######## design 1 ########
Fig. 1: design 1, clock distribution
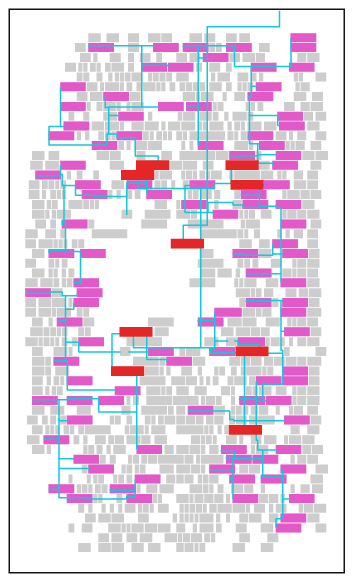

### src/rtl/alu_issue_stage.sv
// -----------------------------------------------------------------------------
// alu_issue_stage
//
// Purpose:
//   Single-entry issue stage in front of an external combinational ALU.
//   A request is decoded on acceptance into an ALU op code and operand pair.
//   The decoded values are latched and driven to the ALU for one EXEC cycle.
//   The ALU result is then registered and offered downstream until it is taken.
//
// Handshake (valid/ready):
//   A transfer happens on a rising clk edge where valid & ready are both 1.
//   The producer keeps valid and its payload stable until that edge.
//   The consumer may drive ready at any time, and ready may depend on valid.
//   Upstream is io_in_valid/io_in_ready; downstream is io_out_valid/io_out_ready.
//
// Ports:
//   clk, reset        clock; synchronous active-high reset
//   io_in_*           request: valid/ready, aluop, funct, shamt, operands a/b
//   io_alu_op/a/b     latched op code and operands driven to the ALU
//   io_alu_out/zero   combinational ALU result and zero flag
//   io_out_*          registered result: valid/ready, result, zero, illegal
//   io_dbg_state      current FSM state (0 IDLE, 1 EXEC, 2 DONE)
// -----------------------------------------------------------------------------
module alu_issue_stage #(
  parameter int WIDTH = 32
) (
  input  logic             clk,
  input  logic             reset,
  input  logic             io_in_valid,
  output logic             io_in_ready,
  input  logic [1:0]       io_in_aluop,
  input  logic [5:0]       io_in_funct,
  input  logic [4:0]       io_in_shamt,
  input  logic [WIDTH-1:0] io_in_a,
  input  logic [WIDTH-1:0] io_in_b,
  output logic [2:0]       io_alu_op,
  output logic [WIDTH-1:0] io_alu_a,
  output logic [WIDTH-1:0] io_alu_b,
  input  logic [WIDTH-1:0] io_alu_out,
  input  logic             io_alu_zero,
  output logic             io_out_valid,
  input  logic             io_out_ready,
  output logic [WIDTH-1:0] io_out_result,
  output logic             io_out_zero,
  output logic             io_out_illegal,
  output logic [1:0]       io_dbg_state
);

  localparam logic [2:0] OP_AND  = 3'd0;
  localparam logic [2:0] OP_OR   = 3'd1;
  localparam logic [2:0] OP_ADD  = 3'd2;
  localparam logic [2:0] OP_XOR  = 3'd3;
  localparam logic [2:0] OP_NOR  = 3'd4;
  localparam logic [2:0] OP_SRL  = 3'd5;
  localparam logic [2:0] OP_SUB  = 3'd6;
  localparam logic [2:0] OP_SLTU = 3'd7;

  typedef enum logic [1:0] {
    S_IDLE = 2'd0,
    S_EXEC = 2'd1,
    S_DONE = 2'd2
  } state_t;

  state_t           r_state;
  logic [2:0]       r_op;
  logic [WIDTH-1:0] r_a;
  logic [WIDTH-1:0] r_b;
  logic             r_illegal;
  logic [WIDTH-1:0] r_result;
  logic             r_zero;
  logic             r_out_illegal;

  logic [2:0]       w_op;
  logic             w_illegal;
  logic [WIDTH-1:0] w_a;
  logic [WIDTH-1:0] w_b;
  logic             w_accept;

  // Never ready while reset is high, so nothing is accepted on a reset edge.
  always_comb begin
    io_in_ready = 1'b0;
    if (!reset) begin
      case (r_state)
        S_IDLE:  io_in_ready = 1'b1;
        S_DONE:  io_in_ready = io_out_ready;
        default: io_in_ready = 1'b0;
      endcase
    end
  end

  assign w_accept = io_in_valid & io_in_ready;

  // Decode: illegal encodings fall back to AND; their result is overridden at capture.
  always_comb begin
    w_op      = OP_AND;
    w_illegal = 1'b0;
    case (io_in_aluop)
      2'd0: w_op = OP_ADD;
      2'd1: w_op = OP_SUB;
      2'd2: begin
        case (io_in_funct)
          6'h24:        w_op = OP_AND;
          6'h25:        w_op = OP_OR;
          6'h20, 6'h21: w_op = OP_ADD;
          6'h26:        w_op = OP_XOR;
          6'h27:        w_op = OP_NOR;
          6'h02:        w_op = OP_SRL;
          6'h22, 6'h23: w_op = OP_SUB;
          6'h2B:        w_op = OP_SLTU;
          default:      w_illegal = 1'b1;
        endcase
      end
      default: w_illegal = 1'b1;
    endcase
  end

  // SRL shifts rt by shamt, so the ALU sees (rt, shamt) instead of (rs, rt).
  assign w_a = (w_op == OP_SRL) ? io_in_b : io_in_a;
  assign w_b = (w_op == OP_SRL) ? {{(WIDTH-5){1'b0}}, io_in_shamt} : io_in_b;

  always_ff @(posedge clk) begin
    if (reset) begin
      r_state       <= S_IDLE;
      r_op          <= '0;
      r_a           <= '0;
      r_b           <= '0;
      r_illegal     <= 1'b0;
      r_result      <= '0;
      r_zero        <= 1'b0;
      r_out_illegal <= 1'b0;
    end else begin
      // Acceptance is only possible in IDLE, or in DONE with io_out_ready high.
      if (w_accept) begin
        r_op      <= w_op;
        r_a       <= w_a;
        r_b       <= w_b;
        r_illegal <= w_illegal;
      end
      case (r_state)
        S_IDLE: begin
          if (w_accept) r_state <= S_EXEC;
        end
        S_EXEC: begin
          r_result      <= r_illegal ? '0 : io_alu_out;
          r_zero        <= r_illegal ? 1'b1 : io_alu_zero;
          r_out_illegal <= r_illegal;
          r_state       <= S_DONE;
        end
        S_DONE: begin
          if (io_out_ready) r_state <= w_accept ? S_EXEC : S_IDLE;
        end
        default: r_state <= S_IDLE;
      endcase
    end
  end

  assign io_alu_op      = r_op;
  assign io_alu_a       = r_a;
  assign io_alu_b       = r_b;
  assign io_out_valid   = (r_state == S_DONE);
  assign io_out_result  = r_result;
  assign io_out_zero    = r_zero;
  assign io_out_illegal = r_out_illegal;
  assign io_dbg_state   = r_state;

endmodule

### config.mk
export PLATFORM = sky130hd
export DESIGN_NAME = alu_issue_stage
export DESIGN_NICKNAME = d
export VERILOG_FILES = /design/src/rtl/alu_issue_stage.sv
export SDC_FILE = /design/constraint.sdc
export NUM_CORES = 1
export LEC_CHECK = 0
export ABC_AREA = 1
export CAP_MARGIN = 20
export CORE_ASPECT_RATIO = 1.75
export CORE_MARGIN = 4
export CORE_UTILIZATION = 37
export DETAILED_ROUTE_END_ITERATION = 8
export GPL_TIMING_DRIVEN = 1
export PLACE_DENSITY = 0.76
export SLEW_MARGIN = 20
export SYNTH_ARGS = -nofsm -noshare
export SYNTH_HDL_FRONTEND = slang
export SYNTH_SLANG_ARGS = --single-unit
### constraint.sdc
create_clock -name clk -period 1.5 [get_ports clk]
set_input_delay 0.375 -clock clk [delete_from_list [all_inputs] [get_ports clk]]
set_output_delay 0.375 -clock clk [all_outputs]
set_load 0.02 [all_outputs]
######## design 2 ########
--- src/rtl/mem_arbiter.sv ---
// Two-requester round-robin arbiter for the 64K x 16 data memory.
// Ports: r0_* (fetch) / r1_* (load-store) request side, mem_* memory side.
module mem_arbiter #(
    parameter int unsigned LOCK_MAX = 4
) (
    input  logic        clk,
    input  logic        rst_n,
    input  logic        r0_req,
    input  logic        r0_we,
    input  logic        r0_lock,
    input  logic [15:0] r0_addr,
    input  logic [15:0] r0_wdata,
    input  logic        r1_req,
    input  logic        r1_we,
    input  logic        r1_lock,
    input  logic [15:0] r1_addr,
    input  logic [15:0] r1_wdata,
    output logic        r0_gnt,
    output logic        r1_gnt,
    output logic        r0_rvalid,
    output logic        r1_rvalid,
    output logic [15:0] r0_rdata,
    output logic [15:0] r1_rdata,
    output logic        mem_write,
    output logic [15:0] mem_write_address,
    output logic [15:0] mem_write_input,
    output logic [15:0] mem_read_address,
    input  logic [15:0] mem_read_output
);

    typedef enum logic {S_IDLE, S_LOCKED} state_t;

    localparam logic [3:0] LMAX = 4'(LOCK_MAX);

    state_t      r_state;
    logic        r_owner;
    logic        r_last;
    logic [3:0]  r_lock_cnt;

    logic        w_own_req;
    logic        w_hold;
    logic        w_gnt0;
    logic        w_gnt1;
    logic        w_gnt;
    logic        w_win;
    logic        w_win_we;
    logic        w_win_lock;
    logic [15:0] w_win_addr;
    logic [15:0] w_win_wdata;
    logic [3:0]  w_cnt_nxt;

    always_comb begin
        w_own_req = r_owner ? r1_req : r0_req;
        // A locked owner that stopped requesting falls back to IDLE rules now.
        w_hold    = (r_state == S_LOCKED) && w_own_req;
        w_gnt0    = 1'b0;
        w_gnt1    = 1'b0;
        if (!rst_n) begin
            w_gnt0 = 1'b0;
            w_gnt1 = 1'b0;
        end else if (w_hold) begin
            w_gnt0 = !r_owner;
            w_gnt1 = r_owner;
        end else if (r0_req && r1_req) begin
            w_gnt0 = r_last;
            w_gnt1 = !r_last;
        end else begin
            w_gnt0 = r0_req;
            w_gnt1 = r1_req;
        end
        w_gnt       = w_gnt0 | w_gnt1;
        w_win       = w_gnt1;
        w_win_we    = w_win ? r1_we    : r0_we;
        w_win_lock  = w_win ? r1_lock  : r0_lock;
        w_win_addr  = w_win ? r1_addr  : r0_addr;
        w_win_wdata = w_win ? r1_wdata : r0_wdata;
        w_cnt_nxt   = r_lock_cnt + 4'd1;
    end

    assign r0_gnt            = w_gnt0;
    assign r1_gnt            = w_gnt1;
    assign mem_write         = w_gnt & w_win_we;
    assign mem_write_address = w_gnt ? w_win_addr  : 16'h0000;
    assign mem_write_input   = w_gnt ? w_win_wdata : 16'h0000;
    assign mem_read_address  = w_gnt ? w_win_addr  : 16'h0000;

    always_ff @(posedge clk or negedge rst_n) begin
        if (!rst_n) begin
            r_state    <= S_IDLE;
            r_owner    <= 1'b0;
            r_last     <= 1'b1;
            r_lock_cnt <= 4'd0;
            r0_rvalid  <= 1'b0;
            r1_rvalid  <= 1'b0;
            r0_rdata   <= 16'h0000;
            r1_rdata   <= 16'h0000;
        end else begin
            r0_rvalid <= w_gnt0 & !r0_we;
            r1_rvalid <= w_gnt1 & !r1_we;
            if (w_gnt0 && !r0_we) begin
                r0_rdata <= mem_read_output;
            end
            if (w_gnt1 && !r1_we) begin
                r1_rdata <= mem_read_output;
            end
            if (w_gnt) begin
                r_last <= w_win;
            end
            if (w_hold) begin
                // Owner keeps going until it drops lock or hits the bound.
                if (!w_win_lock || (w_cnt_nxt >= LMAX)) begin
                    r_state    <= S_IDLE;
                    r_lock_cnt <= 4'd0;
                end else begin
                    r_lock_cnt <= w_cnt_nxt;
                end
            end else if (w_gnt && w_win_lock && (LMAX > 4'd1)) begin
                r_state    <= S_LOCKED;
                r_owner    <= w_win;
                r_lock_cnt <= 4'd1;
            end else begin
                r_state    <= S_IDLE;
                r_lock_cnt <= 4'd0;
            end
        end
    end

endmodule

--- config.mk ---
export PLATFORM = sky130hd
export DESIGN_NAME = mem_arbiter
export DESIGN_NICKNAME = d
export VERILOG_FILES = /design/src/rtl/mem_arbiter.sv
export SDC_FILE = /design/constraint.sdc
export NUM_CORES = 1
export LEC_CHECK = 0
export ABC_CLOCK_PERIOD_IN_PS = 3200
export CORE_MARGIN = 2
export CORE_UTILIZATION = 36
export CTS_BUF_LIST = sky130_fd_sc_hd__clkbuf_8
export DETAILED_ROUTE_END_ITERATION = 10
export PLACE_DENSITY_LB_ADDON = 0.05
export REMOVE_ABC_BUFFERS = 1
export SYNTH_ARGS = -nofsm -noshare
export SYNTH_HDL_FRONTEND = slang
export SYNTH_SLANG_ARGS = --single-unit
--- constraint.sdc ---
create_clock -name clk -period 3.2 [get_ports clk]
set_clock_uncertainty 0.05 [all_clocks]
set_input_delay 0.64 -clock clk [delete_from_list [all_inputs] [get_ports clk]]
set_output_delay 0.64 -clock clk [all_outputs]
set_load 0.02 [all_outputs]
Fig. 2: design 2, routing congestion
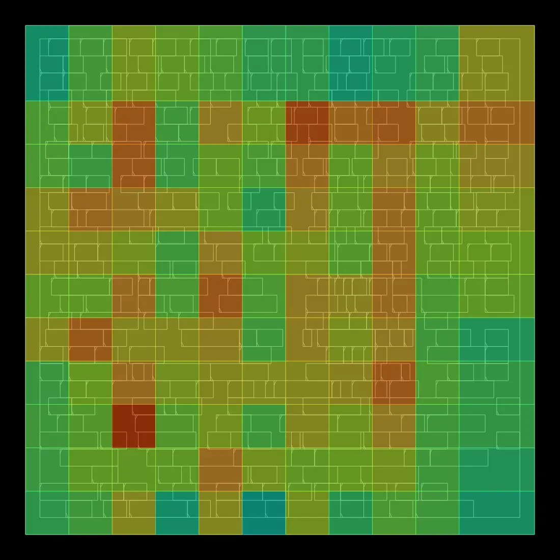
met2 Resource Use GR: 33.1%
GRT Total Usage: 21.1%

==> ci_impl_report.md, design 2 <==
### Yosys + OpenROAD results

| Metric | Value |
|---|---|
| Worst Path Required | ~2500 ps |
| Highest-count logic cell in the final layout | clkdlybuf4s50_1 |
| Largest area contributor in the netlist | dfrtp_1 |
| Syn Area/Cell | 12.6 um2 |
| Init Core Util | 36.7% |
| Crit. End Element | output pin |
| Syn Inst Count | 169 |
| Simple-gate share of the synthesized area | around 5.3% |
| Ao+oa area frac | between 10% and 20% |
| Status | finished clean |
| Yosys warning count | 0 |
| Setup repair bufs after CTS | 0 |
| End of the worst hold path | r1_rdata[7] |
| Final Util | between 60% and 70% |
| Hold_buf cts | 0 |
| ANT nets after route | 0 |
| Via density | around 4.8 |
| Clkbuf count | 5 |
| Logic area | 910 um2 |
| Fillers | ~500 |
| Initial antenna violation count | 0 |
| Startpoint types | primary input |
| DR iter-0 viols | between 60 and 70 |
| Die Y | just over 80 um |
| DIE WIDTH | between 80 and 90 um |
| Synth Area in XOR/XNOR | less than 1% |
| FF-to-FF Start | r_owner |
| Flop count | 41 |
| Top delay family on crit path | buffers and inverters |
==> design 2: power breakdown <==
group / internal, mW / switching [mW]
clock: 0.150 / 0.178
sequential: 0.637 / 0.0655
combinational: 0.484 / 0.395
==> design 2: registers in the layout, indices dropped and copies added (netlist names) <==
register / cells
r_last: 1
r_state: 1
r1_rvalid: 1
r_owner: 1
r1_rdata: 16
r0_rvalid: 1
r0_rdata: 16
r_lock_cnt: 4
==> design 2: per-layer routing <==
layer	vias to the layer above	track usage, %	part of all wire [%]
met2	77	33.1	49
li1	929	-	-
met1	968	26.9	41
met5	-	0	0
met3	9	8.89	9.2
met4	0	5.42	0.91
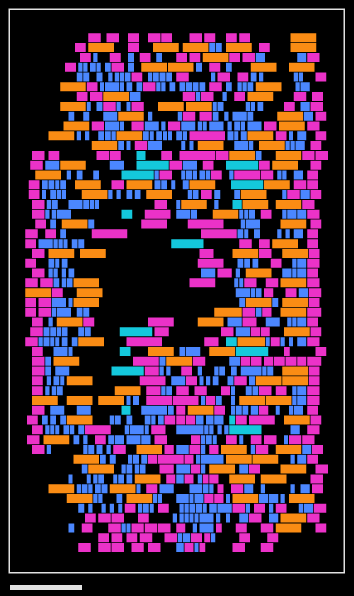
Fig. 3. Cells coloured by class (design 1).
The bar under the picture is 20 um long.
colour	class	cells
orange	registers	104
cyan	clock drivers and dummy loads	16
blue	remaining logic cells	437
magenta	remaining buffers and delay cells	272

## Picture notes: Fig. 1
[red] clock-net drivers | count: 9
[magenta] flip-flops | count: 104
[cyan] clock wires | length: 1190 um
routed clock nets	10
flops lie	all over the die

==> ci_impl_report.md, design 1 <==
### Yosys + OpenROAD results

| Metric | Value |
|---|---|
| Synth Area in XOR/XNOR | 0% |
| Largest area contributor in the netlist | dfxtp_1 |
| Post-synthesis sequential area ratio | 45.0% |
| Origin of the worst setup path | io_dbg_state[1] |
| GRT Total Usage | 22.2% |
| Clock Power Share | about a third |
| Status | finished clean |
| FF-to-FF Start | io_dbg_state[1] |
| Post_cts resized | 173 |
| Hold Path Stages | 2 |
| Clock latency (worst-skew pair) | roughly 340 ps |
| Yosys warning count | 0 |
| Sequential Area | 2080 um2 |
| Clock tree buffer depth | 2 |
| Maxcap violations | 0 |
| Clk slew on worst S/H paths | approximately 70 ps |
| Post-layout nets | ~940 |
| Initial antenna violation count | 1 |
| Antenna cells | 1 |
| Fillers | ~1100 |
-- design 1: per-layer routing --
metal | GRT usage [%] | part of all wire [%]
met1 | 22.7 | 35
met2 | 42.1 | 54
met3 | 3.72 | 5.8
met4 | 12.0 | 4.6
met5 | 0 | 0
-- design 1: state kept, by name, indices dropped and copies added (netlist names) --
signal,cells
io_alu_b,32
r_illegal,1
io_dbg_state,2
io_out_result,32
io_out_zero,1
io_alu_a,32
io_alu_op,3
io_out_illegal,1
-- design 1: critical path, cell delays in order, from the launching register on --
cell     delay [ps]
dfxtp_2         320
inv_2            80
nor2_4           50
nor3_4          160
buf_6           150

==> layout pictures side by side <==
Register map, names as in the netlist.
Other sequential cells in the stronger grey, the rest of the logic in the fainter grey.
(a)
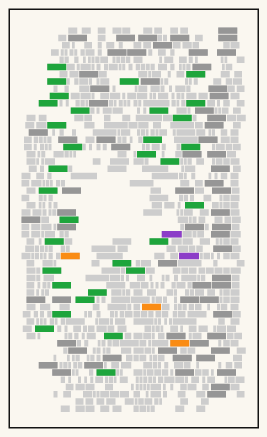
(b)
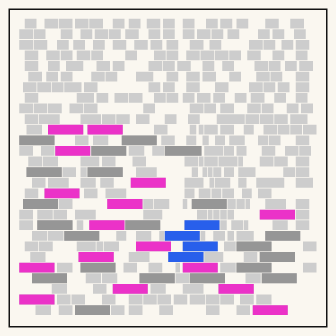
The one with the most cells is (a).
The one with the most sequential cells is (a).
| from | picture |
|---|---|
| design 1 | (a) |
| design 2 | (b) |

Key to (b):
colour	netlist name	sequential cells
blue	r_lock_cnt	4
magenta	r1_rdata	16


######## design 3 ########
===== src/rtl/decrypted_instr_queue.sv =====
// Prefetch queue between the crypt unit and decode: holds decrypted words
// in program order and drops stale words that arrive after a redirect.
//
// Ports:
//   clk, Rstn                       clock, async active-low reset
//   in_valid/in_ready/in_instr/in_pc    word from the crypt unit
//   out_valid/out_ready/out_instr/out_pc head entry to decode
//   flush/flush_pc                  redirect; new expected fetch PC
//   count                           current occupancy
//   stale_drops                     saturating count of PC-mismatch drops
module decrypted_instr_queue #(
    parameter int unsigned DEPTH    = 4,
    parameter logic [31:0] RESET_PC = 32'h0000_0000
) (
    input  logic                       clk,
    input  logic                       Rstn,
    input  logic                       in_valid,
    output logic                       in_ready,
    input  logic [31:0]                in_instr,
    input  logic [31:0]                in_pc,
    output logic                       out_valid,
    input  logic                       out_ready,
    output logic [31:0]                out_instr,
    output logic [31:0]                out_pc,
    input  logic                       flush,
    input  logic [31:0]                flush_pc,
    output logic [$clog2(DEPTH):0]     count,
    output logic [7:0]                 stale_drops
);

    localparam int AW = $clog2(DEPTH);
    localparam int CW = AW + 1;
    localparam logic [CW-1:0] FULL = CW'(DEPTH);

    logic [31:0]   pc_q    [DEPTH];
    logic [31:0]   instr_q [DEPTH];
    logic [AW-1:0] head_q, head_d;
    logic [AW-1:0] tail_q, tail_d;
    logic [CW-1:0] count_q, count_d;
    logic [31:0]   exp_pc_q, exp_pc_d;
    logic [7:0]    stale_q, stale_d;

    logic hs_in;
    logic pc_ok;
    logic push;
    logic stale;
    logic pop;

    // Handshake flags come from registered count only.
    assign in_ready    = (count_q != FULL);
    assign out_valid   = (count_q != '0);
    assign out_instr   = instr_q[head_q];
    assign out_pc      = pc_q[head_q];
    assign count       = count_q;
    assign stale_drops = stale_q;

    // A flush swallows any word handshaken in the same cycle.
    assign hs_in = in_valid && in_ready;
    assign pc_ok = (in_pc == exp_pc_q);
    assign push  = hs_in && !flush && pc_ok;
    assign stale = hs_in && !flush && !pc_ok;
    assign pop   = out_valid && out_ready && !flush;

    always_comb begin
        head_d   = head_q;
        tail_d   = tail_q;
        count_d  = count_q;
        exp_pc_d = exp_pc_q;
        stale_d  = stale_q;
        if (flush) begin
            head_d   = '0;
            tail_d   = '0;
            count_d  = '0;
            exp_pc_d = flush_pc;
        end else begin
            if (push) begin
                tail_d   = tail_q + AW'(1);
                exp_pc_d = exp_pc_q + 32'd4;
            end
            if (pop) begin
                head_d = head_q + AW'(1);
            end
            unique case ({push, pop})
                2'b10:   count_d = count_q + CW'(1);
                2'b01:   count_d = count_q - CW'(1);
                default: count_d = count_q;
            endcase
            if (stale && stale_q != 8'hFF) begin
                stale_d = stale_q + 8'd1;
            end
        end
    end

    always_ff @(posedge clk or negedge Rstn) begin
        if (!Rstn) begin
            head_q   <= '0;
            tail_q   <= '0;
            count_q  <= '0;
            exp_pc_q <= RESET_PC;
            stale_q  <= '0;
            for (int i = 0; i < int'(DEPTH); i++) begin
                pc_q[i]    <= '0;
                instr_q[i] <= '0;
            end
        end else begin
            head_q   <= head_d;
            tail_q   <= tail_d;
            count_q  <= count_d;
            exp_pc_q <= exp_pc_d;
            stale_q  <= stale_d;
            if (push) begin
                pc_q[tail_q]    <= in_pc;
                instr_q[tail_q] <= in_instr;
            end
        end
    end

endmodule


===== config.mk =====
export PLATFORM = sky130hd
export DESIGN_NAME = decrypted_instr_queue
export DESIGN_NICKNAME = d
export VERILOG_FILES = /design/src/rtl/decrypted_instr_queue.sv
export SDC_FILE = /design/constraint.sdc
export NUM_CORES = 1
export LEC_CHECK = 0
export ABC_AREA = 0
export CORE_MARGIN = 10
export CORE_UTILIZATION = 55
export CTS_BUF_LIST = sky130_fd_sc_hd__clkbuf_4 sky130_fd_sc_hd__clkbuf_8 sky130_fd_sc_hd__clkbuf_16
export DETAILED_ROUTE_END_ITERATION = 12
export PLACE_DENSITY = 0.88
export REMOVE_ABC_BUFFERS = 1
export SYNTH_ARGS = -nofsm -noshare
export SYNTH_HDL_FRONTEND = slang
export SYNTH_SLANG_ARGS = --single-unit

===== constraint.sdc =====
create_clock -name clk -period 6.2 [get_ports clk]
set_input_delay 0.62 -clock clk [delete_from_list [all_inputs] [get_ports clk]]
set_output_delay 0.62 -clock clk [all_outputs]
set_load 0.01 [all_outputs]

######## design 4 ########
### src/rtl/mips32_run_pkg.sv
// Shared constants and state encoding for the MIPS32 run controller.
// Optional result checksum beat is enabled by defining MIPS32_RUN_CHKSUM_EN.
package mips32_run_pkg;

    localparam int ADDR_W = 10;
    localparam int CNT_W  = 16;

    localparam logic [5:0] OP_HLT = 6'h3f;

    typedef logic [2:0] run_state_t;

    localparam run_state_t ST_IDLE   = 3'd0;
    localparam run_state_t ST_LOAD   = 3'd1;
    localparam run_state_t ST_INIT   = 3'd2;
    localparam run_state_t ST_RUN    = 3'd3;
    localparam run_state_t ST_RDADDR = 3'd4;
    localparam run_state_t ST_RDWAIT = 3'd5;
    localparam run_state_t ST_REPORT = 3'd6;
    localparam run_state_t ST_DONE   = 3'd7;

endpackage

### src/rtl/mips32_run_cnt.sv
// Saturating run-cycle counter with synchronous clear and timeout-limit compare.
// hit_o flags the last permitted cycle so the FSM can exit on the same edge the count completes.
module mips32_run_cnt #(
    parameter int CNT_W = mips32_run_pkg::CNT_W
) (
    input  logic             clk1,
    input  logic             reset,
    input  logic             clr_i,
    input  logic             en_i,
    input  logic [CNT_W-1:0] lim_i,
    output logic [CNT_W-1:0] cnt_o,
    output logic             hit_o
);

    logic [CNT_W-1:0] cnt_q;
    logic [CNT_W-1:0] cnt_d;

    // Next count: clear wins, otherwise count up and hold at all-ones.
    always_comb begin
        cnt_d = cnt_q;
        if (clr_i) begin
            cnt_d = '0;
        end else if (en_i && (cnt_q != '1)) begin
            cnt_d = cnt_q + CNT_W'(1);
        end else begin
            cnt_d = cnt_q;
        end
    end

    // Counter register.
    always_ff @(posedge clk1) begin
        if (reset) begin
            cnt_q <= '0;
        end else begin
            cnt_q <= cnt_d;
        end
    end

    assign cnt_o = cnt_q;
    assign hit_o = (lim_i != '0) && (cnt_q == (lim_i - CNT_W'(1)));

endmodule

### src/rtl/mips32_run_ctrl.sv
// Run controller: image load, core init/run with halt or timeout stop, result read-back stream.
// Define MIPS32_RUN_CHKSUM_EN to append a modular-sum beat after the last result word.
module mips32_run_ctrl #(
    parameter int ADDR_W = mips32_run_pkg::ADDR_W,
    parameter int DATA_W = 32,
    parameter int N_CHK  = 2,
    parameter int CNT_W  = mips32_run_pkg::CNT_W
) (
    input  logic              clk1,
    input  logic              reset,
    input  logic              ld_valid,
    output logic              ld_ready,
    input  logic [ADDR_W-1:0] ld_addr,
    input  logic [DATA_W-1:0] ld_data,
    input  logic              ld_last,
    input  logic              start,
    input  logic [CNT_W-1:0]  timeout_lim,
    input  logic [ADDR_W-1:0] chk_base,
    output logic              mem_we,
    output logic [ADDR_W-1:0] mem_addr,
    output logic [DATA_W-1:0] mem_wdata,
    input  logic [DATA_W-1:0] mem_rdata,
    output logic              core_init,
    output logic              core_run,
    input  logic              core_halted,
    output logic              res_valid,
    input  logic              res_ready,
    output logic [DATA_W-1:0] res_data,
    output logic [4:0]        res_idx,
    output logic              busy,
    output logic              done,
    output logic              timeout_flag,
    output logic [CNT_W-1:0]  cycle_cnt
);

    import mips32_run_pkg::*;

    localparam logic [4:0] LAST_IDX = 5'(N_CHK - 1);

    run_state_t        state_q, state_d;
    logic [ADDR_W-1:0] base_q, base_d;
    logic [4:0]        idx_q, idx_d;
    logic [DATA_W-1:0] rdata_q, rdata_d;
    logic              tflag_q, tflag_d;
    logic              cnt_hit_s;
    logic              load_fire_s;
    logic              first_run_s;

`ifdef MIPS32_RUN_CHKSUM_EN
    localparam logic [4:0] CHK_IDX = 5'(N_CHK);
    logic [DATA_W-1:0] sum_q, sum_d;
`endif

    mips32_run_cnt #(.CNT_W(CNT_W)) u_cnt (
        .clk1  (clk1),
        .reset (reset),
        .clr_i (state_q == ST_INIT),
        .en_i  (state_q == ST_RUN),
        .lim_i (timeout_lim),
        .cnt_o (cycle_cnt),
        .hit_o (cnt_hit_s)
    );

    assign ld_ready     = (state_q == ST_IDLE) || (state_q == ST_DONE) || (state_q == ST_LOAD);
    assign load_fire_s  = ld_ready && ld_valid;
    assign first_run_s  = (cycle_cnt == '0);

    assign mem_we       = load_fire_s;
    assign mem_wdata    = load_fire_s ? ld_data : '0;
    assign mem_addr     = load_fire_s ? ld_addr :
                          (state_q == ST_RDADDR) ? (base_q + ADDR_W'(idx_q)) : '0;

    assign core_init    = (state_q == ST_INIT);
    assign core_run     = (state_q == ST_RUN);
    assign res_valid    = (state_q == ST_REPORT);
    assign res_data     = rdata_q;
    assign res_idx      = idx_q;
    assign done         = (state_q == ST_DONE);
    assign busy         = !((state_q == ST_IDLE) || (state_q == ST_DONE));
    assign timeout_flag = tflag_q;

    // Sequencer next-state and datapath updates.
    always_comb begin
        state_d = state_q;
        base_d  = base_q;
        idx_d   = idx_q;
        rdata_d = rdata_q;
        tflag_d = tflag_q;
`ifdef MIPS32_RUN_CHKSUM_EN
        sum_d   = sum_q;
`endif
        case (state_q)
            ST_IDLE, ST_DONE: begin
                // A load beat takes priority over a coincident start.
                if (ld_valid) begin
                    state_d = ld_last ? ST_IDLE : ST_LOAD;
                end else if (start) begin
                    state_d = ST_INIT;
                    base_d  = chk_base;
                end else begin
                    state_d = state_q;
                end
            end
            ST_LOAD: begin
                if (ld_valid && ld_last) begin
                    state_d = ST_IDLE;
                end else begin
                    state_d = ST_LOAD;
                end
            end
            ST_INIT: begin
                idx_d   = 5'd0;
                tflag_d = 1'b0;
`ifdef MIPS32_RUN_CHKSUM_EN
                sum_d   = '0;
`endif
                state_d = ST_RUN;
            end
            ST_RUN: begin
                // The halt flag may still be stale from the previous run on the first cycle.
                if (core_halted && !first_run_s) begin
                    tflag_d = 1'b0;
                    state_d = ST_RDADDR;
                end else if (cnt_hit_s) begin
                    tflag_d = 1'b1;
                    state_d = ST_RDADDR;
                end else begin
                    state_d = ST_RUN;
                end
            end
            ST_RDADDR: begin
                state_d = ST_RDWAIT;
            end
            ST_RDWAIT: begin
                rdata_d = mem_rdata;
                state_d = ST_REPORT;
            end
            ST_REPORT: begin
                if (res_ready) begin
`ifdef MIPS32_RUN_CHKSUM_EN
                    if (idx_q <= LAST_IDX) begin
                        sum_d = sum_q + rdata_q;
                    end else begin
                        sum_d = sum_q;
                    end
`endif
                    if (idx_q < LAST_IDX) begin
                        idx_d   = idx_q + 5'd1;
                        state_d = ST_RDADDR;
`ifdef MIPS32_RUN_CHKSUM_EN
                    end else if (idx_q == LAST_IDX) begin
                        idx_d   = CHK_IDX;
                        rdata_d = sum_q + rdata_q;
                        state_d = ST_REPORT;
`endif
                    end else begin
                        state_d = ST_DONE;
                    end
                end else begin
                    state_d = ST_REPORT;
                end
            end
            default: begin
                state_d = ST_IDLE;
            end
        endcase
    end

    // Sequencer state registers.
    always_ff @(posedge clk1) begin
        if (reset) begin
            state_q <= ST_IDLE;
            base_q  <= '0;
            idx_q   <= 5'd0;
            rdata_q <= '0;
            tflag_q <= 1'b0;
        end else begin
            state_q <= state_d;
            base_q  <= base_d;
            idx_q   <= idx_d;
            rdata_q <= rdata_d;
            tflag_q <= tflag_d;
        end
    end

`ifdef MIPS32_RUN_CHKSUM_EN
    // Running sum of reported result words.
    always_ff @(posedge clk1) begin
        if (reset) begin
            sum_q <= '0;
        end else begin
            sum_q <= sum_d;
        end
    end
`endif

endmodule

### config.mk
export PLATFORM = sky130hd
export DESIGN_NAME = mips32_run_ctrl
export DESIGN_NICKNAME = d
export VERILOG_FILES = /design/src/rtl/mips32_run_pkg.sv /design/src/rtl/mips32_run_cnt.sv /design/src/rtl/mips32_run_ctrl.sv
export SDC_FILE = /design/constraint.sdc
export NUM_CORES = 1
export LEC_CHECK = 0
export ABC_CLOCK_PERIOD_IN_PS = 2390
export CORE_UTILIZATION = 35
export CTS_CLUSTER_SIZE = 14
export DETAILED_ROUTE_END_ITERATION = 8
export PLACE_DENSITY = 0.86
export RECOVER_POWER = 25
export SLEW_MARGIN = 10
export SYNTH_ARGS = -nofsm -noshare
export SYNTH_HDL_FRONTEND = slang
export SYNTH_SLANG_ARGS = --single-unit
export TNS_END_PERCENT = 100
### constraint.sdc
create_clock -name clk1 -period 2.39 [get_ports clk1]
set_input_delay 0.717 -clock clk1 [delete_from_list [all_inputs] [get_ports clk1]]
set_output_delay 0.717 -clock clk1 [all_outputs]
set_load 0.03 [all_outputs]

## Gallery

Routing congestion.
shot_01.png
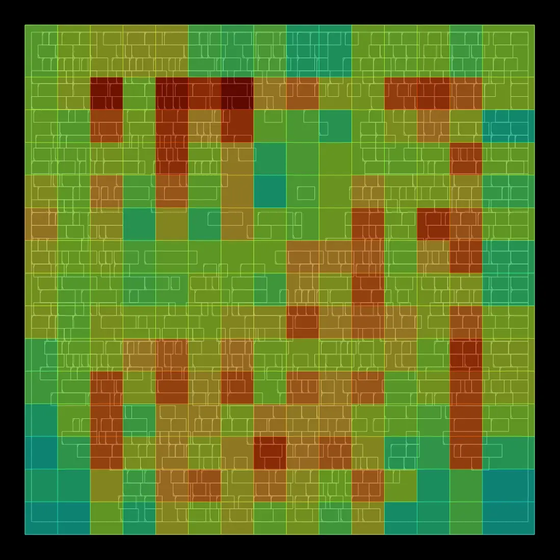
shot_02.png
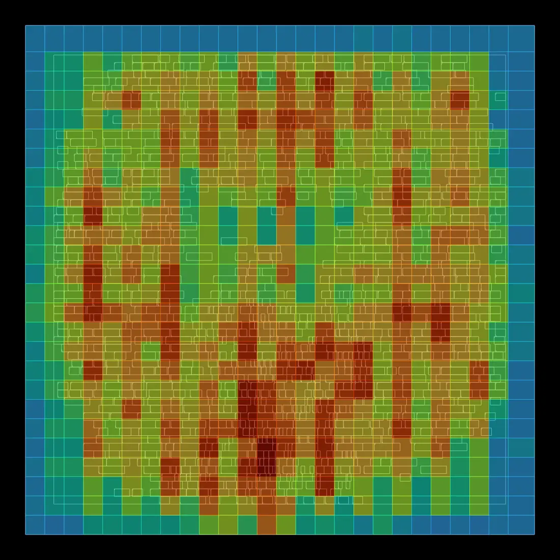
- shot_02.png = design 3
- shot_01.png = design 4

Fig. 4: design 3, register map, names as in the netlist
Other sequential cells in the stronger grey, the rest of the logic in the fainter grey.
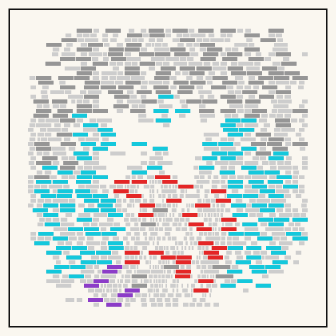
colour	netlist name	sequential cells
red	exp_pc_q	32
purple	stale_drops	8
cyan	pc_q	128
not coloured	135

==> ci_impl_report.md, design 3 <==
### Yosys + OpenROAD results

| Metric | Value |
|---|---|
| CTS root buf | clkbuf_16 |
| Ao+oa area frac | approximately 3.6% |
| CTS tree | built |
| Status | finished clean |
| Die Y | roughly 180 um |
| Worst-Margin Slew | approximately 1100 ps |
| Rows | ~59 |
| Startpoint types | flip-flop |
| Post-Place Cell Area | around 16000 um2 |
| Layout non-clock buf frac | 10.5% |
| Fmax | 254 MHz |
| FF-to-FF Start | exp_pc_q[25] |
| Seq. pwr | around 2.1 mW |
| Syn-to-layout area delta | 20.1% |
| RSZ-0062 raised after global routing | no |
| Critical path type | flip-flop to output pin |
==> design 3: sequential cells by signal (all words and copies together), names as in the netlist <==
| register | flops |
|---|---|
| instr_q | 128 |
| pc_q | 128 |
| exp_pc_q | 32 |
| stale_drops | 8 |
| count | 3 |
| head_q | 2 |
| tail_q | 2 |
==> design 3: cells in the mapped netlist (11+ instances only) <==
library cell	n
o21ai_0	17
clkbuf_1	19
inv_1	12
nand2_1	51
xor2_1	35
nand4_1	11
a21o_1	11
nor2_1	22
dfrtp_1	303
mux4_2	64
mux2_2	236
mux2_1	23
nand3_1	23
buf_6	24
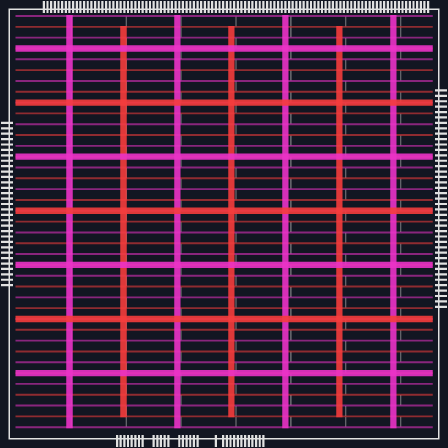
Fig. 5. PDN straps and rails (design 4).
Pins as bars on the die edge. Tap cells in grey.
colour	net
magenta	VSS
red	VDD
rows	38
met1 rails	39
met5 straps	7
signal pins	210
met4 straps	7

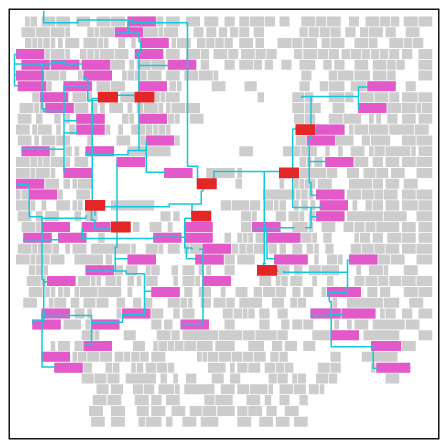
Fig. 6. Clock distribution (design 4).
[magenta] flip-flops | count: 67
[red] clock-net drivers | count: 9
[cyan] clock wires | length: 853 um
flops lie	all over the die
Setup Skew: 10.9 ps
Clock net power: 1.09 mW
Clock Power Share: 35.9%
clock latency (worst-skew pair): 340 ps

==> ci_impl_report.md, design 4 <==
### Yosys + OpenROAD results

| Metric | Value |
|---|---|
| Non-clock inverter count | 13 |
| Part of the power in registers | around two fifths |
| Final setup margin | -587 ps |
| Ao+oa area frac | between 10% and 20% |
| Yosys Instances | roughly 490 |
| Final setup fails | between 40 and 50 |
| Post-synthesis sequential area ratio | 34.4% |
| Syn Nets | 611 |
| Cell variety after synth | about 55 |
| Area leader share | between 30% and 40% |
| Critical path fanouts, max | 2 |
| Worst path arrival time | between 2000 and 2500 ps |
| Combinational share of power | 26.0% |
| Total Power | approximately 3.0 mW |
| Status | finished, violations left |
| Flop share of the area | 19.5% |
| Failing checks | setup timing |
| FFs w/ async S/R, synth | 0% |
| Synth Area in XOR/XNOR | just over 9% |
[design 4: worst max-delay path: cells and delay by family (launching register included)]
family / cells / cell delay (ps)
AND-OR/OR-AND: 4 / 740
adder cells (fa/ha/maj): 2 / 510
flip-flops: 1 / 360
buffers and inverters: 1 / 130
XOR/XNOR: 1 / 100
AND/OR/NAND/NOR: 1 / 80
[design 4: through the flow]
stage | std cells | hold WS, ps | instance area [um2]
after floorplan | 494 | 468 | 4030
after global placement | 867 | 441 | 6470
after detailed placement | 867 | 445 | 6470
after CTS | 892 | 457 | 6890
after global routing | 896 | 476 | 6970
final | 897 | 457 | 6970

######## design 5 ########
Fig. 7: design 5, routing congestion
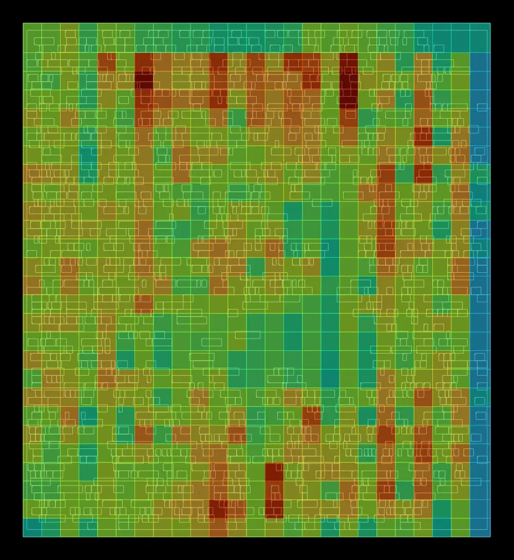

**src/rtl/unified_mem_arbiter.sv**
```systemverilog
// Arbiter sharing one single-ported, variable-latency memory between the fetch
// and data ports. The data port always wins, and a watchdog bounds each access.
module unified_mem_arbiter #(
  parameter int AW       = 32,
  parameter int DW       = 32,
  parameter int MAX_WAIT = 255,
  parameter int CW       = 32
) (
  input  logic          clk,
  input  logic          reset,
  input  logic          if_req,
  input  logic [AW-1:0] if_addr,
  output logic          if_done,
  output logic [DW-1:0] if_rdata,
  output logic          if_stall,
  input  logic          dm_req,
  input  logic          dm_we,
  input  logic [AW-1:0] dm_addr,
  input  logic [DW-1:0] dm_wdata,
  output logic          dm_done,
  output logic [DW-1:0] dm_rdata,
  output logic          dm_stall,
  output logic          mem_req,
  output logic          mem_we,
  output logic [AW-1:0] mem_addr,
  output logic [DW-1:0] mem_wdata,
  input  logic          mem_ack,
  input  logic [DW-1:0] mem_rdata,
  output logic          timeout_err,
  output logic [CW-1:0] if_wait_cnt,
  output logic [CW-1:0] dm_wait_cnt
);

  typedef enum logic [1:0] {IDLE, BUSY_D, BUSY_I, RESP} state_t;

  localparam int WW = (MAX_WAIT < 2) ? 1 : $clog2(MAX_WAIT);
  localparam logic [WW-1:0] WAIT_LAST = WW'(MAX_WAIT - 1);

  state_t        state, state_d;
  logic [WW-1:0] wait_cnt, wait_d;
  logic          mem_req_d, mem_we_d, if_done_d, dm_done_d, timeout_d;
  logic [AW-1:0] mem_addr_d;
  logic [DW-1:0] mem_wdata_d, if_rdata_d, dm_rdata_d;
  logic [DW-1:0] resp_data;

  assign if_stall = if_req & ~if_done;
  assign dm_stall = dm_req & ~dm_done;

  // Ack wins over expiry on the same cycle; a store never returns data.
  assign resp_data = (mem_ack && !mem_we) ? mem_rdata : '0;

  // NOTE: every signal written here gets a default first so no latch is inferred.
  always_comb begin
    state_d     = state;
    wait_d      = wait_cnt;
    mem_req_d   = mem_req;
    mem_we_d    = mem_we;
    mem_addr_d  = mem_addr;
    mem_wdata_d = mem_wdata;
    if_done_d   = 1'b0;
    dm_done_d   = 1'b0;
    if_rdata_d  = if_rdata;
    dm_rdata_d  = dm_rdata;
    timeout_d   = timeout_err;

    unique case (state)
      IDLE: begin
        if (dm_req) begin
          state_d     = BUSY_D;
          wait_d      = '0;
          mem_req_d   = 1'b1;
          mem_we_d    = dm_we;
          mem_addr_d  = dm_addr;
          mem_wdata_d = dm_wdata;
        end else if (if_req) begin
          state_d     = BUSY_I;
          wait_d      = '0;
          mem_req_d   = 1'b1;
          mem_we_d    = 1'b0;
          mem_addr_d  = if_addr;
          mem_wdata_d = '0;
        end
      end
      BUSY_D, BUSY_I: begin
        if (mem_ack || wait_cnt == WAIT_LAST) begin
          state_d   = RESP;
          mem_req_d = 1'b0;
          if (!mem_ack) timeout_d = 1'b1;
          if (state == BUSY_D) begin
            dm_done_d  = 1'b1;
            dm_rdata_d = resp_data;
          end else begin
            if_done_d  = 1'b1;
            if_rdata_d = resp_data;
          end
        end else begin
          wait_d = wait_cnt + WW'(1);
        end
      end
      // No arbitration here, so a requester still showing its old req is not re-served.
      RESP: state_d = IDLE;
      default: state_d = IDLE;
    endcase
  end

  // NOTE: sequential state uses non-blocking assignments so all flops update together.
  always_ff @(posedge clk) begin
    if (reset) begin
      state       <= IDLE;
      wait_cnt    <= '0;
      mem_req     <= 1'b0;
      mem_we      <= 1'b0;
      mem_addr    <= '0;
      mem_wdata   <= '0;
      if_done     <= 1'b0;
      dm_done     <= 1'b0;
      if_rdata    <= '0;
      dm_rdata    <= '0;
      timeout_err <= 1'b0;
    end else begin
      state       <= state_d;
      wait_cnt    <= wait_d;
      mem_req     <= mem_req_d;
      mem_we      <= mem_we_d;
      mem_addr    <= mem_addr_d;
      mem_wdata   <= mem_wdata_d;
      if_done     <= if_done_d;
      dm_done     <= dm_done_d;
      if_rdata    <= if_rdata_d;
      dm_rdata    <= dm_rdata_d;
      timeout_err <= timeout_d;
    end
  end

  // Stall-cycle counters saturate at all-ones.
  always_ff @(posedge clk) begin
    if (reset) begin
      if_wait_cnt <= '0;
      dm_wait_cnt <= '0;
    end else begin
      if (if_stall && !(&if_wait_cnt)) if_wait_cnt <= if_wait_cnt + CW'(1);
      if (dm_stall && !(&dm_wait_cnt)) dm_wait_cnt <= dm_wait_cnt + CW'(1);
    end
  end

endmodule

```
**config.mk**
```make
export PLATFORM = sky130hd
export DESIGN_NAME = unified_mem_arbiter
export DESIGN_NICKNAME = d
export VERILOG_FILES = /design/src/rtl/unified_mem_arbiter.sv
export SDC_FILE = /design/constraint.sdc
export NUM_CORES = 1
export LEC_CHECK = 0
export CAP_MARGIN = 20
export CELL_PAD_IN_SITES_DETAIL_PLACEMENT = 0
export CELL_PAD_IN_SITES_GLOBAL_PLACEMENT = 1
export CORE_ASPECT_RATIO = 1.1
export CORE_UTILIZATION = 28
export DETAILED_ROUTE_END_ITERATION = 6
export PLACE_DENSITY_LB_ADDON = 0.1
export SYNTH_ARGS = -nofsm -noshare
export SYNTH_HDL_FRONTEND = slang
export SYNTH_SLANG_ARGS = --single-unit
```
**constraint.sdc**
```tcl
create_clock -name clk -period 2.6 [get_ports clk]
set_clock_uncertainty 0.15 [all_clocks]
set_input_delay 0.65 -clock clk [delete_from_list [all_inputs] [get_ports clk]]
set_output_delay 0.65 -clock clk [all_outputs]
set_load 0.005 [all_outputs]
```
######## design 6 ########
==> src/rtl/serial_pkg.sv <==
// Shared types and helpers for the serial link blocks (deserializer and future transmitter).
package serial_pkg;

  // Receive FSM states; PARITY is only reached when the parity bit is enabled.
  typedef enum logic [1:0] {
    IDLE   = 2'd0,
    SHIFT  = 2'd1,
    PARITY = 2'd2
  } state_e;

  localparam int unsigned DEFAULT_WIDTH = 4;

  // Bit counter width: must represent 0..width inclusive.
  function automatic int unsigned cnt_width(input int unsigned width);
    return $clog2(width + 1);
  endfunction

endpackage

==> src/rtl/serial_out_buffer.sv <==
// One-entry valid/ready word buffer with sticky overrun flag. A new word is accepted when the
// buffer is empty or being drained in the same cycle; otherwise it is dropped and overrun set.
module serial_out_buffer
  import serial_pkg::*;
#(
  parameter int unsigned WIDTH = DEFAULT_WIDTH
) (
  input  logic             i_clk,
  input  logic             i_rst,
  input  logic             i_wr_valid,
  input  logic [WIDTH-1:0] i_wr_data,
  output logic             o_rd_valid,
  input  logic             i_rd_ready,
  output logic [WIDTH-1:0] o_rd_data,
  output logic             o_overrun
);

  logic             r_valid;
  logic [WIDTH-1:0] r_data;
  logic             r_overrun;
  logic             w_drain;
  logic             w_accept;

  // Accept when empty or when the held word leaves this cycle
  always_comb begin
    w_drain  = r_valid && i_rd_ready;
    w_accept = i_wr_valid && (!r_valid || w_drain);
  end

  // Buffer entry and sticky overrun; data only changes on accept so it is stable while stalled
  always_ff @(posedge i_clk) begin
    if (i_rst) begin
      r_valid   <= 1'b0;
      r_data    <= '0;
      r_overrun <= 1'b0;
    end else begin
      if (w_accept) begin
        r_valid <= 1'b1;
        r_data  <= i_wr_data;
      end else if (w_drain) begin
        r_valid <= 1'b0;
      end
      if (i_wr_valid && !w_accept) begin
        r_overrun <= 1'b1;
      end
    end
  end

  assign o_rd_valid = r_valid;
  assign o_rd_data  = r_data;
  assign o_overrun  = r_overrun;

endmodule

==> src/rtl/serial_deserializer.sv <==
// Serial-to-parallel receiver: reassembles WIDTH-bit frames from a qualified bitstream and
// hands them out through a one-entry valid/ready buffer.
// Optional even-parity bit per frame: define SERIAL_DESERIALIZER_PARITY_EN (adds out_perr).
module serial_deserializer
  import serial_pkg::*;
#(
  parameter int unsigned WIDTH     = DEFAULT_WIDTH,
  parameter bit          LSB_FIRST = 1'b1
) (
  input  logic             clk,
  input  logic             rst,
  input  logic             ser_valid,
  input  logic             ser_data,
  input  logic             ser_start,
  output logic             out_valid,
  input  logic             out_ready,
  output logic [WIDTH-1:0] out_data,
  output logic             frame_err,
`ifdef SERIAL_DESERIALIZER_PARITY_EN
  output logic             out_perr,
`endif
  output logic             overrun
);

  localparam int unsigned CNT_W = cnt_width(WIDTH);
`ifdef SERIAL_DESERIALIZER_PARITY_EN
  localparam int unsigned BUF_W = WIDTH + 1;
`else
  localparam int unsigned BUF_W = WIDTH;
`endif

  state_e           r_state;
  state_e           w_state_nxt;
  logic [CNT_W-1:0] r_cnt;
  logic [CNT_W-1:0] w_cnt_nxt;
  logic [WIDTH-1:0] r_sr;
  logic [WIDTH-1:0] w_sr_base;
  logic [WIDTH-1:0] w_sr_nxt;
  logic             r_frame_err;
  logic             w_shift;
  logic             w_restart;
  logic             w_ferr;
  logic             w_full;
  logic             w_done;
  logic [BUF_W-1:0] w_buf_in;
  logic [BUF_W-1:0] w_buf_out;
`ifdef SERIAL_DESERIALIZER_PARITY_EN
  logic             w_par_bit;
`endif

  // State register
  always_ff @(posedge clk) begin
    if (rst) begin
      r_state <= IDLE;
    end else begin
      r_state <= w_state_nxt;
    end
  end

  // Control decode: classify each qualified bit as data shift, frame restart, parity or stray
  always_comb begin
    w_shift   = 1'b0;
    w_restart = 1'b0;
    w_ferr    = 1'b0;
`ifdef SERIAL_DESERIALIZER_PARITY_EN
    w_par_bit = 1'b0;
`endif
    if (ser_valid) begin
      unique case (r_state)
        IDLE: begin
          if (ser_start) begin
            w_shift   = 1'b1;
            w_restart = 1'b1;
          end else begin
            w_ferr = 1'b1;
          end
        end
        SHIFT: begin
          w_shift = 1'b1;
          if (ser_start) begin
            w_restart = 1'b1;
            w_ferr    = 1'b1;
          end
        end
`ifdef SERIAL_DESERIALIZER_PARITY_EN
        PARITY: begin
          if (ser_start) begin
            w_shift   = 1'b1;
            w_restart = 1'b1;
            w_ferr    = 1'b1;
          end else begin
            w_par_bit = 1'b1;
          end
        end
`endif
        default: ;
      endcase
    end
  end

  // Datapath next values; a restart shifts into a cleared register so the bit becomes bit 0
  always_comb begin
    w_cnt_nxt = w_restart ? CNT_W'(1) : r_cnt + CNT_W'(1);
    w_full    = w_shift && (w_cnt_nxt == CNT_W'(WIDTH));
    w_sr_base = w_restart ? '0 : r_sr;
    if (LSB_FIRST) begin
      w_sr_nxt = (w_sr_base >> 1) | (WIDTH'(ser_data) << (WIDTH - 1));
    end else begin
      w_sr_nxt = (w_sr_base << 1) | WIDTH'(ser_data);
    end
  end

  // Next-state logic
  always_comb begin
    w_state_nxt = r_state;
    if (w_shift) begin
`ifdef SERIAL_DESERIALIZER_PARITY_EN
      w_state_nxt = w_full ? PARITY : SHIFT;
`else
      w_state_nxt = w_full ? IDLE : SHIFT;
`endif
    end
`ifdef SERIAL_DESERIALIZER_PARITY_EN
    else if (w_par_bit) begin
      w_state_nxt = IDLE;
    end
`endif
  end

  // Word completion: on the last data bit, or on the parity bit when parity is enabled
`ifdef SERIAL_DESERIALIZER_PARITY_EN
  assign w_done   = w_par_bit;
  assign w_buf_in = {(^r_sr) ^ ser_data, r_sr};
`else
  assign w_done   = w_full;
  assign w_buf_in = w_sr_nxt;
`endif

  // Bit counter, shift register and registered frame-error pulse
  always_ff @(posedge clk) begin
    if (rst) begin
      r_cnt       <= '0;
      r_sr        <= '0;
      r_frame_err <= 1'b0;
    end else begin
      r_frame_err <= w_ferr;
      if (w_shift) begin
        r_cnt <= w_full ? '0 : w_cnt_nxt;
        r_sr  <= w_sr_nxt;
      end
    end
  end

  serial_out_buffer #(
    .WIDTH(BUF_W)
  ) u_out_buffer (
    .i_clk     (clk),
    .i_rst     (rst),
    .i_wr_valid(w_done),
    .i_wr_data (w_buf_in),
    .o_rd_valid(out_valid),
    .i_rd_ready(out_ready),
    .o_rd_data (w_buf_out),
    .o_overrun (overrun)
  );

  assign out_data  = w_buf_out[WIDTH-1:0];
  assign frame_err = r_frame_err;
`ifdef SERIAL_DESERIALIZER_PARITY_EN
  assign out_perr  = w_buf_out[WIDTH];
`endif

endmodule

==> config.mk <==
export PLATFORM = sky130hd
export DESIGN_NAME = serial_deserializer
export DESIGN_NICKNAME = d
export VERILOG_FILES = /design/src/rtl/serial_pkg.sv /design/src/rtl/serial_out_buffer.sv /design/src/rtl/serial_deserializer.sv
export SDC_FILE = /design/constraint.sdc
export NUM_CORES = 1
export LEC_CHECK = 0
export ABC_AREA = 1
export CORE_AREA = 8 8 45 47
export DETAILED_ROUTE_END_ITERATION = 16
export DIE_AREA = 0 0 53 55
export PLACE_DENSITY = 0.81
export SLEW_MARGIN = 20
export SYNTH_ARGS = -nofsm -noshare
export SYNTH_HDL_FRONTEND = slang
export SYNTH_SLANG_ARGS = --single-unit
==> constraint.sdc <==
create_clock -name clk -period 3.4 [get_ports clk]
set_input_delay 0.68 -clock clk [delete_from_list [all_inputs] [get_ports clk]]
set_output_delay 0.68 -clock clk [all_outputs]
set_load 0.02 [all_outputs]
######## design 7 ########
==> src/rtl/ir_alu_seq.sv <==
// ir_alu_seq -- sequential, handshaked N-bit integer ALU.
//
// Purpose:
//   Performs ADD/SUB (optional carry/borrow-in from CF), NEG, iterative
//   shifts/rotates (one bit per clock), and the CLRC/SETC carry-flag ops.
//   It keeps an architectural carry flag CF across operations. Requests
//   arrive on a valid/ready pair, and results leave on a second valid/ready
//   pair.
//
// Ports:
//   CLK        clock, rising edge
//   RESETN     synchronous reset, active low
//   IN_VALID   request valid          IN_READY   request can be accepted
//   OP         opcode (0 ADD,1 SUB,2 NEG,3 ASR,4 LSR,5 ROR,6 CLRC,7 SETC)
//   A, B       operands (B: ADD/SUB only)
//   SHAMT      shift amount (ASR/LSR/ROR only)
//   USE_CF     ADD/SUB carry/borrow-in = CF, else 0
//   OUT_VALID  result valid           OUT_READY  consumer accepts result
//   C          result                 COUT       carry/borrow/shift-out
//   CF         architectural carry flag
//
// Configuration:
//   IR_ALU_SEQ_FLAGS_EN  when defined, adds the registered Z (zero) and
//                        V (signed overflow) outputs.
module ir_alu_seq #(
  parameter int N  = 8,
  parameter int SW = 3
) (
  input  logic          CLK,
  input  logic          RESETN,
  input  logic          IN_VALID,
  output logic          IN_READY,
  input  logic [2:0]    OP,
  input  logic [N-1:0]  A,
  input  logic [N-1:0]  B,
  input  logic [SW-1:0] SHAMT,
  input  logic          USE_CF,
  output logic          OUT_VALID,
  input  logic          OUT_READY,
  output logic [N-1:0]  C,
  output logic          COUT,
`ifdef IR_ALU_SEQ_FLAGS_EN
  output logic          Z,
  output logic          V,
`endif
  output logic          CF
);

  typedef enum logic [1:0] {S_IDLE, S_BUSY, S_DONE} state_t;
  typedef enum logic [2:0] {
    OP_ADD, OP_SUB, OP_NEG, OP_ASR, OP_LSR, OP_ROR, OP_CLRC, OP_SETC
  } op_t;

  state_t        state_q;
  logic [N-1:0]  c_q;
  logic          cout_q;
  logic          cf_q;
  logic          ovalid_q;
  logic [SW-1:0] cnt_q;    // shifts still to perform while BUSY
  logic          asr_q;
  logic          rot_q;
`ifdef IR_ALU_SEQ_FLAGS_EN
  logic          z_q;
  logic          v_q;
`endif

  // One right-shift step: returns {bit shifted out, shifted value}.
  function automatic logic [N:0] shift1(input logic [N-1:0] v,
                                        input logic asr, input logic rot);
    logic fill;
    fill = rot ? v[0] : (asr & v[N-1]);
    return {v[0], fill, v[N-1:1]};
  endfunction

  logic          accept;
  logic          cin;
  logic [N:0]    sum;
  logic [N:0]    dif;
  logic [N:0]    sh_acc;
  logic [N:0]    sh_busy;
  logic [N-1:0]  acc_c;
  logic          acc_cout;
  logic          acc_busy;
  logic          op_asr;
  logic          op_rot;
`ifdef IR_ALU_SEQ_FLAGS_EN
  logic          acc_v;
`endif

  assign IN_READY  = RESETN & ((state_q == S_IDLE) |
                               ((state_q == S_DONE) & OUT_READY));
  assign accept    = IN_VALID & IN_READY;
  assign OUT_VALID = ovalid_q;
  assign C         = c_q;
  assign COUT      = cout_q;
  assign CF        = cf_q;
`ifdef IR_ALU_SEQ_FLAGS_EN
  assign Z         = z_q;
  assign V         = v_q;
`endif

  always_comb begin
    cin      = USE_CF & cf_q;
    sum      = {1'b0, A} + {1'b0, B} + {{N{1'b0}}, cin};
    dif      = {1'b0, A} - {1'b0, B} - {{N{1'b0}}, cin};
    op_asr   = (OP == OP_ASR);
    op_rot   = (OP == OP_ROR);
    // The first shift happens on the accepting edge, so latency is
    // max(1, SHAMT) edges.
    sh_acc   = shift1(A, op_asr, op_rot);
    sh_busy  = shift1(c_q, asr_q, rot_q);
    acc_c    = A;
    acc_cout = 1'b0;
    acc_busy = 1'b0;
`ifdef IR_ALU_SEQ_FLAGS_EN
    acc_v    = 1'b0;
`endif
    case (OP)
      OP_ADD: begin
        {acc_cout, acc_c} = sum;
`ifdef IR_ALU_SEQ_FLAGS_EN
        acc_v = (A[N-1] == B[N-1]) & (sum[N-1] != A[N-1]);
`endif
      end
      OP_SUB: begin
        {acc_cout, acc_c} = dif;
`ifdef IR_ALU_SEQ_FLAGS_EN
        acc_v = (A[N-1] != B[N-1]) & (dif[N-1] != A[N-1]);
`endif
      end
      OP_NEG: begin
        acc_c    = -A;
        acc_cout = (A != '0);
`ifdef IR_ALU_SEQ_FLAGS_EN
        acc_v    = (A == {1'b1, {(N-1){1'b0}}});
`endif
      end
      OP_ASR, OP_LSR, OP_ROR: begin
        if (SHAMT == '0) begin
          acc_c    = A;
          acc_cout = cf_q;
        end else begin
          acc_c    = sh_acc[N-1:0];
          acc_cout = sh_acc[N];
          acc_busy = (SHAMT != SW'(1));
        end
      end
      OP_CLRC: acc_cout = 1'b0;
      OP_SETC: acc_cout = 1'b1;
      default: acc_cout = 1'b0;
    endcase
  end

  always_ff @(posedge CLK) begin
    if (!RESETN) begin
      state_q  <= S_IDLE;
      c_q      <= '0;
      cout_q   <= 1'b0;
      cf_q     <= 1'b0;
      ovalid_q <= 1'b0;
      cnt_q    <= '0;
      asr_q    <= 1'b0;
      rot_q    <= 1'b0;
`ifdef IR_ALU_SEQ_FLAGS_EN
      z_q      <= 1'b0;
      v_q      <= 1'b0;
`endif
    end else if (state_q == S_BUSY) begin
      c_q    <= sh_busy[N-1:0];
      cout_q <= sh_busy[N];
      cnt_q  <= cnt_q - SW'(1);
`ifdef IR_ALU_SEQ_FLAGS_EN
      z_q    <= (sh_busy[N-1:0] == '0);
      v_q    <= 1'b0;
`endif
      if (cnt_q == SW'(1)) begin
        state_q  <= S_DONE;
        ovalid_q <= 1'b1;
        cf_q     <= sh_busy[N];
      end
    end else if (accept) begin
      c_q    <= acc_c;
      cout_q <= acc_cout;
      cnt_q  <= SHAMT - SW'(1);
      asr_q  <= op_asr;
      rot_q  <= op_rot;
`ifdef IR_ALU_SEQ_FLAGS_EN
      z_q    <= (acc_c == '0);
      v_q    <= acc_v;
`endif
      if (acc_busy) begin
        state_q  <= S_BUSY;
        ovalid_q <= 1'b0;
      end else begin
        state_q  <= S_DONE;
        ovalid_q <= 1'b1;
        cf_q     <= acc_cout;
      end
    end else if ((state_q == S_DONE) && OUT_READY) begin
      state_q  <= S_IDLE;
      ovalid_q <= 1'b0;
    end
  end

endmodule
==> config.mk <==
export PLATFORM = sky130hd
export DESIGN_NAME = ir_alu_seq
export DESIGN_NICKNAME = d
export VERILOG_FILES = /design/src/rtl/ir_alu_seq.sv
export SDC_FILE = /design/constraint.sdc
export NUM_CORES = 1
export LEC_CHECK = 0
export ABC_AREA = 0
export CORE_ASPECT_RATIO = 2
export CORE_MARGIN = 10
export CORE_UTILIZATION = 35
export CTS_CLUSTER_SIZE = 25
export DETAILED_ROUTE_END_ITERATION = 8
export GPL_ROUTABILITY_DRIVEN = 0
export HOLD_SLACK_MARGIN = 0.08
export PLACE_DENSITY_LB_ADDON = 0.25
export SYNTH_ARGS = -nofsm -noshare
export SYNTH_HDL_FRONTEND = slang
export SYNTH_SLANG_ARGS = --single-unit
export TNS_END_PERCENT = 50
==> constraint.sdc <==
create_clock -name CLK -period 2.5 [get_ports CLK]
set_input_delay 0.25 -clock CLK [delete_from_list [all_inputs] [get_ports CLK]]
set_output_delay 0.25 -clock CLK [all_outputs]
set_load 0.01 [all_outputs]
Fig. 8: design 6, register map, names as in the netlist
Other sequential cells in the stronger grey, the rest of the logic in the fainter grey.
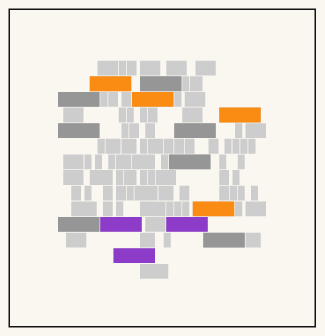
colour	netlist name	sequential cells
purple	r_cnt	3
orange	u_out_buffer.o_rd_data	4
not coloured	7
Seq. pwr: 0.174 mW
flop share of the area: 35.1%
Sequential Area: 280 um2
Final Util: 57.7%

==> ci_impl_report.md, design 6 <==
### Yosys + OpenROAD results

| Metric | Value |
|---|---|
| Crit. End Element | flip-flop |
| Area leader share | between 40% and 50% |
| Top FF cell, synth | dfxtp_1 |
| Drt pass-1 iters | 4 |
| Sw Ratio | between 20% and 30% |
| Logic area | between 200 and 300 um2 |
| Final Hold Viols | 0 |
| Clock Power Share | 35.8% |
| Max Slew Vio Count | 0 |
| Routability-driven placement congestion ratio | between 0.7 and 0.8 |
| Power density cells | around 420 nW/um2 |
| Syn Std Cell Area | approximately 640 um2 |
| Syn Inst Count | a little over 80 |
| Status | finished clean |
| Worst Reg2Reg Path Length in Cells | 8 |
| Clock net power | 0.119 mW |
| CTS tree | built |
## design 6: critical path: stages
cell and delay, ps:
clkdlybuf4s50_1 510, inv_1 50, ha_1 220, nor2_4 240, nand3b_1 160, nor2_4 160
nand3_1 100, nand2_1 70, nor2_1 40
## design 6: final cells by class
type / count / area share, %
Multi-Input combinational cell: 51 / 35.7
Inverter: 15 / 7.05
Sequential cell: 14 / 35.1
Clock buffer: 4 / 4.55
Tap cell: 16 / 2.51
Timing Repair Buffer: 12 / 15.0
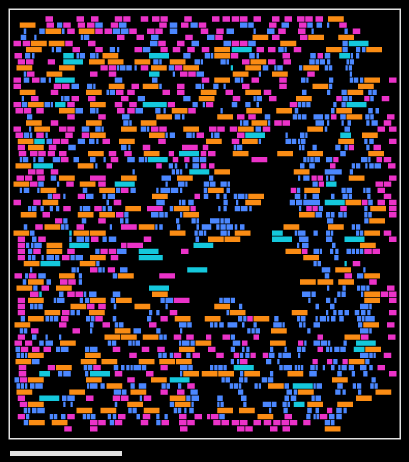
Fig. 9. Cells coloured by class (design 5).
The bar under the picture is 50 um long.
colour	class	cells
orange	registers	207
blue	remaining logic cells	749
cyan	clock drivers and dummy loads	44
magenta	remaining buffers and delay cells	382

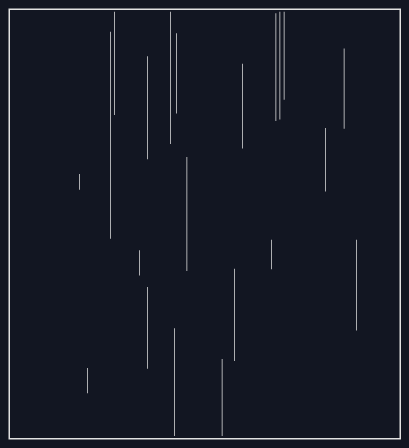
Fig. 10. Met4 routing (design 5).
wire length on this layer	802 um
nets with wire on the layer	13
main direction	vertical
via count: 8631
Detailed Route WL: 29.9 mm

## Picture notes: Fig. 7
GR Layer Usage met1: 21.1%
most used routing layer: met2

==> ci_impl_report.md, design 5 <==
### Yosys + OpenROAD results

| Metric | Value |
|---|---|
| R2r setup slk | 350 ps |
| Peak supply drop | approximately 0.57 mV |
| Syn Std Cell Area | 9030 um2 |
| Fillers | 3135 |
| Post-route insts no fill | roughly 1800 |
| Total Power | between 10 and 15 mW |
| Post-Place Setup Slack | -129 ps |
| Largest area contributor in the netlist | dfxtp_1 |
| Dominant comb cell | simple AND/OR/NAND/NOR gates |
| Critical path type | flip-flop to output pin |
| Logic area | roughly 4600 um2 |
| Antenna cells | 0 |
| Hold Path Stages | 2 |
| End of the worst hold path | if_rdata[16] |
| M3 GR Usage | 6.16% |
| Top Metal Used | met5 |
| Status | finished clean |
| CTS tree | built |
-- design 5: worst max-delay path by stage --
stage                 start              end  slack (ps)  cells after the start
CTS                 dm_done         dm_stall          80                      3
global route        dm_done         dm_stall          10                      3
global placement     if_req         if_stall        -120                      4
finish              dm_done         dm_stall         120                      3
floorplan            dm_req  dm_wait_cnt[29]         300                      5
detailed placement   if_req         if_stall        -130                      4
-- design 5: where the power goes --
part           switching [mW]  total, mW  leakage (nW)  internal [mW]
combinational            1.30       2.70          2.75           1.40
clock                    1.40       3.79         0.445           2.38
sequential              0.204       3.77          1.68           3.56
total                    2.90       10.3          4.87           7.35
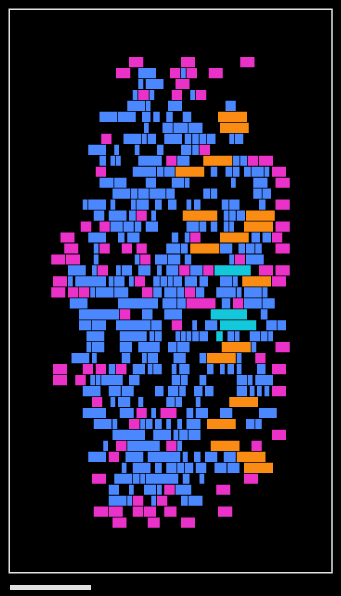
Fig. 11. Cells coloured by class (design 7).
The bar under the picture is 20 um long.
colour	class	cells
orange	registers	17
magenta	remaining buffers and delay cells	87
cyan	clock drivers and dummy loads	4
blue	remaining logic cells	294
flop share of the area: 10.0%
Rows: 43
core area: 6940 um2

==> ci_impl_report.md, design 7 <==
### Yosys + OpenROAD results

| Metric | Value |
|---|---|
| First-pass GRT wire length | ~13 mm |
| Die ar. | approximately 11000 um2 |
| H-Tree Depth | 1 |
| Detailed Route WL | slightly above 8 mm |
| Fmax | around 410 MHz |
| Die Y | around 140 um |
| CTS root buf | clkbuf_16 |
| Sequential Area | about 340 um2 |
| Cell Int Power | 0.841 mW |
| MI comb cells | 261 |
| Setup repair bufs after CTS | 2 |
| Share of cells above drive strength 1 | a little over a fifth |
| Largest area contributor in the netlist | dfxtp_1 |
| GR Layer Usage met1 | 13.4% |
| Tightest Hold Check Type | flip-flop to flip-flop |
| Flop count | 17 |
| CTS Buf Count | 3 |
| Highest-count logic cell in the final layout | buf_4 |
| Maxcap violations | 0 |
| P_comb | roughly 0.67 mW |
| Part of the power in registers | 24.5% |
| Final hold slack | slightly below 500 ps |
| GRT Total Usage | roughly 14% |
| Clock buffers and inverters, area share | 2.33% |
| Top FF cell, synth | dfxtp_1 |
| Yosys warning count | 0 |
| Drt drc | 0 |
| Final Hold Viols | 0 |
| Syn Nets | 387 |
| Status | finished clean |
design 7: layer usage:
layer	share of wire, %	vias to the layer above
li1	-	1324
met2	57	73
met5	0	-
met4	4.2	0
met3	3.9	19
met1	34	1232
design 7: tightest hold or removal path, delay by kind of cell, from the launching register on:
kind,cells,cell delay (ps)
DFF,1,320
and+or+nand+nor,1,60
AOI/OAI and AO/OA,1,50
design 7: worst paths after layout:
kind / startpoint / endpoint / slack (ps) / depth (start not counted)
max reg2reg: CF / CF / 60 / 11
max: CF / CF / 60 / 11
min reg2reg: rot_q / rot_q / 480 / 2
min: rot_q / rot_q / 480 / 2

==> notes/layouts.md <==
Pictures saved along the way, in no particular order.

PDN straps and rails.
Pins as bars on the die edge. Tap cells in grey.
panel A
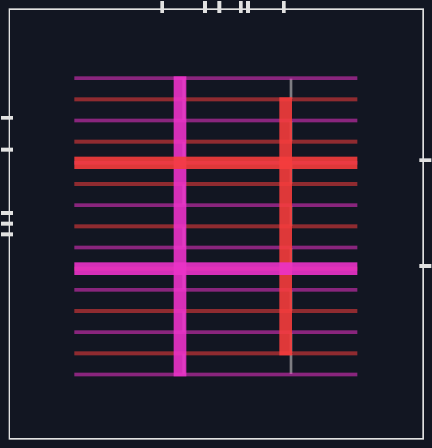
panel B
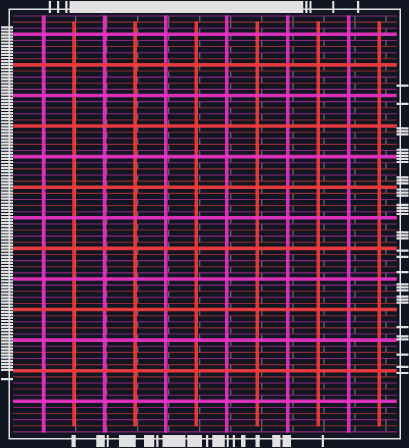
panel C
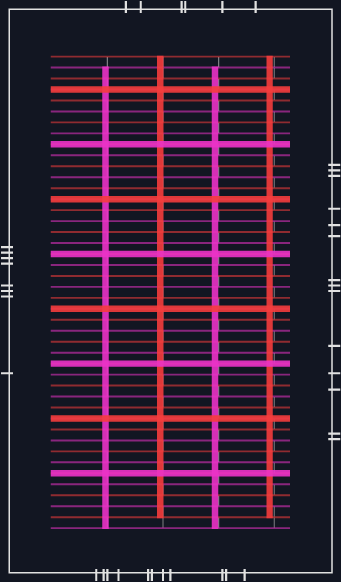
Panel A comes from design 6.
Panel B comes from design 5.
Panel C comes from design 7.
The one with the smallest die is panel A.
The one with the largest die is panel B.

Key to panel B:
colour	net
red	VDD
magenta	VSS
rows	68
signal pins	333
met4 straps	12
met5 straps	13
tap cells	420


######## design 8 ########
## config.mk

```make
export PLATFORM = sky130hd
export DESIGN_NAME = encoder_fsm_multi
export DESIGN_NICKNAME = d
export VERILOG_FILES = /design/src/rtl/encoder_fsm_multi.sv
export SDC_FILE = /design/constraint.sdc
export NUM_CORES = 1
export LEC_CHECK = 0
export ABC_AREA = 0
export CAP_MARGIN = 30
export CORE_AREA = 2 2 223 225
export CTS_BUF_LIST = sky130_fd_sc_hd__clkbuf_2
export DETAILED_ROUTE_END_ITERATION = 7
export DIE_AREA = 0 0 225 227
export GPL_TIMING_DRIVEN = 0
export PLACE_DENSITY = 0.5
export SYNTH_ARGS = -nofsm -noshare
export SYNTH_HDL_FRONTEND = slang
export SYNTH_SLANG_ARGS = --single-unit
```

## constraint.sdc

```tcl
create_clock -name i_clock -period 17.5 [get_ports i_clock]
set_input_delay 2.625 -clock i_clock [delete_from_list [all_inputs] [get_ports i_clock]]
set_output_delay 2.625 -clock i_clock [all_outputs]
set_load 0.01 [all_outputs]
```

## src/rtl/encoder_fsm_multi.sv

```systemverilog
// rtl/encoder_fsm_multi.sv - multi-lane 64b/66b TX block-type sequence checker
//
// Purpose: checks N_BLOCKS coded blocks per clock against the TX block-type
// state machine, chaining the state across the lanes within one cycle.
// Violating lanes are replaced by EBLOCK unless bypass is set.
//
// Ports:
//   i_clock, i_reset      clock, asynchronous active-high reset
//   i_enable, i_valid     a cycle is accepted when both are high
//   i_bypass              forward input data unaltered (checks still run)
//   i_clear_cnt           synchronous clear of the error counter
//   i_tx_type             4 bits per lane: D=1000 S=0100 C=0010 T=0001, else E
//   i_tx_coded            coded blocks, lane 0 in the LSBs (earliest)
//   o_tx_coded            checked blocks, 1 cycle latency
//   o_valid               registered accept
//   o_err_flags           per-lane violation flags
//   o_err_count           saturating violation count
//   o_state               one-hot state after the last lane

module encoder_fsm_multi #(
    parameter int                 NB_DATA_CODED = 66,
    parameter int                 N_BLOCKS      = 4,
    parameter int                 NB_ERR_CNT    = 16,
    parameter logic [NB_DATA_CODED-1:0] LBLOCK  = 66'h2_4B00_0001_F000_0000,
    parameter logic [NB_DATA_CODED-1:0] EBLOCK  = 66'h2_1E1E_1E1E_1E1E_1E1E
) (
    input  logic                              i_clock,
    input  logic                              i_reset,
    input  logic                              i_enable,
    input  logic                              i_valid,
    input  logic                              i_bypass,
    input  logic                              i_clear_cnt,
    input  logic [4*N_BLOCKS-1:0]             i_tx_type,
    input  logic [NB_DATA_CODED*N_BLOCKS-1:0] i_tx_coded,
    output logic [NB_DATA_CODED*N_BLOCKS-1:0] o_tx_coded,
    output logic                              o_valid,
    output logic [N_BLOCKS-1:0]               o_err_flags,
    output logic [NB_ERR_CNT-1:0]             o_err_count,
    output logic [4:0]                        o_state
);

    localparam logic [3:0] TYPE_D = 4'b1000;
    localparam logic [3:0] TYPE_S = 4'b0100;
    localparam logic [3:0] TYPE_C = 4'b0010;
    localparam logic [3:0] TYPE_T = 4'b0001;

    // Four spare bits hold the popcount of up to 8 lanes on top of a full counter.
    localparam int               SUM_W   = NB_ERR_CNT + 4;
    localparam logic [SUM_W-1:0] CNT_MAX = {4'b0000, {NB_ERR_CNT{1'b1}}};

    typedef enum logic [4:0] {
        ST_INIT = 5'b10000,
        ST_C    = 5'b01000,
        ST_D    = 5'b00100,
        ST_T    = 5'b00010,
        ST_E    = 5'b00001
    } state_t;

    state_t                              state_q, state_d;
    logic [NB_DATA_CODED*N_BLOCKS-1:0]   data_q, data_d;
    logic                                valid_q, valid_d;
    logic [N_BLOCKS-1:0]                 flags_q, flags_d;
    logic [NB_ERR_CNT-1:0]               cnt_q, cnt_d;

    logic                                acc;
    state_t                              lane_cur;
    state_t                              lane_nxt;
    logic [N_BLOCKS-1:0]                 viol;
    logic [NB_DATA_CODED*N_BLOCKS-1:0]   lane_data;
    logic [3:0]                          pop;
    logic [SUM_W-1:0]                    sum;
    logic [NB_ERR_CNT-1:0]               cnt_sat;

    // Unrecognised type codes fall through every branch and land in E.
    function automatic state_t next_state(input state_t s, input logic [3:0] t);
        state_t n;
        n = ST_E;
        case (s)
            ST_INIT, ST_C, ST_T: begin
                if (t == TYPE_C)      n = ST_C;
                else if (t == TYPE_S) n = ST_D;
            end
            ST_D: begin
                if (t == TYPE_D)      n = ST_D;
                else if (t == TYPE_T) n = ST_T;
            end
            ST_E: begin
                if (t == TYPE_T)      n = ST_T;
                else if (t == TYPE_D) n = ST_D;
                else if (t == TYPE_C) n = ST_C;
            end
            default: n = ST_E;
        endcase
        return n;
    endfunction

    assign acc = i_enable && i_valid;

    // Lane k enters with the state left by lane k-1; lane 0 with the register.
    always_comb begin
        lane_cur  = state_q;
        lane_nxt  = state_q;
        viol      = '0;
        lane_data = '0;
        pop       = '0;
        for (int k = 0; k < N_BLOCKS; k++) begin
            lane_nxt = next_state(lane_cur, i_tx_type[4*k +: 4]);
            viol[k]  = (lane_nxt == ST_E);
            lane_data[k*NB_DATA_CODED +: NB_DATA_CODED] =
                (viol[k] && !i_bypass) ? EBLOCK : i_tx_coded[k*NB_DATA_CODED +: NB_DATA_CODED];
            pop      = pop + {3'b000, viol[k]};
            lane_cur = lane_nxt;
        end
    end

    always_comb begin
        sum     = (i_clear_cnt ? '0 : SUM_W'(cnt_q)) + SUM_W'(pop);
        cnt_sat = (sum > CNT_MAX) ? '1 : sum[NB_ERR_CNT-1:0];

        state_d = acc ? lane_cur  : state_q;
        data_d  = acc ? lane_data : data_q;
        valid_d = acc;
        flags_d = acc ? viol : '0;
        if (acc)              cnt_d = cnt_sat;
        else if (i_clear_cnt) cnt_d = '0;
        else                  cnt_d = cnt_q;
    end

    always_ff @(posedge i_clock or posedge i_reset) begin
        if (i_reset) begin
            state_q <= ST_INIT;
            data_q  <= {N_BLOCKS{LBLOCK}};
            valid_q <= 1'b0;
            flags_q <= '0;
            cnt_q   <= '0;
        end else begin
            state_q <= state_d;
            data_q  <= data_d;
            valid_q <= valid_d;
            flags_q <= flags_d;
            cnt_q   <= cnt_d;
        end
    end

    assign o_tx_coded  = data_q;
    assign o_valid     = valid_q;
    assign o_err_flags = flags_q;
    assign o_err_count = cnt_q;
    assign o_state     = state_q;

endmodule
```

######## design 9 ########
--- src/rtl/sprite_color_ctrl_if.sv ---
// Sprite-position inputs and registered colour/hit outputs of sprite_color_ctrl.
// The master drives positions; the slave (the colour controller) drives colours and hit status.
interface sprite_color_ctrl_if #(
    parameter int unsigned NUM_PLAYERS = 3,
    parameter int unsigned POS_W       = 9,
    parameter int unsigned COLOR_W     = 12
);
    localparam int unsigned ID_W = (NUM_PLAYERS > 1) ? $clog2(NUM_PLAYERS) : 1;

    logic [POS_W-1:0]               ball_pos_i;
    logic                           ball_dir_i;
    logic [NUM_PLAYERS*POS_W-1:0]   player_pos_i;
    logic [NUM_PLAYERS*COLOR_W-1:0] player_color_o;
    logic [COLOR_W-1:0]             ball_color_o;
    logic [3:0]                     hit_count_o;
    logic                           hit_pulse_o;
    logic [ID_W-1:0]                hit_id_o;

    modport master (
        output ball_pos_i, ball_dir_i, player_pos_i,
        input  player_color_o, ball_color_o, hit_count_o, hit_pulse_o, hit_id_o
    );

    modport slave (
        input  ball_pos_i, ball_dir_i, player_pos_i,
        output player_color_o, ball_color_o, hit_count_o, hit_pulse_o, hit_id_o
    );
endinterface

--- src/rtl/sprite_color_ctrl.sv ---
// Pong sprite colour manager: edge-detected paddle hits and edge-column ball recolour.
// Define SPRITE_COLOR_LFSR_EN to take the palette index from a 4-bit LFSR instead of hit_count.
module sprite_color_ctrl #(
    parameter int unsigned        NUM_PLAYERS      = 3,
    parameter int unsigned        POS_W            = 9,
    parameter int unsigned        COLOR_W          = 12,
    parameter int unsigned        COLS             = 30,
    parameter int unsigned        ROWS             = 10,
    parameter logic [COLOR_W-1:0] RESET_COLOR      = '1,
    parameter logic [1:0]         RECOLOR_DIR_MASK = 2'b11
) (
    input logic               clk,
    input logic               reset,
    sprite_color_ctrl_if.slave bus
);
    localparam int unsigned ID_W      = (NUM_PLAYERS > 1) ? $clog2(NUM_PLAYERS) : 1;
    localparam int unsigned CH_W      = COLOR_W / 3;
    localparam int unsigned NUM_CELLS = COLS * ROWS;

    typedef enum logic {StFree, StContact} state_e;

    state_e                          state_q, state_d;
    logic [NUM_PLAYERS-1:0][COLOR_W-1:0] player_color_q, player_color_d;
    logic [COLOR_W-1:0]              ball_color_q, ball_color_d;
    logic [3:0]                      hit_count_q, hit_count_d;
    logic                            hit_pulse_q, hit_pulse_d;
    logic [ID_W-1:0]                 hit_id_q, hit_id_d;
    logic [POS_W-1:0]                prev_pos_q;
    logic [3:0]                      pal_idx;

    // Channels of the 12-bit entries are MSB-aligned into COLOR_W/3-bit channels.
    function automatic logic [COLOR_W-1:0] palette(input logic [3:0] idx);
        logic [11:0]        raw;
        logic [COLOR_W-1:0] res;
        int                 src;
        case (idx)
            4'd0:    raw = 12'h083;
            4'd1:    raw = 12'hF00;
            4'd2:    raw = 12'h0F0;
            4'd3:    raw = 12'hB29;
            4'd4:    raw = 12'hF0F;
            4'd5:    raw = 12'h0FF;
            4'd6:    raw = 12'h3A7;
            4'd7:    raw = 12'h72F;
            4'd8:    raw = 12'hFF0;
            4'd9:    raw = 12'hF00;
            4'd10:   raw = 12'h8C2;
            4'd11:   raw = 12'h00F;
            4'd12:   raw = 12'hE93;
            4'd13:   raw = 12'hF0F;
            4'd14:   raw = 12'hAA9;
            default: raw = 12'hF00;
        endcase
        res = '0;
        for (int c = 0; c < 3; c++) begin
            for (int b = 0; b < int'(CH_W); b++) begin
                src = b + 4 - int'(CH_W);
                if (src >= 0 && src < 4) res[c*int'(CH_W) + b] = raw[c*4 + src];
            end
        end
        return res;
    endfunction

    logic [31:0]            ball_pos_ext;
    logic                   pos_valid;
    logic [POS_W:0]         ball_next;
    logic [ROWS-1:0]        edge_row;
    logic [NUM_PLAYERS-1:0] adj;

    assign ball_pos_ext = 32'(bus.ball_pos_i);
    assign pos_valid    = ball_pos_ext < NUM_CELLS;
    assign ball_next    = {1'b0, bus.ball_pos_i} + {{POS_W{1'b0}}, 1'b1};

    for (genvar r = 0; r < int'(ROWS); r++) begin : g_edge
        localparam int unsigned EdgePos = r * COLS + COLS - 1;
        assign edge_row[r] = (ball_pos_ext == EdgePos);
    end

    for (genvar i = 0; i < int'(NUM_PLAYERS); i++) begin : g_adj
        assign adj[i] = pos_valid && (ball_next == {1'b0, bus.player_pos_i[i*POS_W +: POS_W]});
    end

    logic            hit_any;
    logic [ID_W-1:0] hit_idx;
    logic            recolor;

    always_comb begin
        hit_any = 1'b0;
        hit_idx = '0;
        for (int i = int'(NUM_PLAYERS) - 1; i >= 0; i--) begin
            if (adj[i]) begin
                hit_any = 1'b1;
                hit_idx = ID_W'(i);
            end
        end
    end

    assign recolor = pos_valid && (|edge_row) && (bus.ball_pos_i != prev_pos_q) &&
                     RECOLOR_DIR_MASK[bus.ball_dir_i];

`ifdef SPRITE_COLOR_LFSR_EN
    logic [3:0] lfsr_q, lfsr_d;
    assign pal_idx = lfsr_q;
`else
    assign pal_idx = hit_count_q;
`endif

    always_comb begin
        state_d        = state_q;
        player_color_d = player_color_q;
        ball_color_d   = ball_color_q;
        hit_count_d    = hit_count_q;
        hit_pulse_d    = 1'b0;
        hit_id_d       = hit_id_q;
`ifdef SPRITE_COLOR_LFSR_EN
        lfsr_d         = lfsr_q;
`endif
        unique case (state_q)
            StFree: begin
                if (hit_any) begin
                    player_color_d[hit_idx] = ball_color_q;
                    hit_count_d             = hit_count_q + 4'd1;
                    hit_id_d                = hit_idx;
                    hit_pulse_d             = 1'b1;
                    state_d                 = StContact;
`ifdef SPRITE_COLOR_LFSR_EN
                    lfsr_d                  = {lfsr_q[2:0], lfsr_q[3] ^ lfsr_q[2]};
`endif
                end
            end
            StContact: begin
                // Only release of the paddle that was hit ends the contact.
                if (!adj[hit_id_q]) state_d = StFree;
            end
            default: state_d = StFree;
        endcase
        if (recolor) ball_color_d = palette(pal_idx);
    end

    always_ff @(posedge clk) begin
        if (reset) begin
            state_q        <= StFree;
            player_color_q <= {NUM_PLAYERS{RESET_COLOR}};
            ball_color_q   <= RESET_COLOR;
            hit_count_q    <= '0;
            hit_pulse_q    <= 1'b0;
            hit_id_q       <= '0;
            prev_pos_q     <= '0;
`ifdef SPRITE_COLOR_LFSR_EN
            lfsr_q         <= 4'b1001;
`endif
        end else begin
            state_q        <= state_d;
            player_color_q <= player_color_d;
            ball_color_q   <= ball_color_d;
            hit_count_q    <= hit_count_d;
            hit_pulse_q    <= hit_pulse_d;
            hit_id_q       <= hit_id_d;
            prev_pos_q     <= bus.ball_pos_i;
`ifdef SPRITE_COLOR_LFSR_EN
            lfsr_q         <= lfsr_d;
`endif
        end
    end

    assign bus.player_color_o = player_color_q;
    assign bus.ball_color_o   = ball_color_q;
    assign bus.hit_count_o    = hit_count_q;
    assign bus.hit_pulse_o    = hit_pulse_q;
    assign bus.hit_id_o       = hit_id_q;
endmodule
--- src/flat_wrapper.sv ---
// flat-port wrapper written by rule: the top's interface ports become plain ports
module sprite_color_ctrl_flat 
#(
    parameter int unsigned        NUM_PLAYERS      = 3,
    parameter int unsigned        POS_W            = 9,
    parameter int unsigned        COLOR_W          = 12,
    parameter int unsigned        COLS             = 30,
    parameter int unsigned        ROWS             = 10,
    parameter logic [COLOR_W-1:0] RESET_COLOR      = '1,
    parameter logic [1:0]         RECOLOR_DIR_MASK = 2'b11
)
  (clk, reset, bus_ball_pos_i, bus_ball_dir_i, bus_player_pos_i, bus_player_color_o, bus_ball_color_o, bus_hit_count_o, bus_hit_pulse_o, bus_hit_id_o);
  sprite_color_ctrl_if #(.NUM_PLAYERS(NUM_PLAYERS), .POS_W(POS_W), .COLOR_W(COLOR_W)) bus_i ();
  input logic clk;
  input logic reset;
  input wire logic [$bits(bus_i.ball_pos_i)-1:0] bus_ball_pos_i;
  input wire logic [$bits(bus_i.ball_dir_i)-1:0] bus_ball_dir_i;
  input wire logic [$bits(bus_i.player_pos_i)-1:0] bus_player_pos_i;
  output wire logic [$bits(bus_i.player_color_o)-1:0] bus_player_color_o;
  output wire logic [$bits(bus_i.ball_color_o)-1:0] bus_ball_color_o;
  output wire logic [$bits(bus_i.hit_count_o)-1:0] bus_hit_count_o;
  output wire logic [$bits(bus_i.hit_pulse_o)-1:0] bus_hit_pulse_o;
  output wire logic [$bits(bus_i.hit_id_o)-1:0] bus_hit_id_o;
  assign bus_i.ball_pos_i = bus_ball_pos_i;
  assign bus_i.ball_dir_i = bus_ball_dir_i;
  assign bus_i.player_pos_i = bus_player_pos_i;
  assign bus_player_color_o = bus_i.player_color_o;
  assign bus_ball_color_o = bus_i.ball_color_o;
  assign bus_hit_count_o = bus_i.hit_count_o;
  assign bus_hit_pulse_o = bus_i.hit_pulse_o;
  assign bus_hit_id_o = bus_i.hit_id_o;
  sprite_color_ctrl #(.NUM_PLAYERS(NUM_PLAYERS), .POS_W(POS_W), .COLOR_W(COLOR_W), .COLS(COLS), .ROWS(ROWS), .RESET_COLOR(RESET_COLOR), .RECOLOR_DIR_MASK(RECOLOR_DIR_MASK)) u_core (.clk(clk), .reset(reset), .bus(bus_i));
endmodule
--- config.mk ---
export PLATFORM = sky130hd
export DESIGN_NAME = sprite_color_ctrl_flat
export DESIGN_NICKNAME = d
export VERILOG_FILES = /design/src/rtl/sprite_color_ctrl_if.sv /design/src/rtl/sprite_color_ctrl.sv /design/src/flat_wrapper.sv
export SDC_FILE = /design/constraint.sdc
export NUM_CORES = 1
export LEC_CHECK = 0
export CORE_ASPECT_RATIO = 1.25
export CORE_MARGIN = 4
export CORE_UTILIZATION = 35
export DETAILED_ROUTE_END_ITERATION = 7
export REMOVE_ABC_BUFFERS = 1
export SETUP_SLACK_MARGIN = 0.3
export SYNTH_ARGS = -nofsm -noshare
export SYNTH_HDL_FRONTEND = slang
export SYNTH_SLANG_ARGS = --single-unit
--- constraint.sdc ---
create_clock -name clk -period 5.1 [get_ports clk]
set_input_delay 1.02 -clock clk [delete_from_list [all_inputs] [get_ports clk]]
set_output_delay 1.02 -clock clk [all_outputs]
set_load 0.01 [all_outputs]
######## design 10 ########
<file path="src/rtl/fifo_tx_drain.sv">
// fifo_tx_drain: pulls words from the FIFO and serializes each one onto tx_out
// as start(0), data LSB-first, odd parity, stop(1), every bit held CLK_DIV cycles.
module fifo_tx_drain #(
    parameter int FIFO_WIDTH    = 64,
    parameter int CLK_DIV       = 4,
    parameter int WORD_CNT_BITS = 16
) (
    input  logic                     clk,
    input  logic                     reset,
    output logic                     read_n,
    input  logic [FIFO_WIDTH-1:0]    fifo_data,
    input  logic                     fifo_empty,
    input  logic                     tx_enable,
    output logic                     tx_out,
    output logic                     tx_busy,
    output logic [WORD_CNT_BITS-1:0] words_sent
);
    localparam int NBITS = FIFO_WIDTH + 3;
    localparam int BW    = $clog2(NBITS);
    localparam int DW    = $clog2(CLK_DIV + 1);

    typedef enum logic [1:0] {IDLE, READ, LOAD, SHIFT} state_t;

    state_t                state;
    logic [FIFO_WIDTH+1:0] shreg;
    logic [BW-1:0]         bit_cnt;
    logic [DW-1:0]         div_cnt;

    always_ff @(posedge clk or posedge reset) begin
        if (reset) begin
            state      <= IDLE;
            read_n     <= 1'b1;
            tx_out     <= 1'b1;
            tx_busy    <= 1'b0;
            words_sent <= '0;
            shreg      <= '0;
            bit_cnt    <= '0;
            div_cnt    <= '0;
        end else begin
            case (state)
                IDLE: if (tx_enable && !fifo_empty) begin
                    state   <= READ;
                    read_n  <= 1'b0;
                    tx_busy <= 1'b1;
                end
                READ: begin
                    state  <= LOAD;
                    read_n <= 1'b1;
                end
                LOAD: begin
                    // shreg holds the bits that follow the start bit: data, parity, stop
                    shreg   <= {1'b1, ~^fifo_data, fifo_data};
                    tx_out  <= 1'b0;
                    bit_cnt <= '0;
                    div_cnt <= '0;
                    state   <= SHIFT;
                end
                SHIFT: if (div_cnt == DW'(CLK_DIV - 1)) begin
                    div_cnt <= '0;
                    if (bit_cnt == BW'(NBITS - 1)) begin
                        state      <= IDLE;
                        tx_busy    <= 1'b0;
                        words_sent <= words_sent + 1'b1;
                        bit_cnt    <= '0;
                    end else begin
                        bit_cnt <= bit_cnt + 1'b1;
                        tx_out  <= shreg[0];
                        shreg   <= shreg >> 1;
                    end
                end else begin
                    div_cnt <= div_cnt + 1'b1;
                end
                default: state <= IDLE;
            endcase
        end
    end
endmodule

</file>
<file path="config.mk">
export PLATFORM = sky130hd
export DESIGN_NAME = fifo_tx_drain
export DESIGN_NICKNAME = d
export VERILOG_FILES = /design/src/rtl/fifo_tx_drain.sv
export SDC_FILE = /design/constraint.sdc
export NUM_CORES = 1
export LEC_CHECK = 0
export CAP_MARGIN = 20
export CORE_MARGIN = 1
export CORE_UTILIZATION = 53
export DETAILED_ROUTE_END_ITERATION = 7
export PLACE_DENSITY = 0.82
export SLEW_MARGIN = 20
export SYNTH_ARGS = -nofsm -noshare
export SYNTH_HDL_FRONTEND = slang
export SYNTH_SLANG_ARGS = --single-unit
</file>
<file path="constraint.sdc">
create_clock -name clk -period 3.5 [get_ports clk]
set_input_delay 0.35 -clock clk [delete_from_list [all_inputs] [get_ports clk]]
set_output_delay 0.35 -clock clk [all_outputs]
set_load 0.05 [all_outputs]
</file>

==> screenshots <==
Cells coloured by class.
Plate I
The bar under the picture is 20 um long.
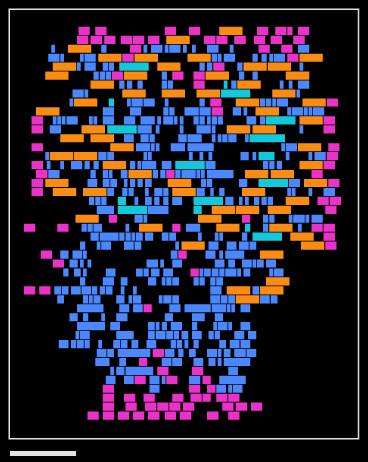
Plate II
The bar under the picture is 20 um long.
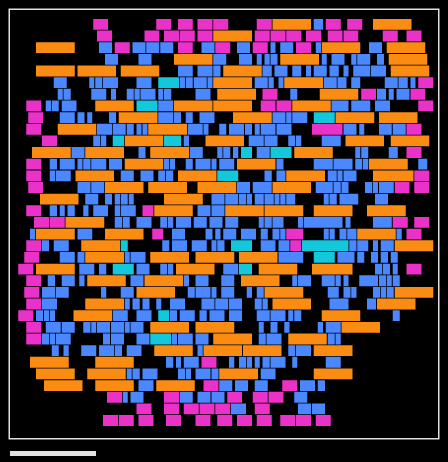
Plate III
The bar under the picture is 50 um long.
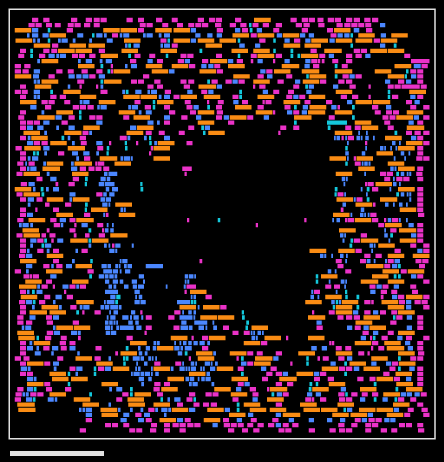
Plate I comes from design 9.
Plate II comes from design 10.
Plate III comes from design 8.
Of these, highest utilization: Plate II
Of these, fewest sequential cells: Plate I

Key to Plate I:
colour	class	cells
cyan	clock drivers and dummy loads	16
magenta	remaining buffers and delay cells	103
blue	remaining logic cells	393
orange	registers	65

Fig. 12: design 9, routing congestion
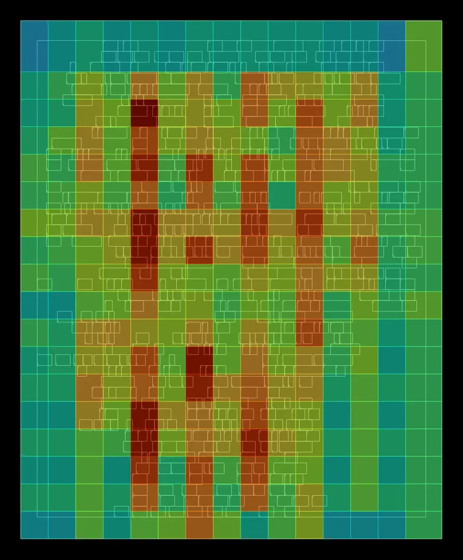
Final Util: 46.9%
DR WL/cell: 16.0 um
M3 GR Usage: 2.18%
GRT Total Usage: 16.9%
most used routing layer: met2

==> ci_impl_report.md, design 9 <==
### Yosys + OpenROAD results

| Metric | Value |
|---|---|
| Status | finished clean |
| Die Y | 130 um |
| Yosys Instances | ~500 |
| Post-synth EDFFs | 0 |
| Syn-to-layout area delta | 31.0% |
| Dominant comb cell | simple AND/OR/NAND/NOR gates |
| Most frequent cell after synthesis | dfxtp_1 |
| Met2 Resource Use GR | a little under 30% |
| RSZ-0062 raised after global routing | no |
| Largest net degree at the start of global routing | 50 |
| Drt drc | 0 |
| Crit. End Element | flip-flop |
| Pwr top | the clock network |
| OpenROAD warning count | 35 |
| Worst Reg2Reg Path Length in Cells | 8 |
| Top cell category | multi-input combinational cells |
| Post-synth top cells | dfxtp_1, nor2_1, nand2_1 |
==> design 9: sequential cells by signal, summed over array words and instances (netlist names) <==
signal and flops:
u_core.bus.player_color_o 36, u_core.bus.hit_count_o 4, u_core.bus.ball_color_o 12, u_core.state_q 1, u_core.bus.hit_pulse_o 1, u_core.prev_pos_q 9, u_core.bus.hit_id_o 2
==> design 9: metrics by stage <==
stage	util (%)	area [um2]	cells
4_1_cts	46.9	5470	738
6_report	46.9	5470	738
2_1_floorplan	-	3970	458
3_5_place_dp	44.3	5170	722
3_3_place_gp	44.3	5170	722
5_1_grt	46.9	5470	738
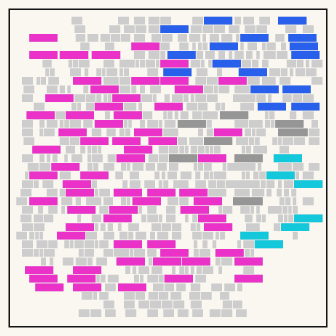
Fig. 13. Register map, names as in the netlist (design 10).
Other sequential cells in the stronger grey, the rest of the logic in the fainter grey.
colour	netlist name	sequential cells
cyan	bit_cnt	7
blue	words_sent	16
magenta	shreg	66
not coloured	8

==> ci_impl_report.md, design 10 <==
### Yosys + OpenROAD results

| Metric | Value |
|---|---|
| Status | finished clean |
| #FFs+latches synth | just under 100 |
| Setup repair bufs after CTS | 0 |
| Via density | 5.19 |
| Synth area leaders | dfrtp_1, mux2i_1, xnor2_1 |
| Clkbuf count | 9 |
| Highest-count logic cell in the final layout | dfrtp_1 |
| Largest area contributor in the netlist | dfrtp_1 |
| Total Power | between 4 and 5 mW |
| CP endpoint | words_sent[15] |
| OpenROAD warning count | 33 |
| Clock tree buffer depth | 2 |
| Flop share of the area | 38.7% |
| Top FF cell, synth | dfrtp_1 |
| Power density cells | slightly above 700 nW/um2 |
| Sequential Area | approximately 2400 um2 |
| Clk slew on worst S/H paths | 100 ps |
| Chip area in the Yosys report | just over 5000 um2 |
## design 10: cells by family (layout without fill, tap and decap cells)
group	count (synthesis)	in the layout	share of synthesized area [%]
AND/OR/NAND/NOR	127	127	11.2
flip-flops	97	97	47.8
AND-OR/OR-AND	89	89	9.19
XOR/XNOR	80	80	13.8
multiplexers	67	67	13.2
buffers and inverters	31	113	2.59
adder cells (fa/ha/maj)	9	9	2.22
## design 10: sequential cells by signal, summed over array words and instances (netlist names)
register,flops
shreg,66
words_sent,16
bit_cnt,7
div_cnt,3
state,2
read_n,1
tx_busy,1
tx_out,1
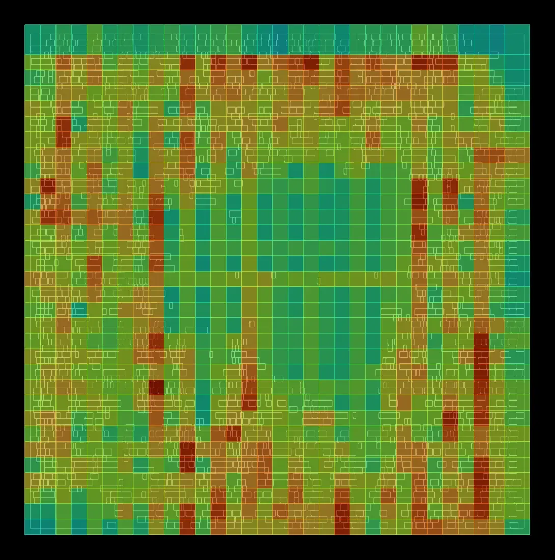
Fig. 14. Routing congestion (design 8).
met2 Resource Use GR: 30.5%
GRT Total Usage: 18.8%

==> ci_impl_report.md, design 8 <==
### Yosys + OpenROAD results

| Metric | Value |
|---|---|
| Chip area in the Yosys report | around 12000 um2 |
| Dominant comb cell | AND-OR/OR-AND gates |
| Power density cells | 94.8 nW/um2 |
| Final Hold Viols | 0 |
| Clock buffers and inverters, area share | slightly below 4% |
| Final setup margin | ~10000 ps |
| Status | finished clean |
| Initial antenna violation count | 5 |
| Detailed Route WL | just under 50 mm |
| RSZ-0062 raised after global routing | no |
| Core area | slightly below 50000 um2 |
| Top FF cell, synth | dfrtp_1 |
| Largest net degree at the start of global routing | roughly 120 |
| Worst path max stage delay | between 500 and 600 ps |
| Drt drc | 0 |
| Critical path depth | 17 |
| Slowest-stage cell, CP | clkdlybuf4s50_1 |
| Ao+oa area frac | about 19% |
| H-Tree Depth | 3 |
| Net Sw Power | about 0.57 mW |
| Syn Nets | ~1300 |
-- design 8: cells by family after synthesis --
kind of cell,count (synthesis)
simple gates,163
buf+inv,82
fa+ha+maj,4
compound gates,308
xor+xnor,19
flops,290
mux,105
-- design 8: layer usage --
metal / global-route usage (%) / vias up / part of all wire [%]
li1: - / 4949 / -
met3: 7.71 / 86 / 9.7
met5: 0 / - / 0.026
met1: 22.1 / 5272 / 40
met2: 30.5 / 443 / 47
met4: 7.95 / 2 / 3.0
-- design 8: flip-flops by register name, summed over array words and instances, names as in the netlist --
register / cells
o_tx_coded: 264
o_valid: 1
o_err_count: 16
o_err_flags: 4
o_state: 5

######## design 11 ########
Fig. 15: design 11, routing congestion
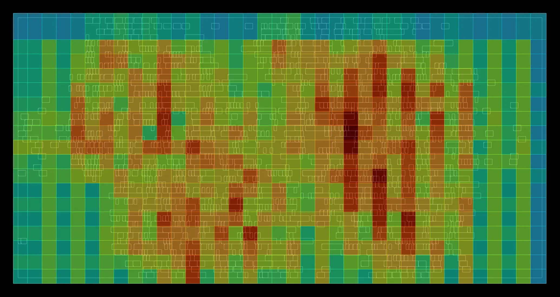

### src/rtl/rv32_instr_encoder.sv
// RV32I instruction word builder: packs decoded fields and a signed immediate,
// validates the immediate, tags each word with an address and buffers it in a 2-deep FIFO.
module rv32_instr_encoder #(
  parameter logic [31:0] BASE_ADDR = 32'h0000_0000,
  parameter int          ERR_W     = 8
) (
  input  logic             clk,
  input  logic             rst,
  input  logic             in_valid,
  output logic             in_ready,
  input  logic [2:0]       fmt,
  input  logic [6:0]       opcode,
  input  logic [4:0]       rd,
  input  logic [4:0]       rs1,
  input  logic [4:0]       rs2,
  input  logic [2:0]       funct3,
  input  logic [6:0]       funct7,
  input  logic [31:0]      imm,
  input  logic             addr_load,
  input  logic [31:0]      addr_val,
  output logic             out_valid,
  input  logic             out_ready,
  output logic [31:0]      out_instr,
  output logic [31:0]      out_addr,
  output logic [1:0]       out_err,
  output logic [ERR_W-1:0] err_count
);

  localparam logic [31:0] NOP = 32'h0000_0013;

  logic signed [31:0] simm;
  logic [31:0]        packed_word;
  logic [31:0]        enc_instr;
  logic [1:0]         enc_err;

  logic [31:0]      instr_mem [2];
  logic [31:0]      addr_mem  [2];
  logic [1:0]       err_mem   [2];
  logic             wr_ptr_reg;
  logic             rd_ptr_reg;
  logic [1:0]       count_reg;
  logic [1:0]       count_next;
  logic             init_reg;
  logic [31:0]      addr_reg;
  logic [ERR_W-1:0] err_count_reg;
  logic             push;
  logic             pop;

  assign simm = imm;

  always_comb begin
    packed_word = 32'h0;
    enc_err     = 2'd0;
    case (fmt)
      3'd0: packed_word = {funct7, rs2, rs1, funct3, rd, opcode};
      3'd1: begin
        packed_word = {imm[11:0], rs1, funct3, rd, opcode};
        if (simm < -2048 || simm > 2047) enc_err = 2'd1;
      end
      3'd2: begin
        packed_word = {imm[11:5], rs2, rs1, funct3, imm[4:0], opcode};
        if (simm < -2048 || simm > 2047) enc_err = 2'd1;
      end
      3'd3: begin
        packed_word = {imm[12], imm[10:5], rs2, rs1, funct3, imm[4:1], imm[11], opcode};
        // Misalignment outranks range, so it is tested first.
        if (imm[0])                          enc_err = 2'd2;
        else if (simm < -4096 || simm > 4094) enc_err = 2'd1;
      end
      3'd4: begin
        packed_word = {imm[31:12], rd, opcode};
        if (imm[11:0] != 12'h000) enc_err = 2'd2;
      end
      3'd5: begin
        packed_word = {imm[20], imm[10:1], imm[11], imm[19:12], rd, opcode};
        if (imm[0])                                  enc_err = 2'd2;
        else if (simm < -1048576 || simm > 1048574) enc_err = 2'd1;
      end
      default: enc_err = 2'd3;
    endcase
    enc_instr = (enc_err != 2'd0) ? NOP : packed_word;
  end

  // init_reg keeps the input side closed for the first cycle after reset.
  assign in_ready  = init_reg && (count_reg != 2'd2);
  assign out_valid = (count_reg != 2'd0);
  assign push      = in_valid && in_ready;
  assign pop       = out_valid && out_ready;

  assign out_instr = instr_mem[rd_ptr_reg];
  assign out_addr  = addr_mem[rd_ptr_reg];
  assign out_err   = err_mem[rd_ptr_reg];
  assign err_count = err_count_reg;

  always_comb begin
    count_next = count_reg;
    if (push && !pop)      count_next = count_reg + 2'd1;
    else if (pop && !push) count_next = count_reg - 2'd1;
  end

  always_ff @(posedge clk or posedge rst) begin
    if (rst) begin
      init_reg      <= 1'b0;
      count_reg     <= 2'd0;
      wr_ptr_reg    <= 1'b0;
      rd_ptr_reg    <= 1'b0;
      addr_reg      <= BASE_ADDR;
      err_count_reg <= '0;
      for (int i = 0; i < 2; i++) begin
        instr_mem[i] <= 32'h0;
        addr_mem[i]  <= 32'h0;
        err_mem[i]   <= 2'd0;
      end
    end else begin
      init_reg  <= 1'b1;
      count_reg <= count_next;
      if (push) begin
        instr_mem[wr_ptr_reg] <= enc_instr;
        addr_mem[wr_ptr_reg]  <= addr_reg;
        err_mem[wr_ptr_reg]   <= enc_err;
        wr_ptr_reg            <= ~wr_ptr_reg;
        if (enc_err != 2'd0 && err_count_reg != {ERR_W{1'b1}})
          err_count_reg <= err_count_reg + ERR_W'(1);
      end
      if (pop) rd_ptr_reg <= ~rd_ptr_reg;
      // A load wins over the post-push increment; the pushed word already took the old value.
      if (addr_load)  addr_reg <= {addr_val[31:2], 2'b00};
      else if (push)  addr_reg <= addr_reg + 32'd4;
    end
  end

endmodule

### config.mk
export PLATFORM = sky130hd
export DESIGN_NAME = rv32_instr_encoder
export DESIGN_NICKNAME = d
export VERILOG_FILES = /design/src/rtl/rv32_instr_encoder.sv
export SDC_FILE = /design/constraint.sdc
export NUM_CORES = 1
export LEC_CHECK = 0
export ABC_AREA = 1
export CAP_MARGIN = 15
export CORE_ASPECT_RATIO = 0.5
export CORE_MARGIN = 2
export CORE_UTILIZATION = 30
export DETAILED_ROUTE_END_ITERATION = 16
export GPL_TIMING_DRIVEN = 0
export SLEW_MARGIN = 20
export SYNTH_ARGS = -nofsm -noshare
export SYNTH_HDL_FRONTEND = slang
export SYNTH_SLANG_ARGS = --single-unit
export TNS_END_PERCENT = 30
### constraint.sdc
create_clock -name clk -period 7.8 [get_ports clk]
set_input_delay 1.17 -clock clk [delete_from_list [all_inputs] [get_ports clk]]
set_output_delay 1.17 -clock clk [all_outputs]
set_load 0.03 [all_outputs]
######## design 12 ########
**src/rtl/mem_intf_unit_p.sv**
```systemverilog
// Single-request memory interface: 4-phase read/write handshake to the SMM with timeout and illegal-request error.
// Optional macro MEM_INTF_RETRY_EN: re-issue a timed-out request up to MAX_RETRY times before reporting the error.
module mem_intf_unit_p #(
  parameter int ADDR_W    = 14,
  parameter int WDATA_W   = 16,
  parameter int RDATA_W   = 8,
  parameter int TIMEOUT   = 12,
  parameter int MAX_RETRY = 2
) (
  input  logic               clk,
  input  logic               reset_n,
  input  logic               load,
  input  logic               store,
  input  logic [ADDR_W-1:0]  addr,
  input  logic [WDATA_W-1:0] result,
  output logic               req_ready,
  output logic               mem_done,
  output logic               mem_err,
  output logic [RDATA_W-1:0] datatoinst,
  output logic               read_req,
  output logic               write_req,
  output logic [ADDR_W-1:0]  addrout,
  output logic [WDATA_W-1:0] datatomem,
  input  logic               mem_resp,
  input  logic [RDATA_W-1:0] datafrommem
);

  typedef enum logic [1:0] {IDLE, REQ, RELEASE, DONE} state_t;

  localparam int CNT_W = $clog2(TIMEOUT + 1);
  localparam logic [CNT_W-1:0] CNT_LAST = CNT_W'(TIMEOUT - 1);
  localparam int RETRY_W = (MAX_RETRY < 1) ? 1 : $clog2(MAX_RETRY + 1);
`ifdef MEM_INTF_RETRY_EN
  localparam int RETRY_LIMIT = MAX_RETRY;
`else
  localparam int RETRY_LIMIT = 0;
`endif
  localparam logic [RETRY_W-1:0] RETRY_LAST = RETRY_W'(RETRY_LIMIT);

  state_t               r_state, w_state_nxt;
  logic [CNT_W-1:0]     r_cnt;
  logic [RETRY_W-1:0]   r_retry;
  logic                 r_gap;
  logic                 r_is_load;
  logic                 r_req_ready, r_mem_done, r_mem_err, r_read_req, r_write_req;
  logic [RDATA_W-1:0]   r_datatoinst;
  logic [ADDR_W-1:0]    r_addrout;
  logic [WDATA_W-1:0]   r_datatomem;

  logic w_accept, w_illegal, w_resp_hit, w_tmo, w_retry_ok;

  assign w_accept   = r_req_ready && (load ^ store);
  assign w_illegal  = r_req_ready && load && store;
  // r_gap marks the one-cycle request drop between retry attempts
  assign w_resp_hit = !r_gap && mem_resp;
  assign w_tmo      = !r_gap && !mem_resp && (r_cnt == CNT_LAST);
  assign w_retry_ok = (RETRY_LIMIT != 0) && (r_retry != RETRY_LAST);

  always_ff @(posedge clk or negedge reset_n) begin
    if (!reset_n) r_state <= IDLE;
    else          r_state <= w_state_nxt;
  end

  always_comb begin
    w_state_nxt = r_state;
    case (r_state)
      IDLE:    if (w_accept) w_state_nxt = REQ;
               else if (w_illegal) w_state_nxt = DONE;
      REQ:     if (w_resp_hit || (w_tmo && !w_retry_ok)) w_state_nxt = RELEASE;
      RELEASE: if (!mem_resp) w_state_nxt = IDLE;
      DONE:    w_state_nxt = IDLE;
      default: w_state_nxt = IDLE;
    endcase
  end

  // Ready is withheld one extra cycle after DONE so an illegal request costs the same turnaround as the shortest legal one
  always_ff @(posedge clk or negedge reset_n) begin
    if (!reset_n) begin
      r_req_ready  <= 1'b0;
      r_mem_done   <= 1'b0;
      r_mem_err    <= 1'b0;
      r_read_req   <= 1'b0;
      r_write_req  <= 1'b0;
      r_datatoinst <= '0;
      r_addrout    <= '0;
      r_datatomem  <= '0;
      r_cnt        <= '0;
      r_retry      <= '0;
      r_gap        <= 1'b0;
      r_is_load    <= 1'b0;
    end else begin
      r_mem_done  <= 1'b0;
      r_mem_err   <= 1'b0;
      r_req_ready <= (w_state_nxt == IDLE) && (r_state != DONE);
      case (r_state)
        IDLE: begin
          r_retry <= '0;
          r_gap   <= 1'b0;
          if (w_accept) begin
            r_addrout   <= addr;
            if (store) r_datatomem <= result;
            r_read_req  <= load;
            r_write_req <= store;
            r_is_load   <= load;
            r_cnt       <= '0;
          end else if (w_illegal) begin
            r_mem_done <= 1'b1;
            r_mem_err  <= 1'b1;
          end
        end
        REQ: begin
          if (r_gap) begin
            if (!mem_resp) begin
              r_read_req  <= r_is_load;
              r_write_req <= !r_is_load;
              r_gap       <= 1'b0;
            end
          end else if (mem_resp) begin
            if (r_is_load) r_datatoinst <= datafrommem;
            r_read_req  <= 1'b0;
            r_write_req <= 1'b0;
            r_mem_done  <= 1'b1;
          end else if (w_tmo) begin
            r_read_req  <= 1'b0;
            r_write_req <= 1'b0;
            r_cnt       <= '0;
            if (w_retry_ok) begin
              r_gap   <= 1'b1;
              r_retry <= r_retry + RETRY_W'(1);
            end else begin
              r_mem_done <= 1'b1;
              r_mem_err  <= 1'b1;
            end
          end else begin
            r_cnt <= r_cnt + CNT_W'(1);
          end
        end
        default: ;
      endcase
    end
  end

  assign req_ready  = r_req_ready;
  assign mem_done   = r_mem_done;
  assign mem_err    = r_mem_err;
  assign datatoinst = r_datatoinst;
  assign read_req   = r_read_req;
  assign write_req  = r_write_req;
  assign addrout    = r_addrout;
  assign datatomem  = r_datatomem;

endmodule

```
**config.mk**
```make
export PLATFORM = sky130hd
export DESIGN_NAME = mem_intf_unit_p
export DESIGN_NICKNAME = d
export VERILOG_FILES = /design/src/rtl/mem_intf_unit_p.sv
export SDC_FILE = /design/constraint.sdc
export NUM_CORES = 1
export LEC_CHECK = 0
export CAP_MARGIN = 5
export CORE_ASPECT_RATIO = 1.2
export CORE_UTILIZATION = 44
export CTS_BUF_LIST = sky130_fd_sc_hd__clkbuf_2 sky130_fd_sc_hd__clkbuf_4 sky130_fd_sc_hd__clkbuf_8
export DETAILED_ROUTE_END_ITERATION = 12
export HOLD_SLACK_MARGIN = 0.06
export PLACE_DENSITY = 0.82
export SLEW_MARGIN = 40
export SYNTH_ARGS = -nofsm -noshare
export SYNTH_HDL_FRONTEND = slang
export SYNTH_SLANG_ARGS = --single-unit
```
**constraint.sdc**
```tcl
create_clock -name clk -period 2.1 [get_ports clk]
set_input_delay 0.315 -clock clk [delete_from_list [all_inputs] [get_ports clk]]
set_output_delay 0.315 -clock clk [all_outputs]
set_load 0.01 [all_outputs]
```

## Gallery

Clock distribution.
image #1
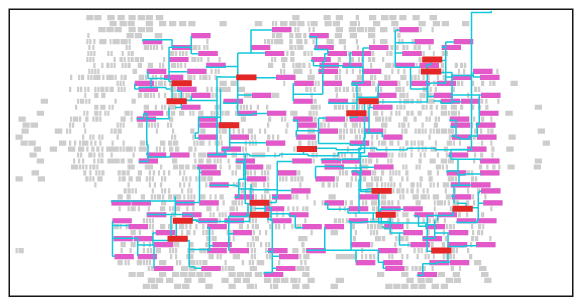
image #2
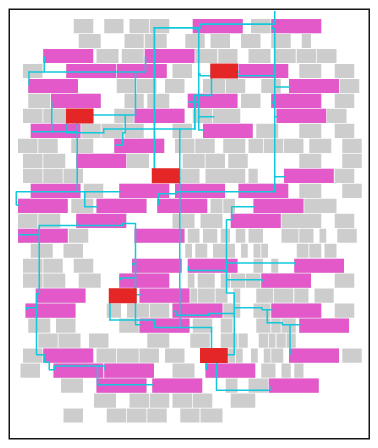
- design 11 = image #1
- design 12 = image #2
Of these, most sequential cells: image #1

Key to image #2:
[magenta] flip-flops | count: 51
[red] clock-net drivers | count: 5
[cyan] clock wires | length: 591 um
flops lie	all over the die

Fig. 16: design 11, cells coloured by class
The bar under the picture is 100 um long.
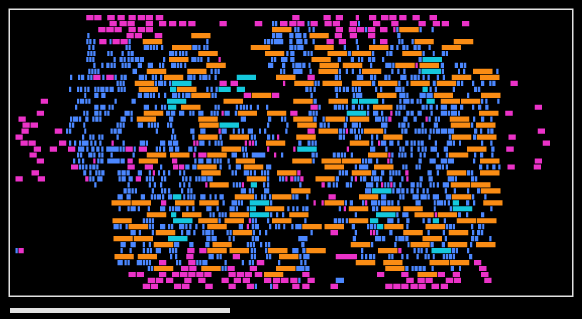
colour	class	cells
magenta	remaining buffers and delay cells	237
blue	remaining logic cells	1071
cyan	clock drivers and dummy loads	32
orange	registers	171

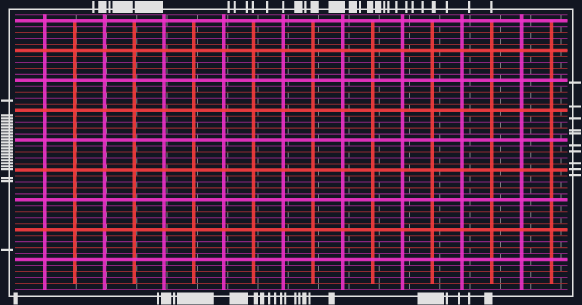
Fig. 17. PDN straps and rails (design 11).
Pins as bars on the die edge. Tap cells in grey.
colour	net
red	VDD
magenta	VSS
rows	46
met1 rails	47

## Picture notes: Fig. 15
GRT Total Usage: 19.1%
most used routing layer: met2

==> ci_impl_report.md, design 11 <==
### Yosys + OpenROAD results

| Metric | Value |
|---|---|
| Net Sw Power | about 1.8 mW |
| Final critical-path required period | between 4000 and 5000 ps |
| Layout non-clock buf frac | between 10% and 20% |
| Dominant logic cell types in the final layout | nand2_1, clkdlybuf4s50_1, dfrtp_1, inv_1, o21ai_0 |
| Yosys Instances | 1303 |
| Via count | approximately 9000 |
| Worst path max stage delay | between 700 and 800 ps |
| Leakage | 6.00 nW |
| Top cell category | multi-input combinational cells |
| Post_cts resized | 0 |
| Peak supply drop | between 0.1 and 0.15 mV |
| Slowest-stage cell, CP | clkdlybuf4s50_1 |
| Status | finished clean |
| Tcrit/Tclk final | 54.1% |
| Init Core Util | approximately 30% |
| Synth area leaders | dfrtp_1, nand2_1, inv_1 |
| P_comb | approximately 1.9 mW |
| Sink Count | approximately 170 |
| Clock tree buffer depth | 2 |
| Adder and majority cell fraction of the synthesized area | less than 1% |
| Syn Area/Cell | approximately 7.3 um2 |
| CTS Buf Count | 17 |
| Syn-to-layout area delta | 30.4% |
| N_taps | roughly 430 |
| Post-synth top cells | nand2_1, dfrtp_1, inv_1 |
| Hold Path Stages | 1 |
| Relative slew slack | between 50% and 60% |
| Top Metal Used | met4 |
| Highest-count logic cell in the final layout | nand2_1 |
| Fillers | 3290 |
-- design 11: worst min-delay path by stage --
stage                   from             to  slack (ps)
6_report        count_reg[0]   count_reg[0]         480
5_1_grt        instr_mem[32]  instr_mem[32]         490
4_1_cts         count_reg[0]   count_reg[0]         480
3_5_place_dp    count_reg[0]   count_reg[0]         460
3_3_place_gp    count_reg[0]   count_reg[0]         460
2_1_floorplan   count_reg[0]   count_reg[0]         450
-- design 11: critical path: cells and delay by family (launching register included) --
kind / cells / cell delay (ps)
and+or+nand+nor: 1 / 90
AOI/OAI and AO/OA: 1 / 180
buffers and inverters: 3 / 1870
DFF: 1 / 460
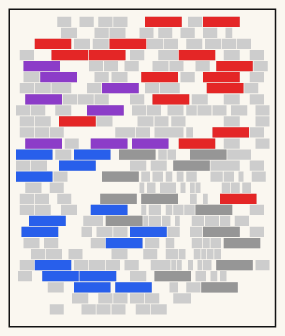
Fig. 18. Register map, names as in the netlist (design 12).
Other sequential cells in the stronger grey, the rest of the logic in the fainter grey.
colour	netlist name	sequential cells
purple	datatoinst	8
blue	addrout	14
red	datatomem	16
not coloured	13

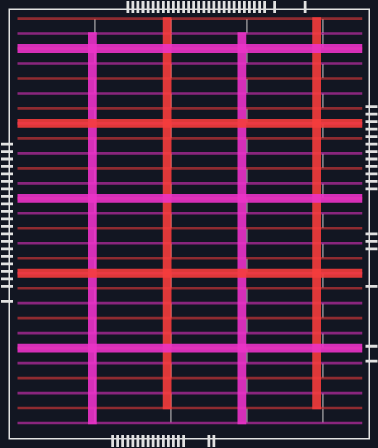
Fig. 19. PDN straps and rails (design 12).
Pins as bars on the die edge. Tap cells in grey.
colour	net
magenta	VSS
red	VDD
met4 straps	4
rows	27
met5 straps	5
met1 rails	28
peak supply drop: 0.728 mV
core area: 4590 um2
Die Y: 77.7 um

==> ci_impl_report.md, design 12 <==
### Yosys + OpenROAD results

| Metric | Value |
|---|---|
| Status | finished clean |
| Rows | 27 |
| Flop count | 51 |
| N_taps | a little under 60 |
| Syn Inst Count | approximately 150 |
| DR WL/cell | roughly 15 um |
| Worst Path Required | between 2000 and 2500 ps |
| Bufs w/o clock | about 92 |
| End of the worst hold path | addrout[8] |
| Syn Std Cell Area | roughly 2100 um2 |
| Post-Place Cell Area | a little over 3000 um2 |
| Met2 Resource Use GR | 34.6% |
| Reg2reg end | addrout[6] |
| Final Util | approximately 69% |
| Non-clock inverter count | 7 |
| Clk slew on worst S/H paths | roughly 90 ps |
| Max reg flops | 16 |
| Post-Place Setup Slack | 28.8 ps |
| Sequential Area | 1280 um2 |
| Maxcap violations | 0 |
| Setup Skew | ~9 ps |
| Final hold slack | 494 ps |
| Combinational share of power | between 40% and 50% |
| Tightest Hold Check Type | flip-flop to flip-flop |
| DIE WIDTH | roughly 65 um |
| Antenna cells | 0 |
| Final setup fails | 0 |
## design 12: logic make-up after synthesis
family	Yosys count	share of synthesized area, %
fa+ha+maj	1	0.595
flops	51	60.7
mux	38	20.4
compound gates	24	7.92
simple gates	24	7.44
buf+inv	13	2.98
## design 12: synth_stat cells (all sizes together) (2+ instances only)
master / count
a311oi: 2
mux2: 38
nand2b: 2
buf: 5
o22ai: 4
a21oi: 5
dfrtp: 51
or4b: 2
or2: 2
nand2: 5
nor2: 3
inv: 7
o21ai: 5


==> gallery <==
Register map, names as in the netlist.
Other sequential cells in the stronger grey, the rest of the logic in the fainter grey.
picture 1
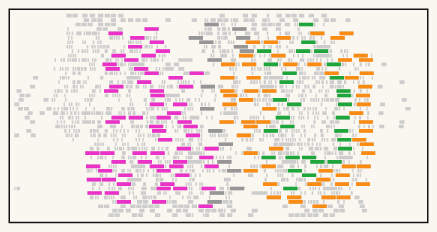
picture 2
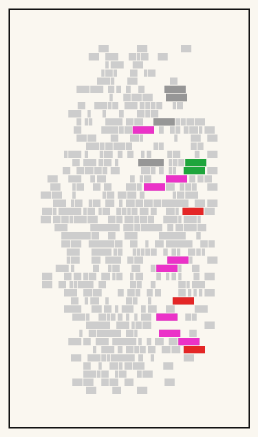
picture 3
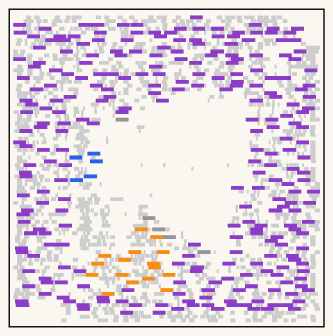
picture 4
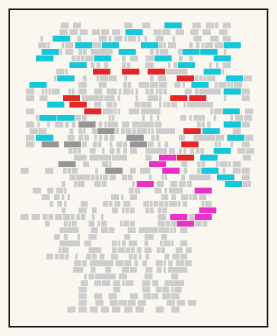
picture 5
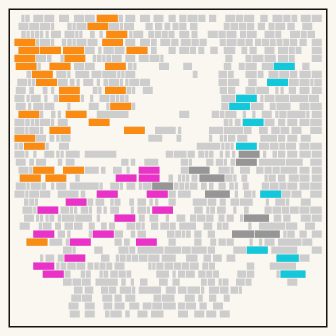
The one with the most sequential cells is picture 3.
The one with the fewest sequential cells is picture 2.
picture 1 -> design 11
picture 5 -> design 4
picture 4 -> design 9
picture 2 -> design 7
picture 3 -> design 8

Key to picture 4:
colour	netlist name	sequential cells
red	u_core.bus.ball_color_o	12
magenta	u_core.prev_pos_q	9
cyan	u_core.bus.player_color_o	36


==> gallery <==
Cells coloured by class.
(a)
The bar under the picture is 20 um long.
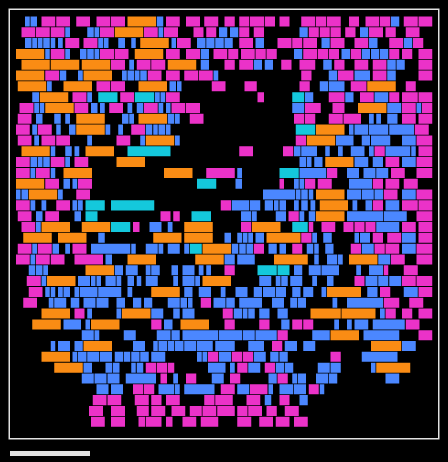
(b)
The bar under the picture is 20 um long.
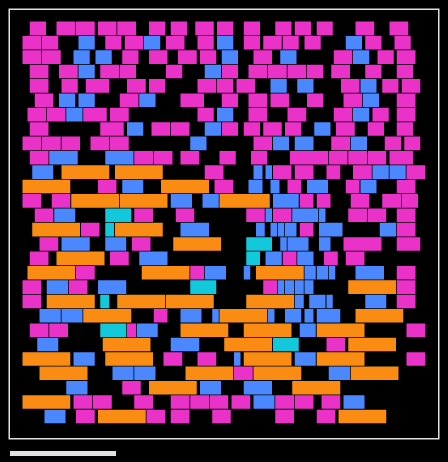
(c)
The bar under the picture is 20 um long.
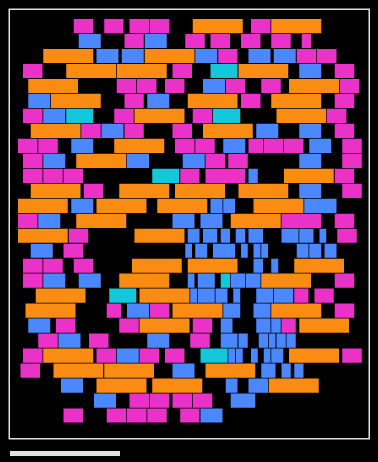
(d)
The bar under the picture is 20 um long.
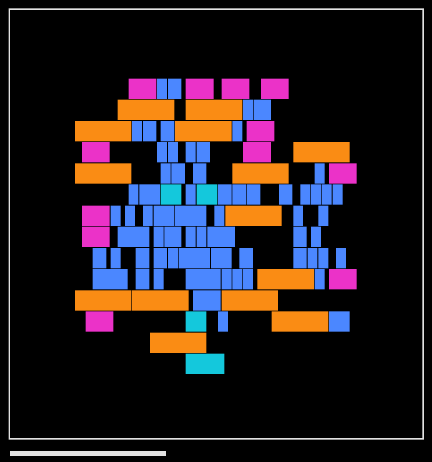
(e)
The bar under the picture is 50 um long.
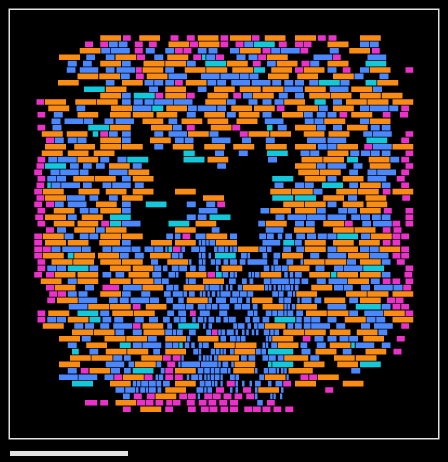
(d) is design 6.
(c) is design 12.
(a) is design 4.
(e) is design 3.
(b) is design 2.

Key to (e):
colour	class	cells
orange	registers	303
magenta	remaining buffers and delay cells	182
cyan	clock drivers and dummy loads	55
blue	remaining logic cells	632

Power and IR drop assume default switching activity.
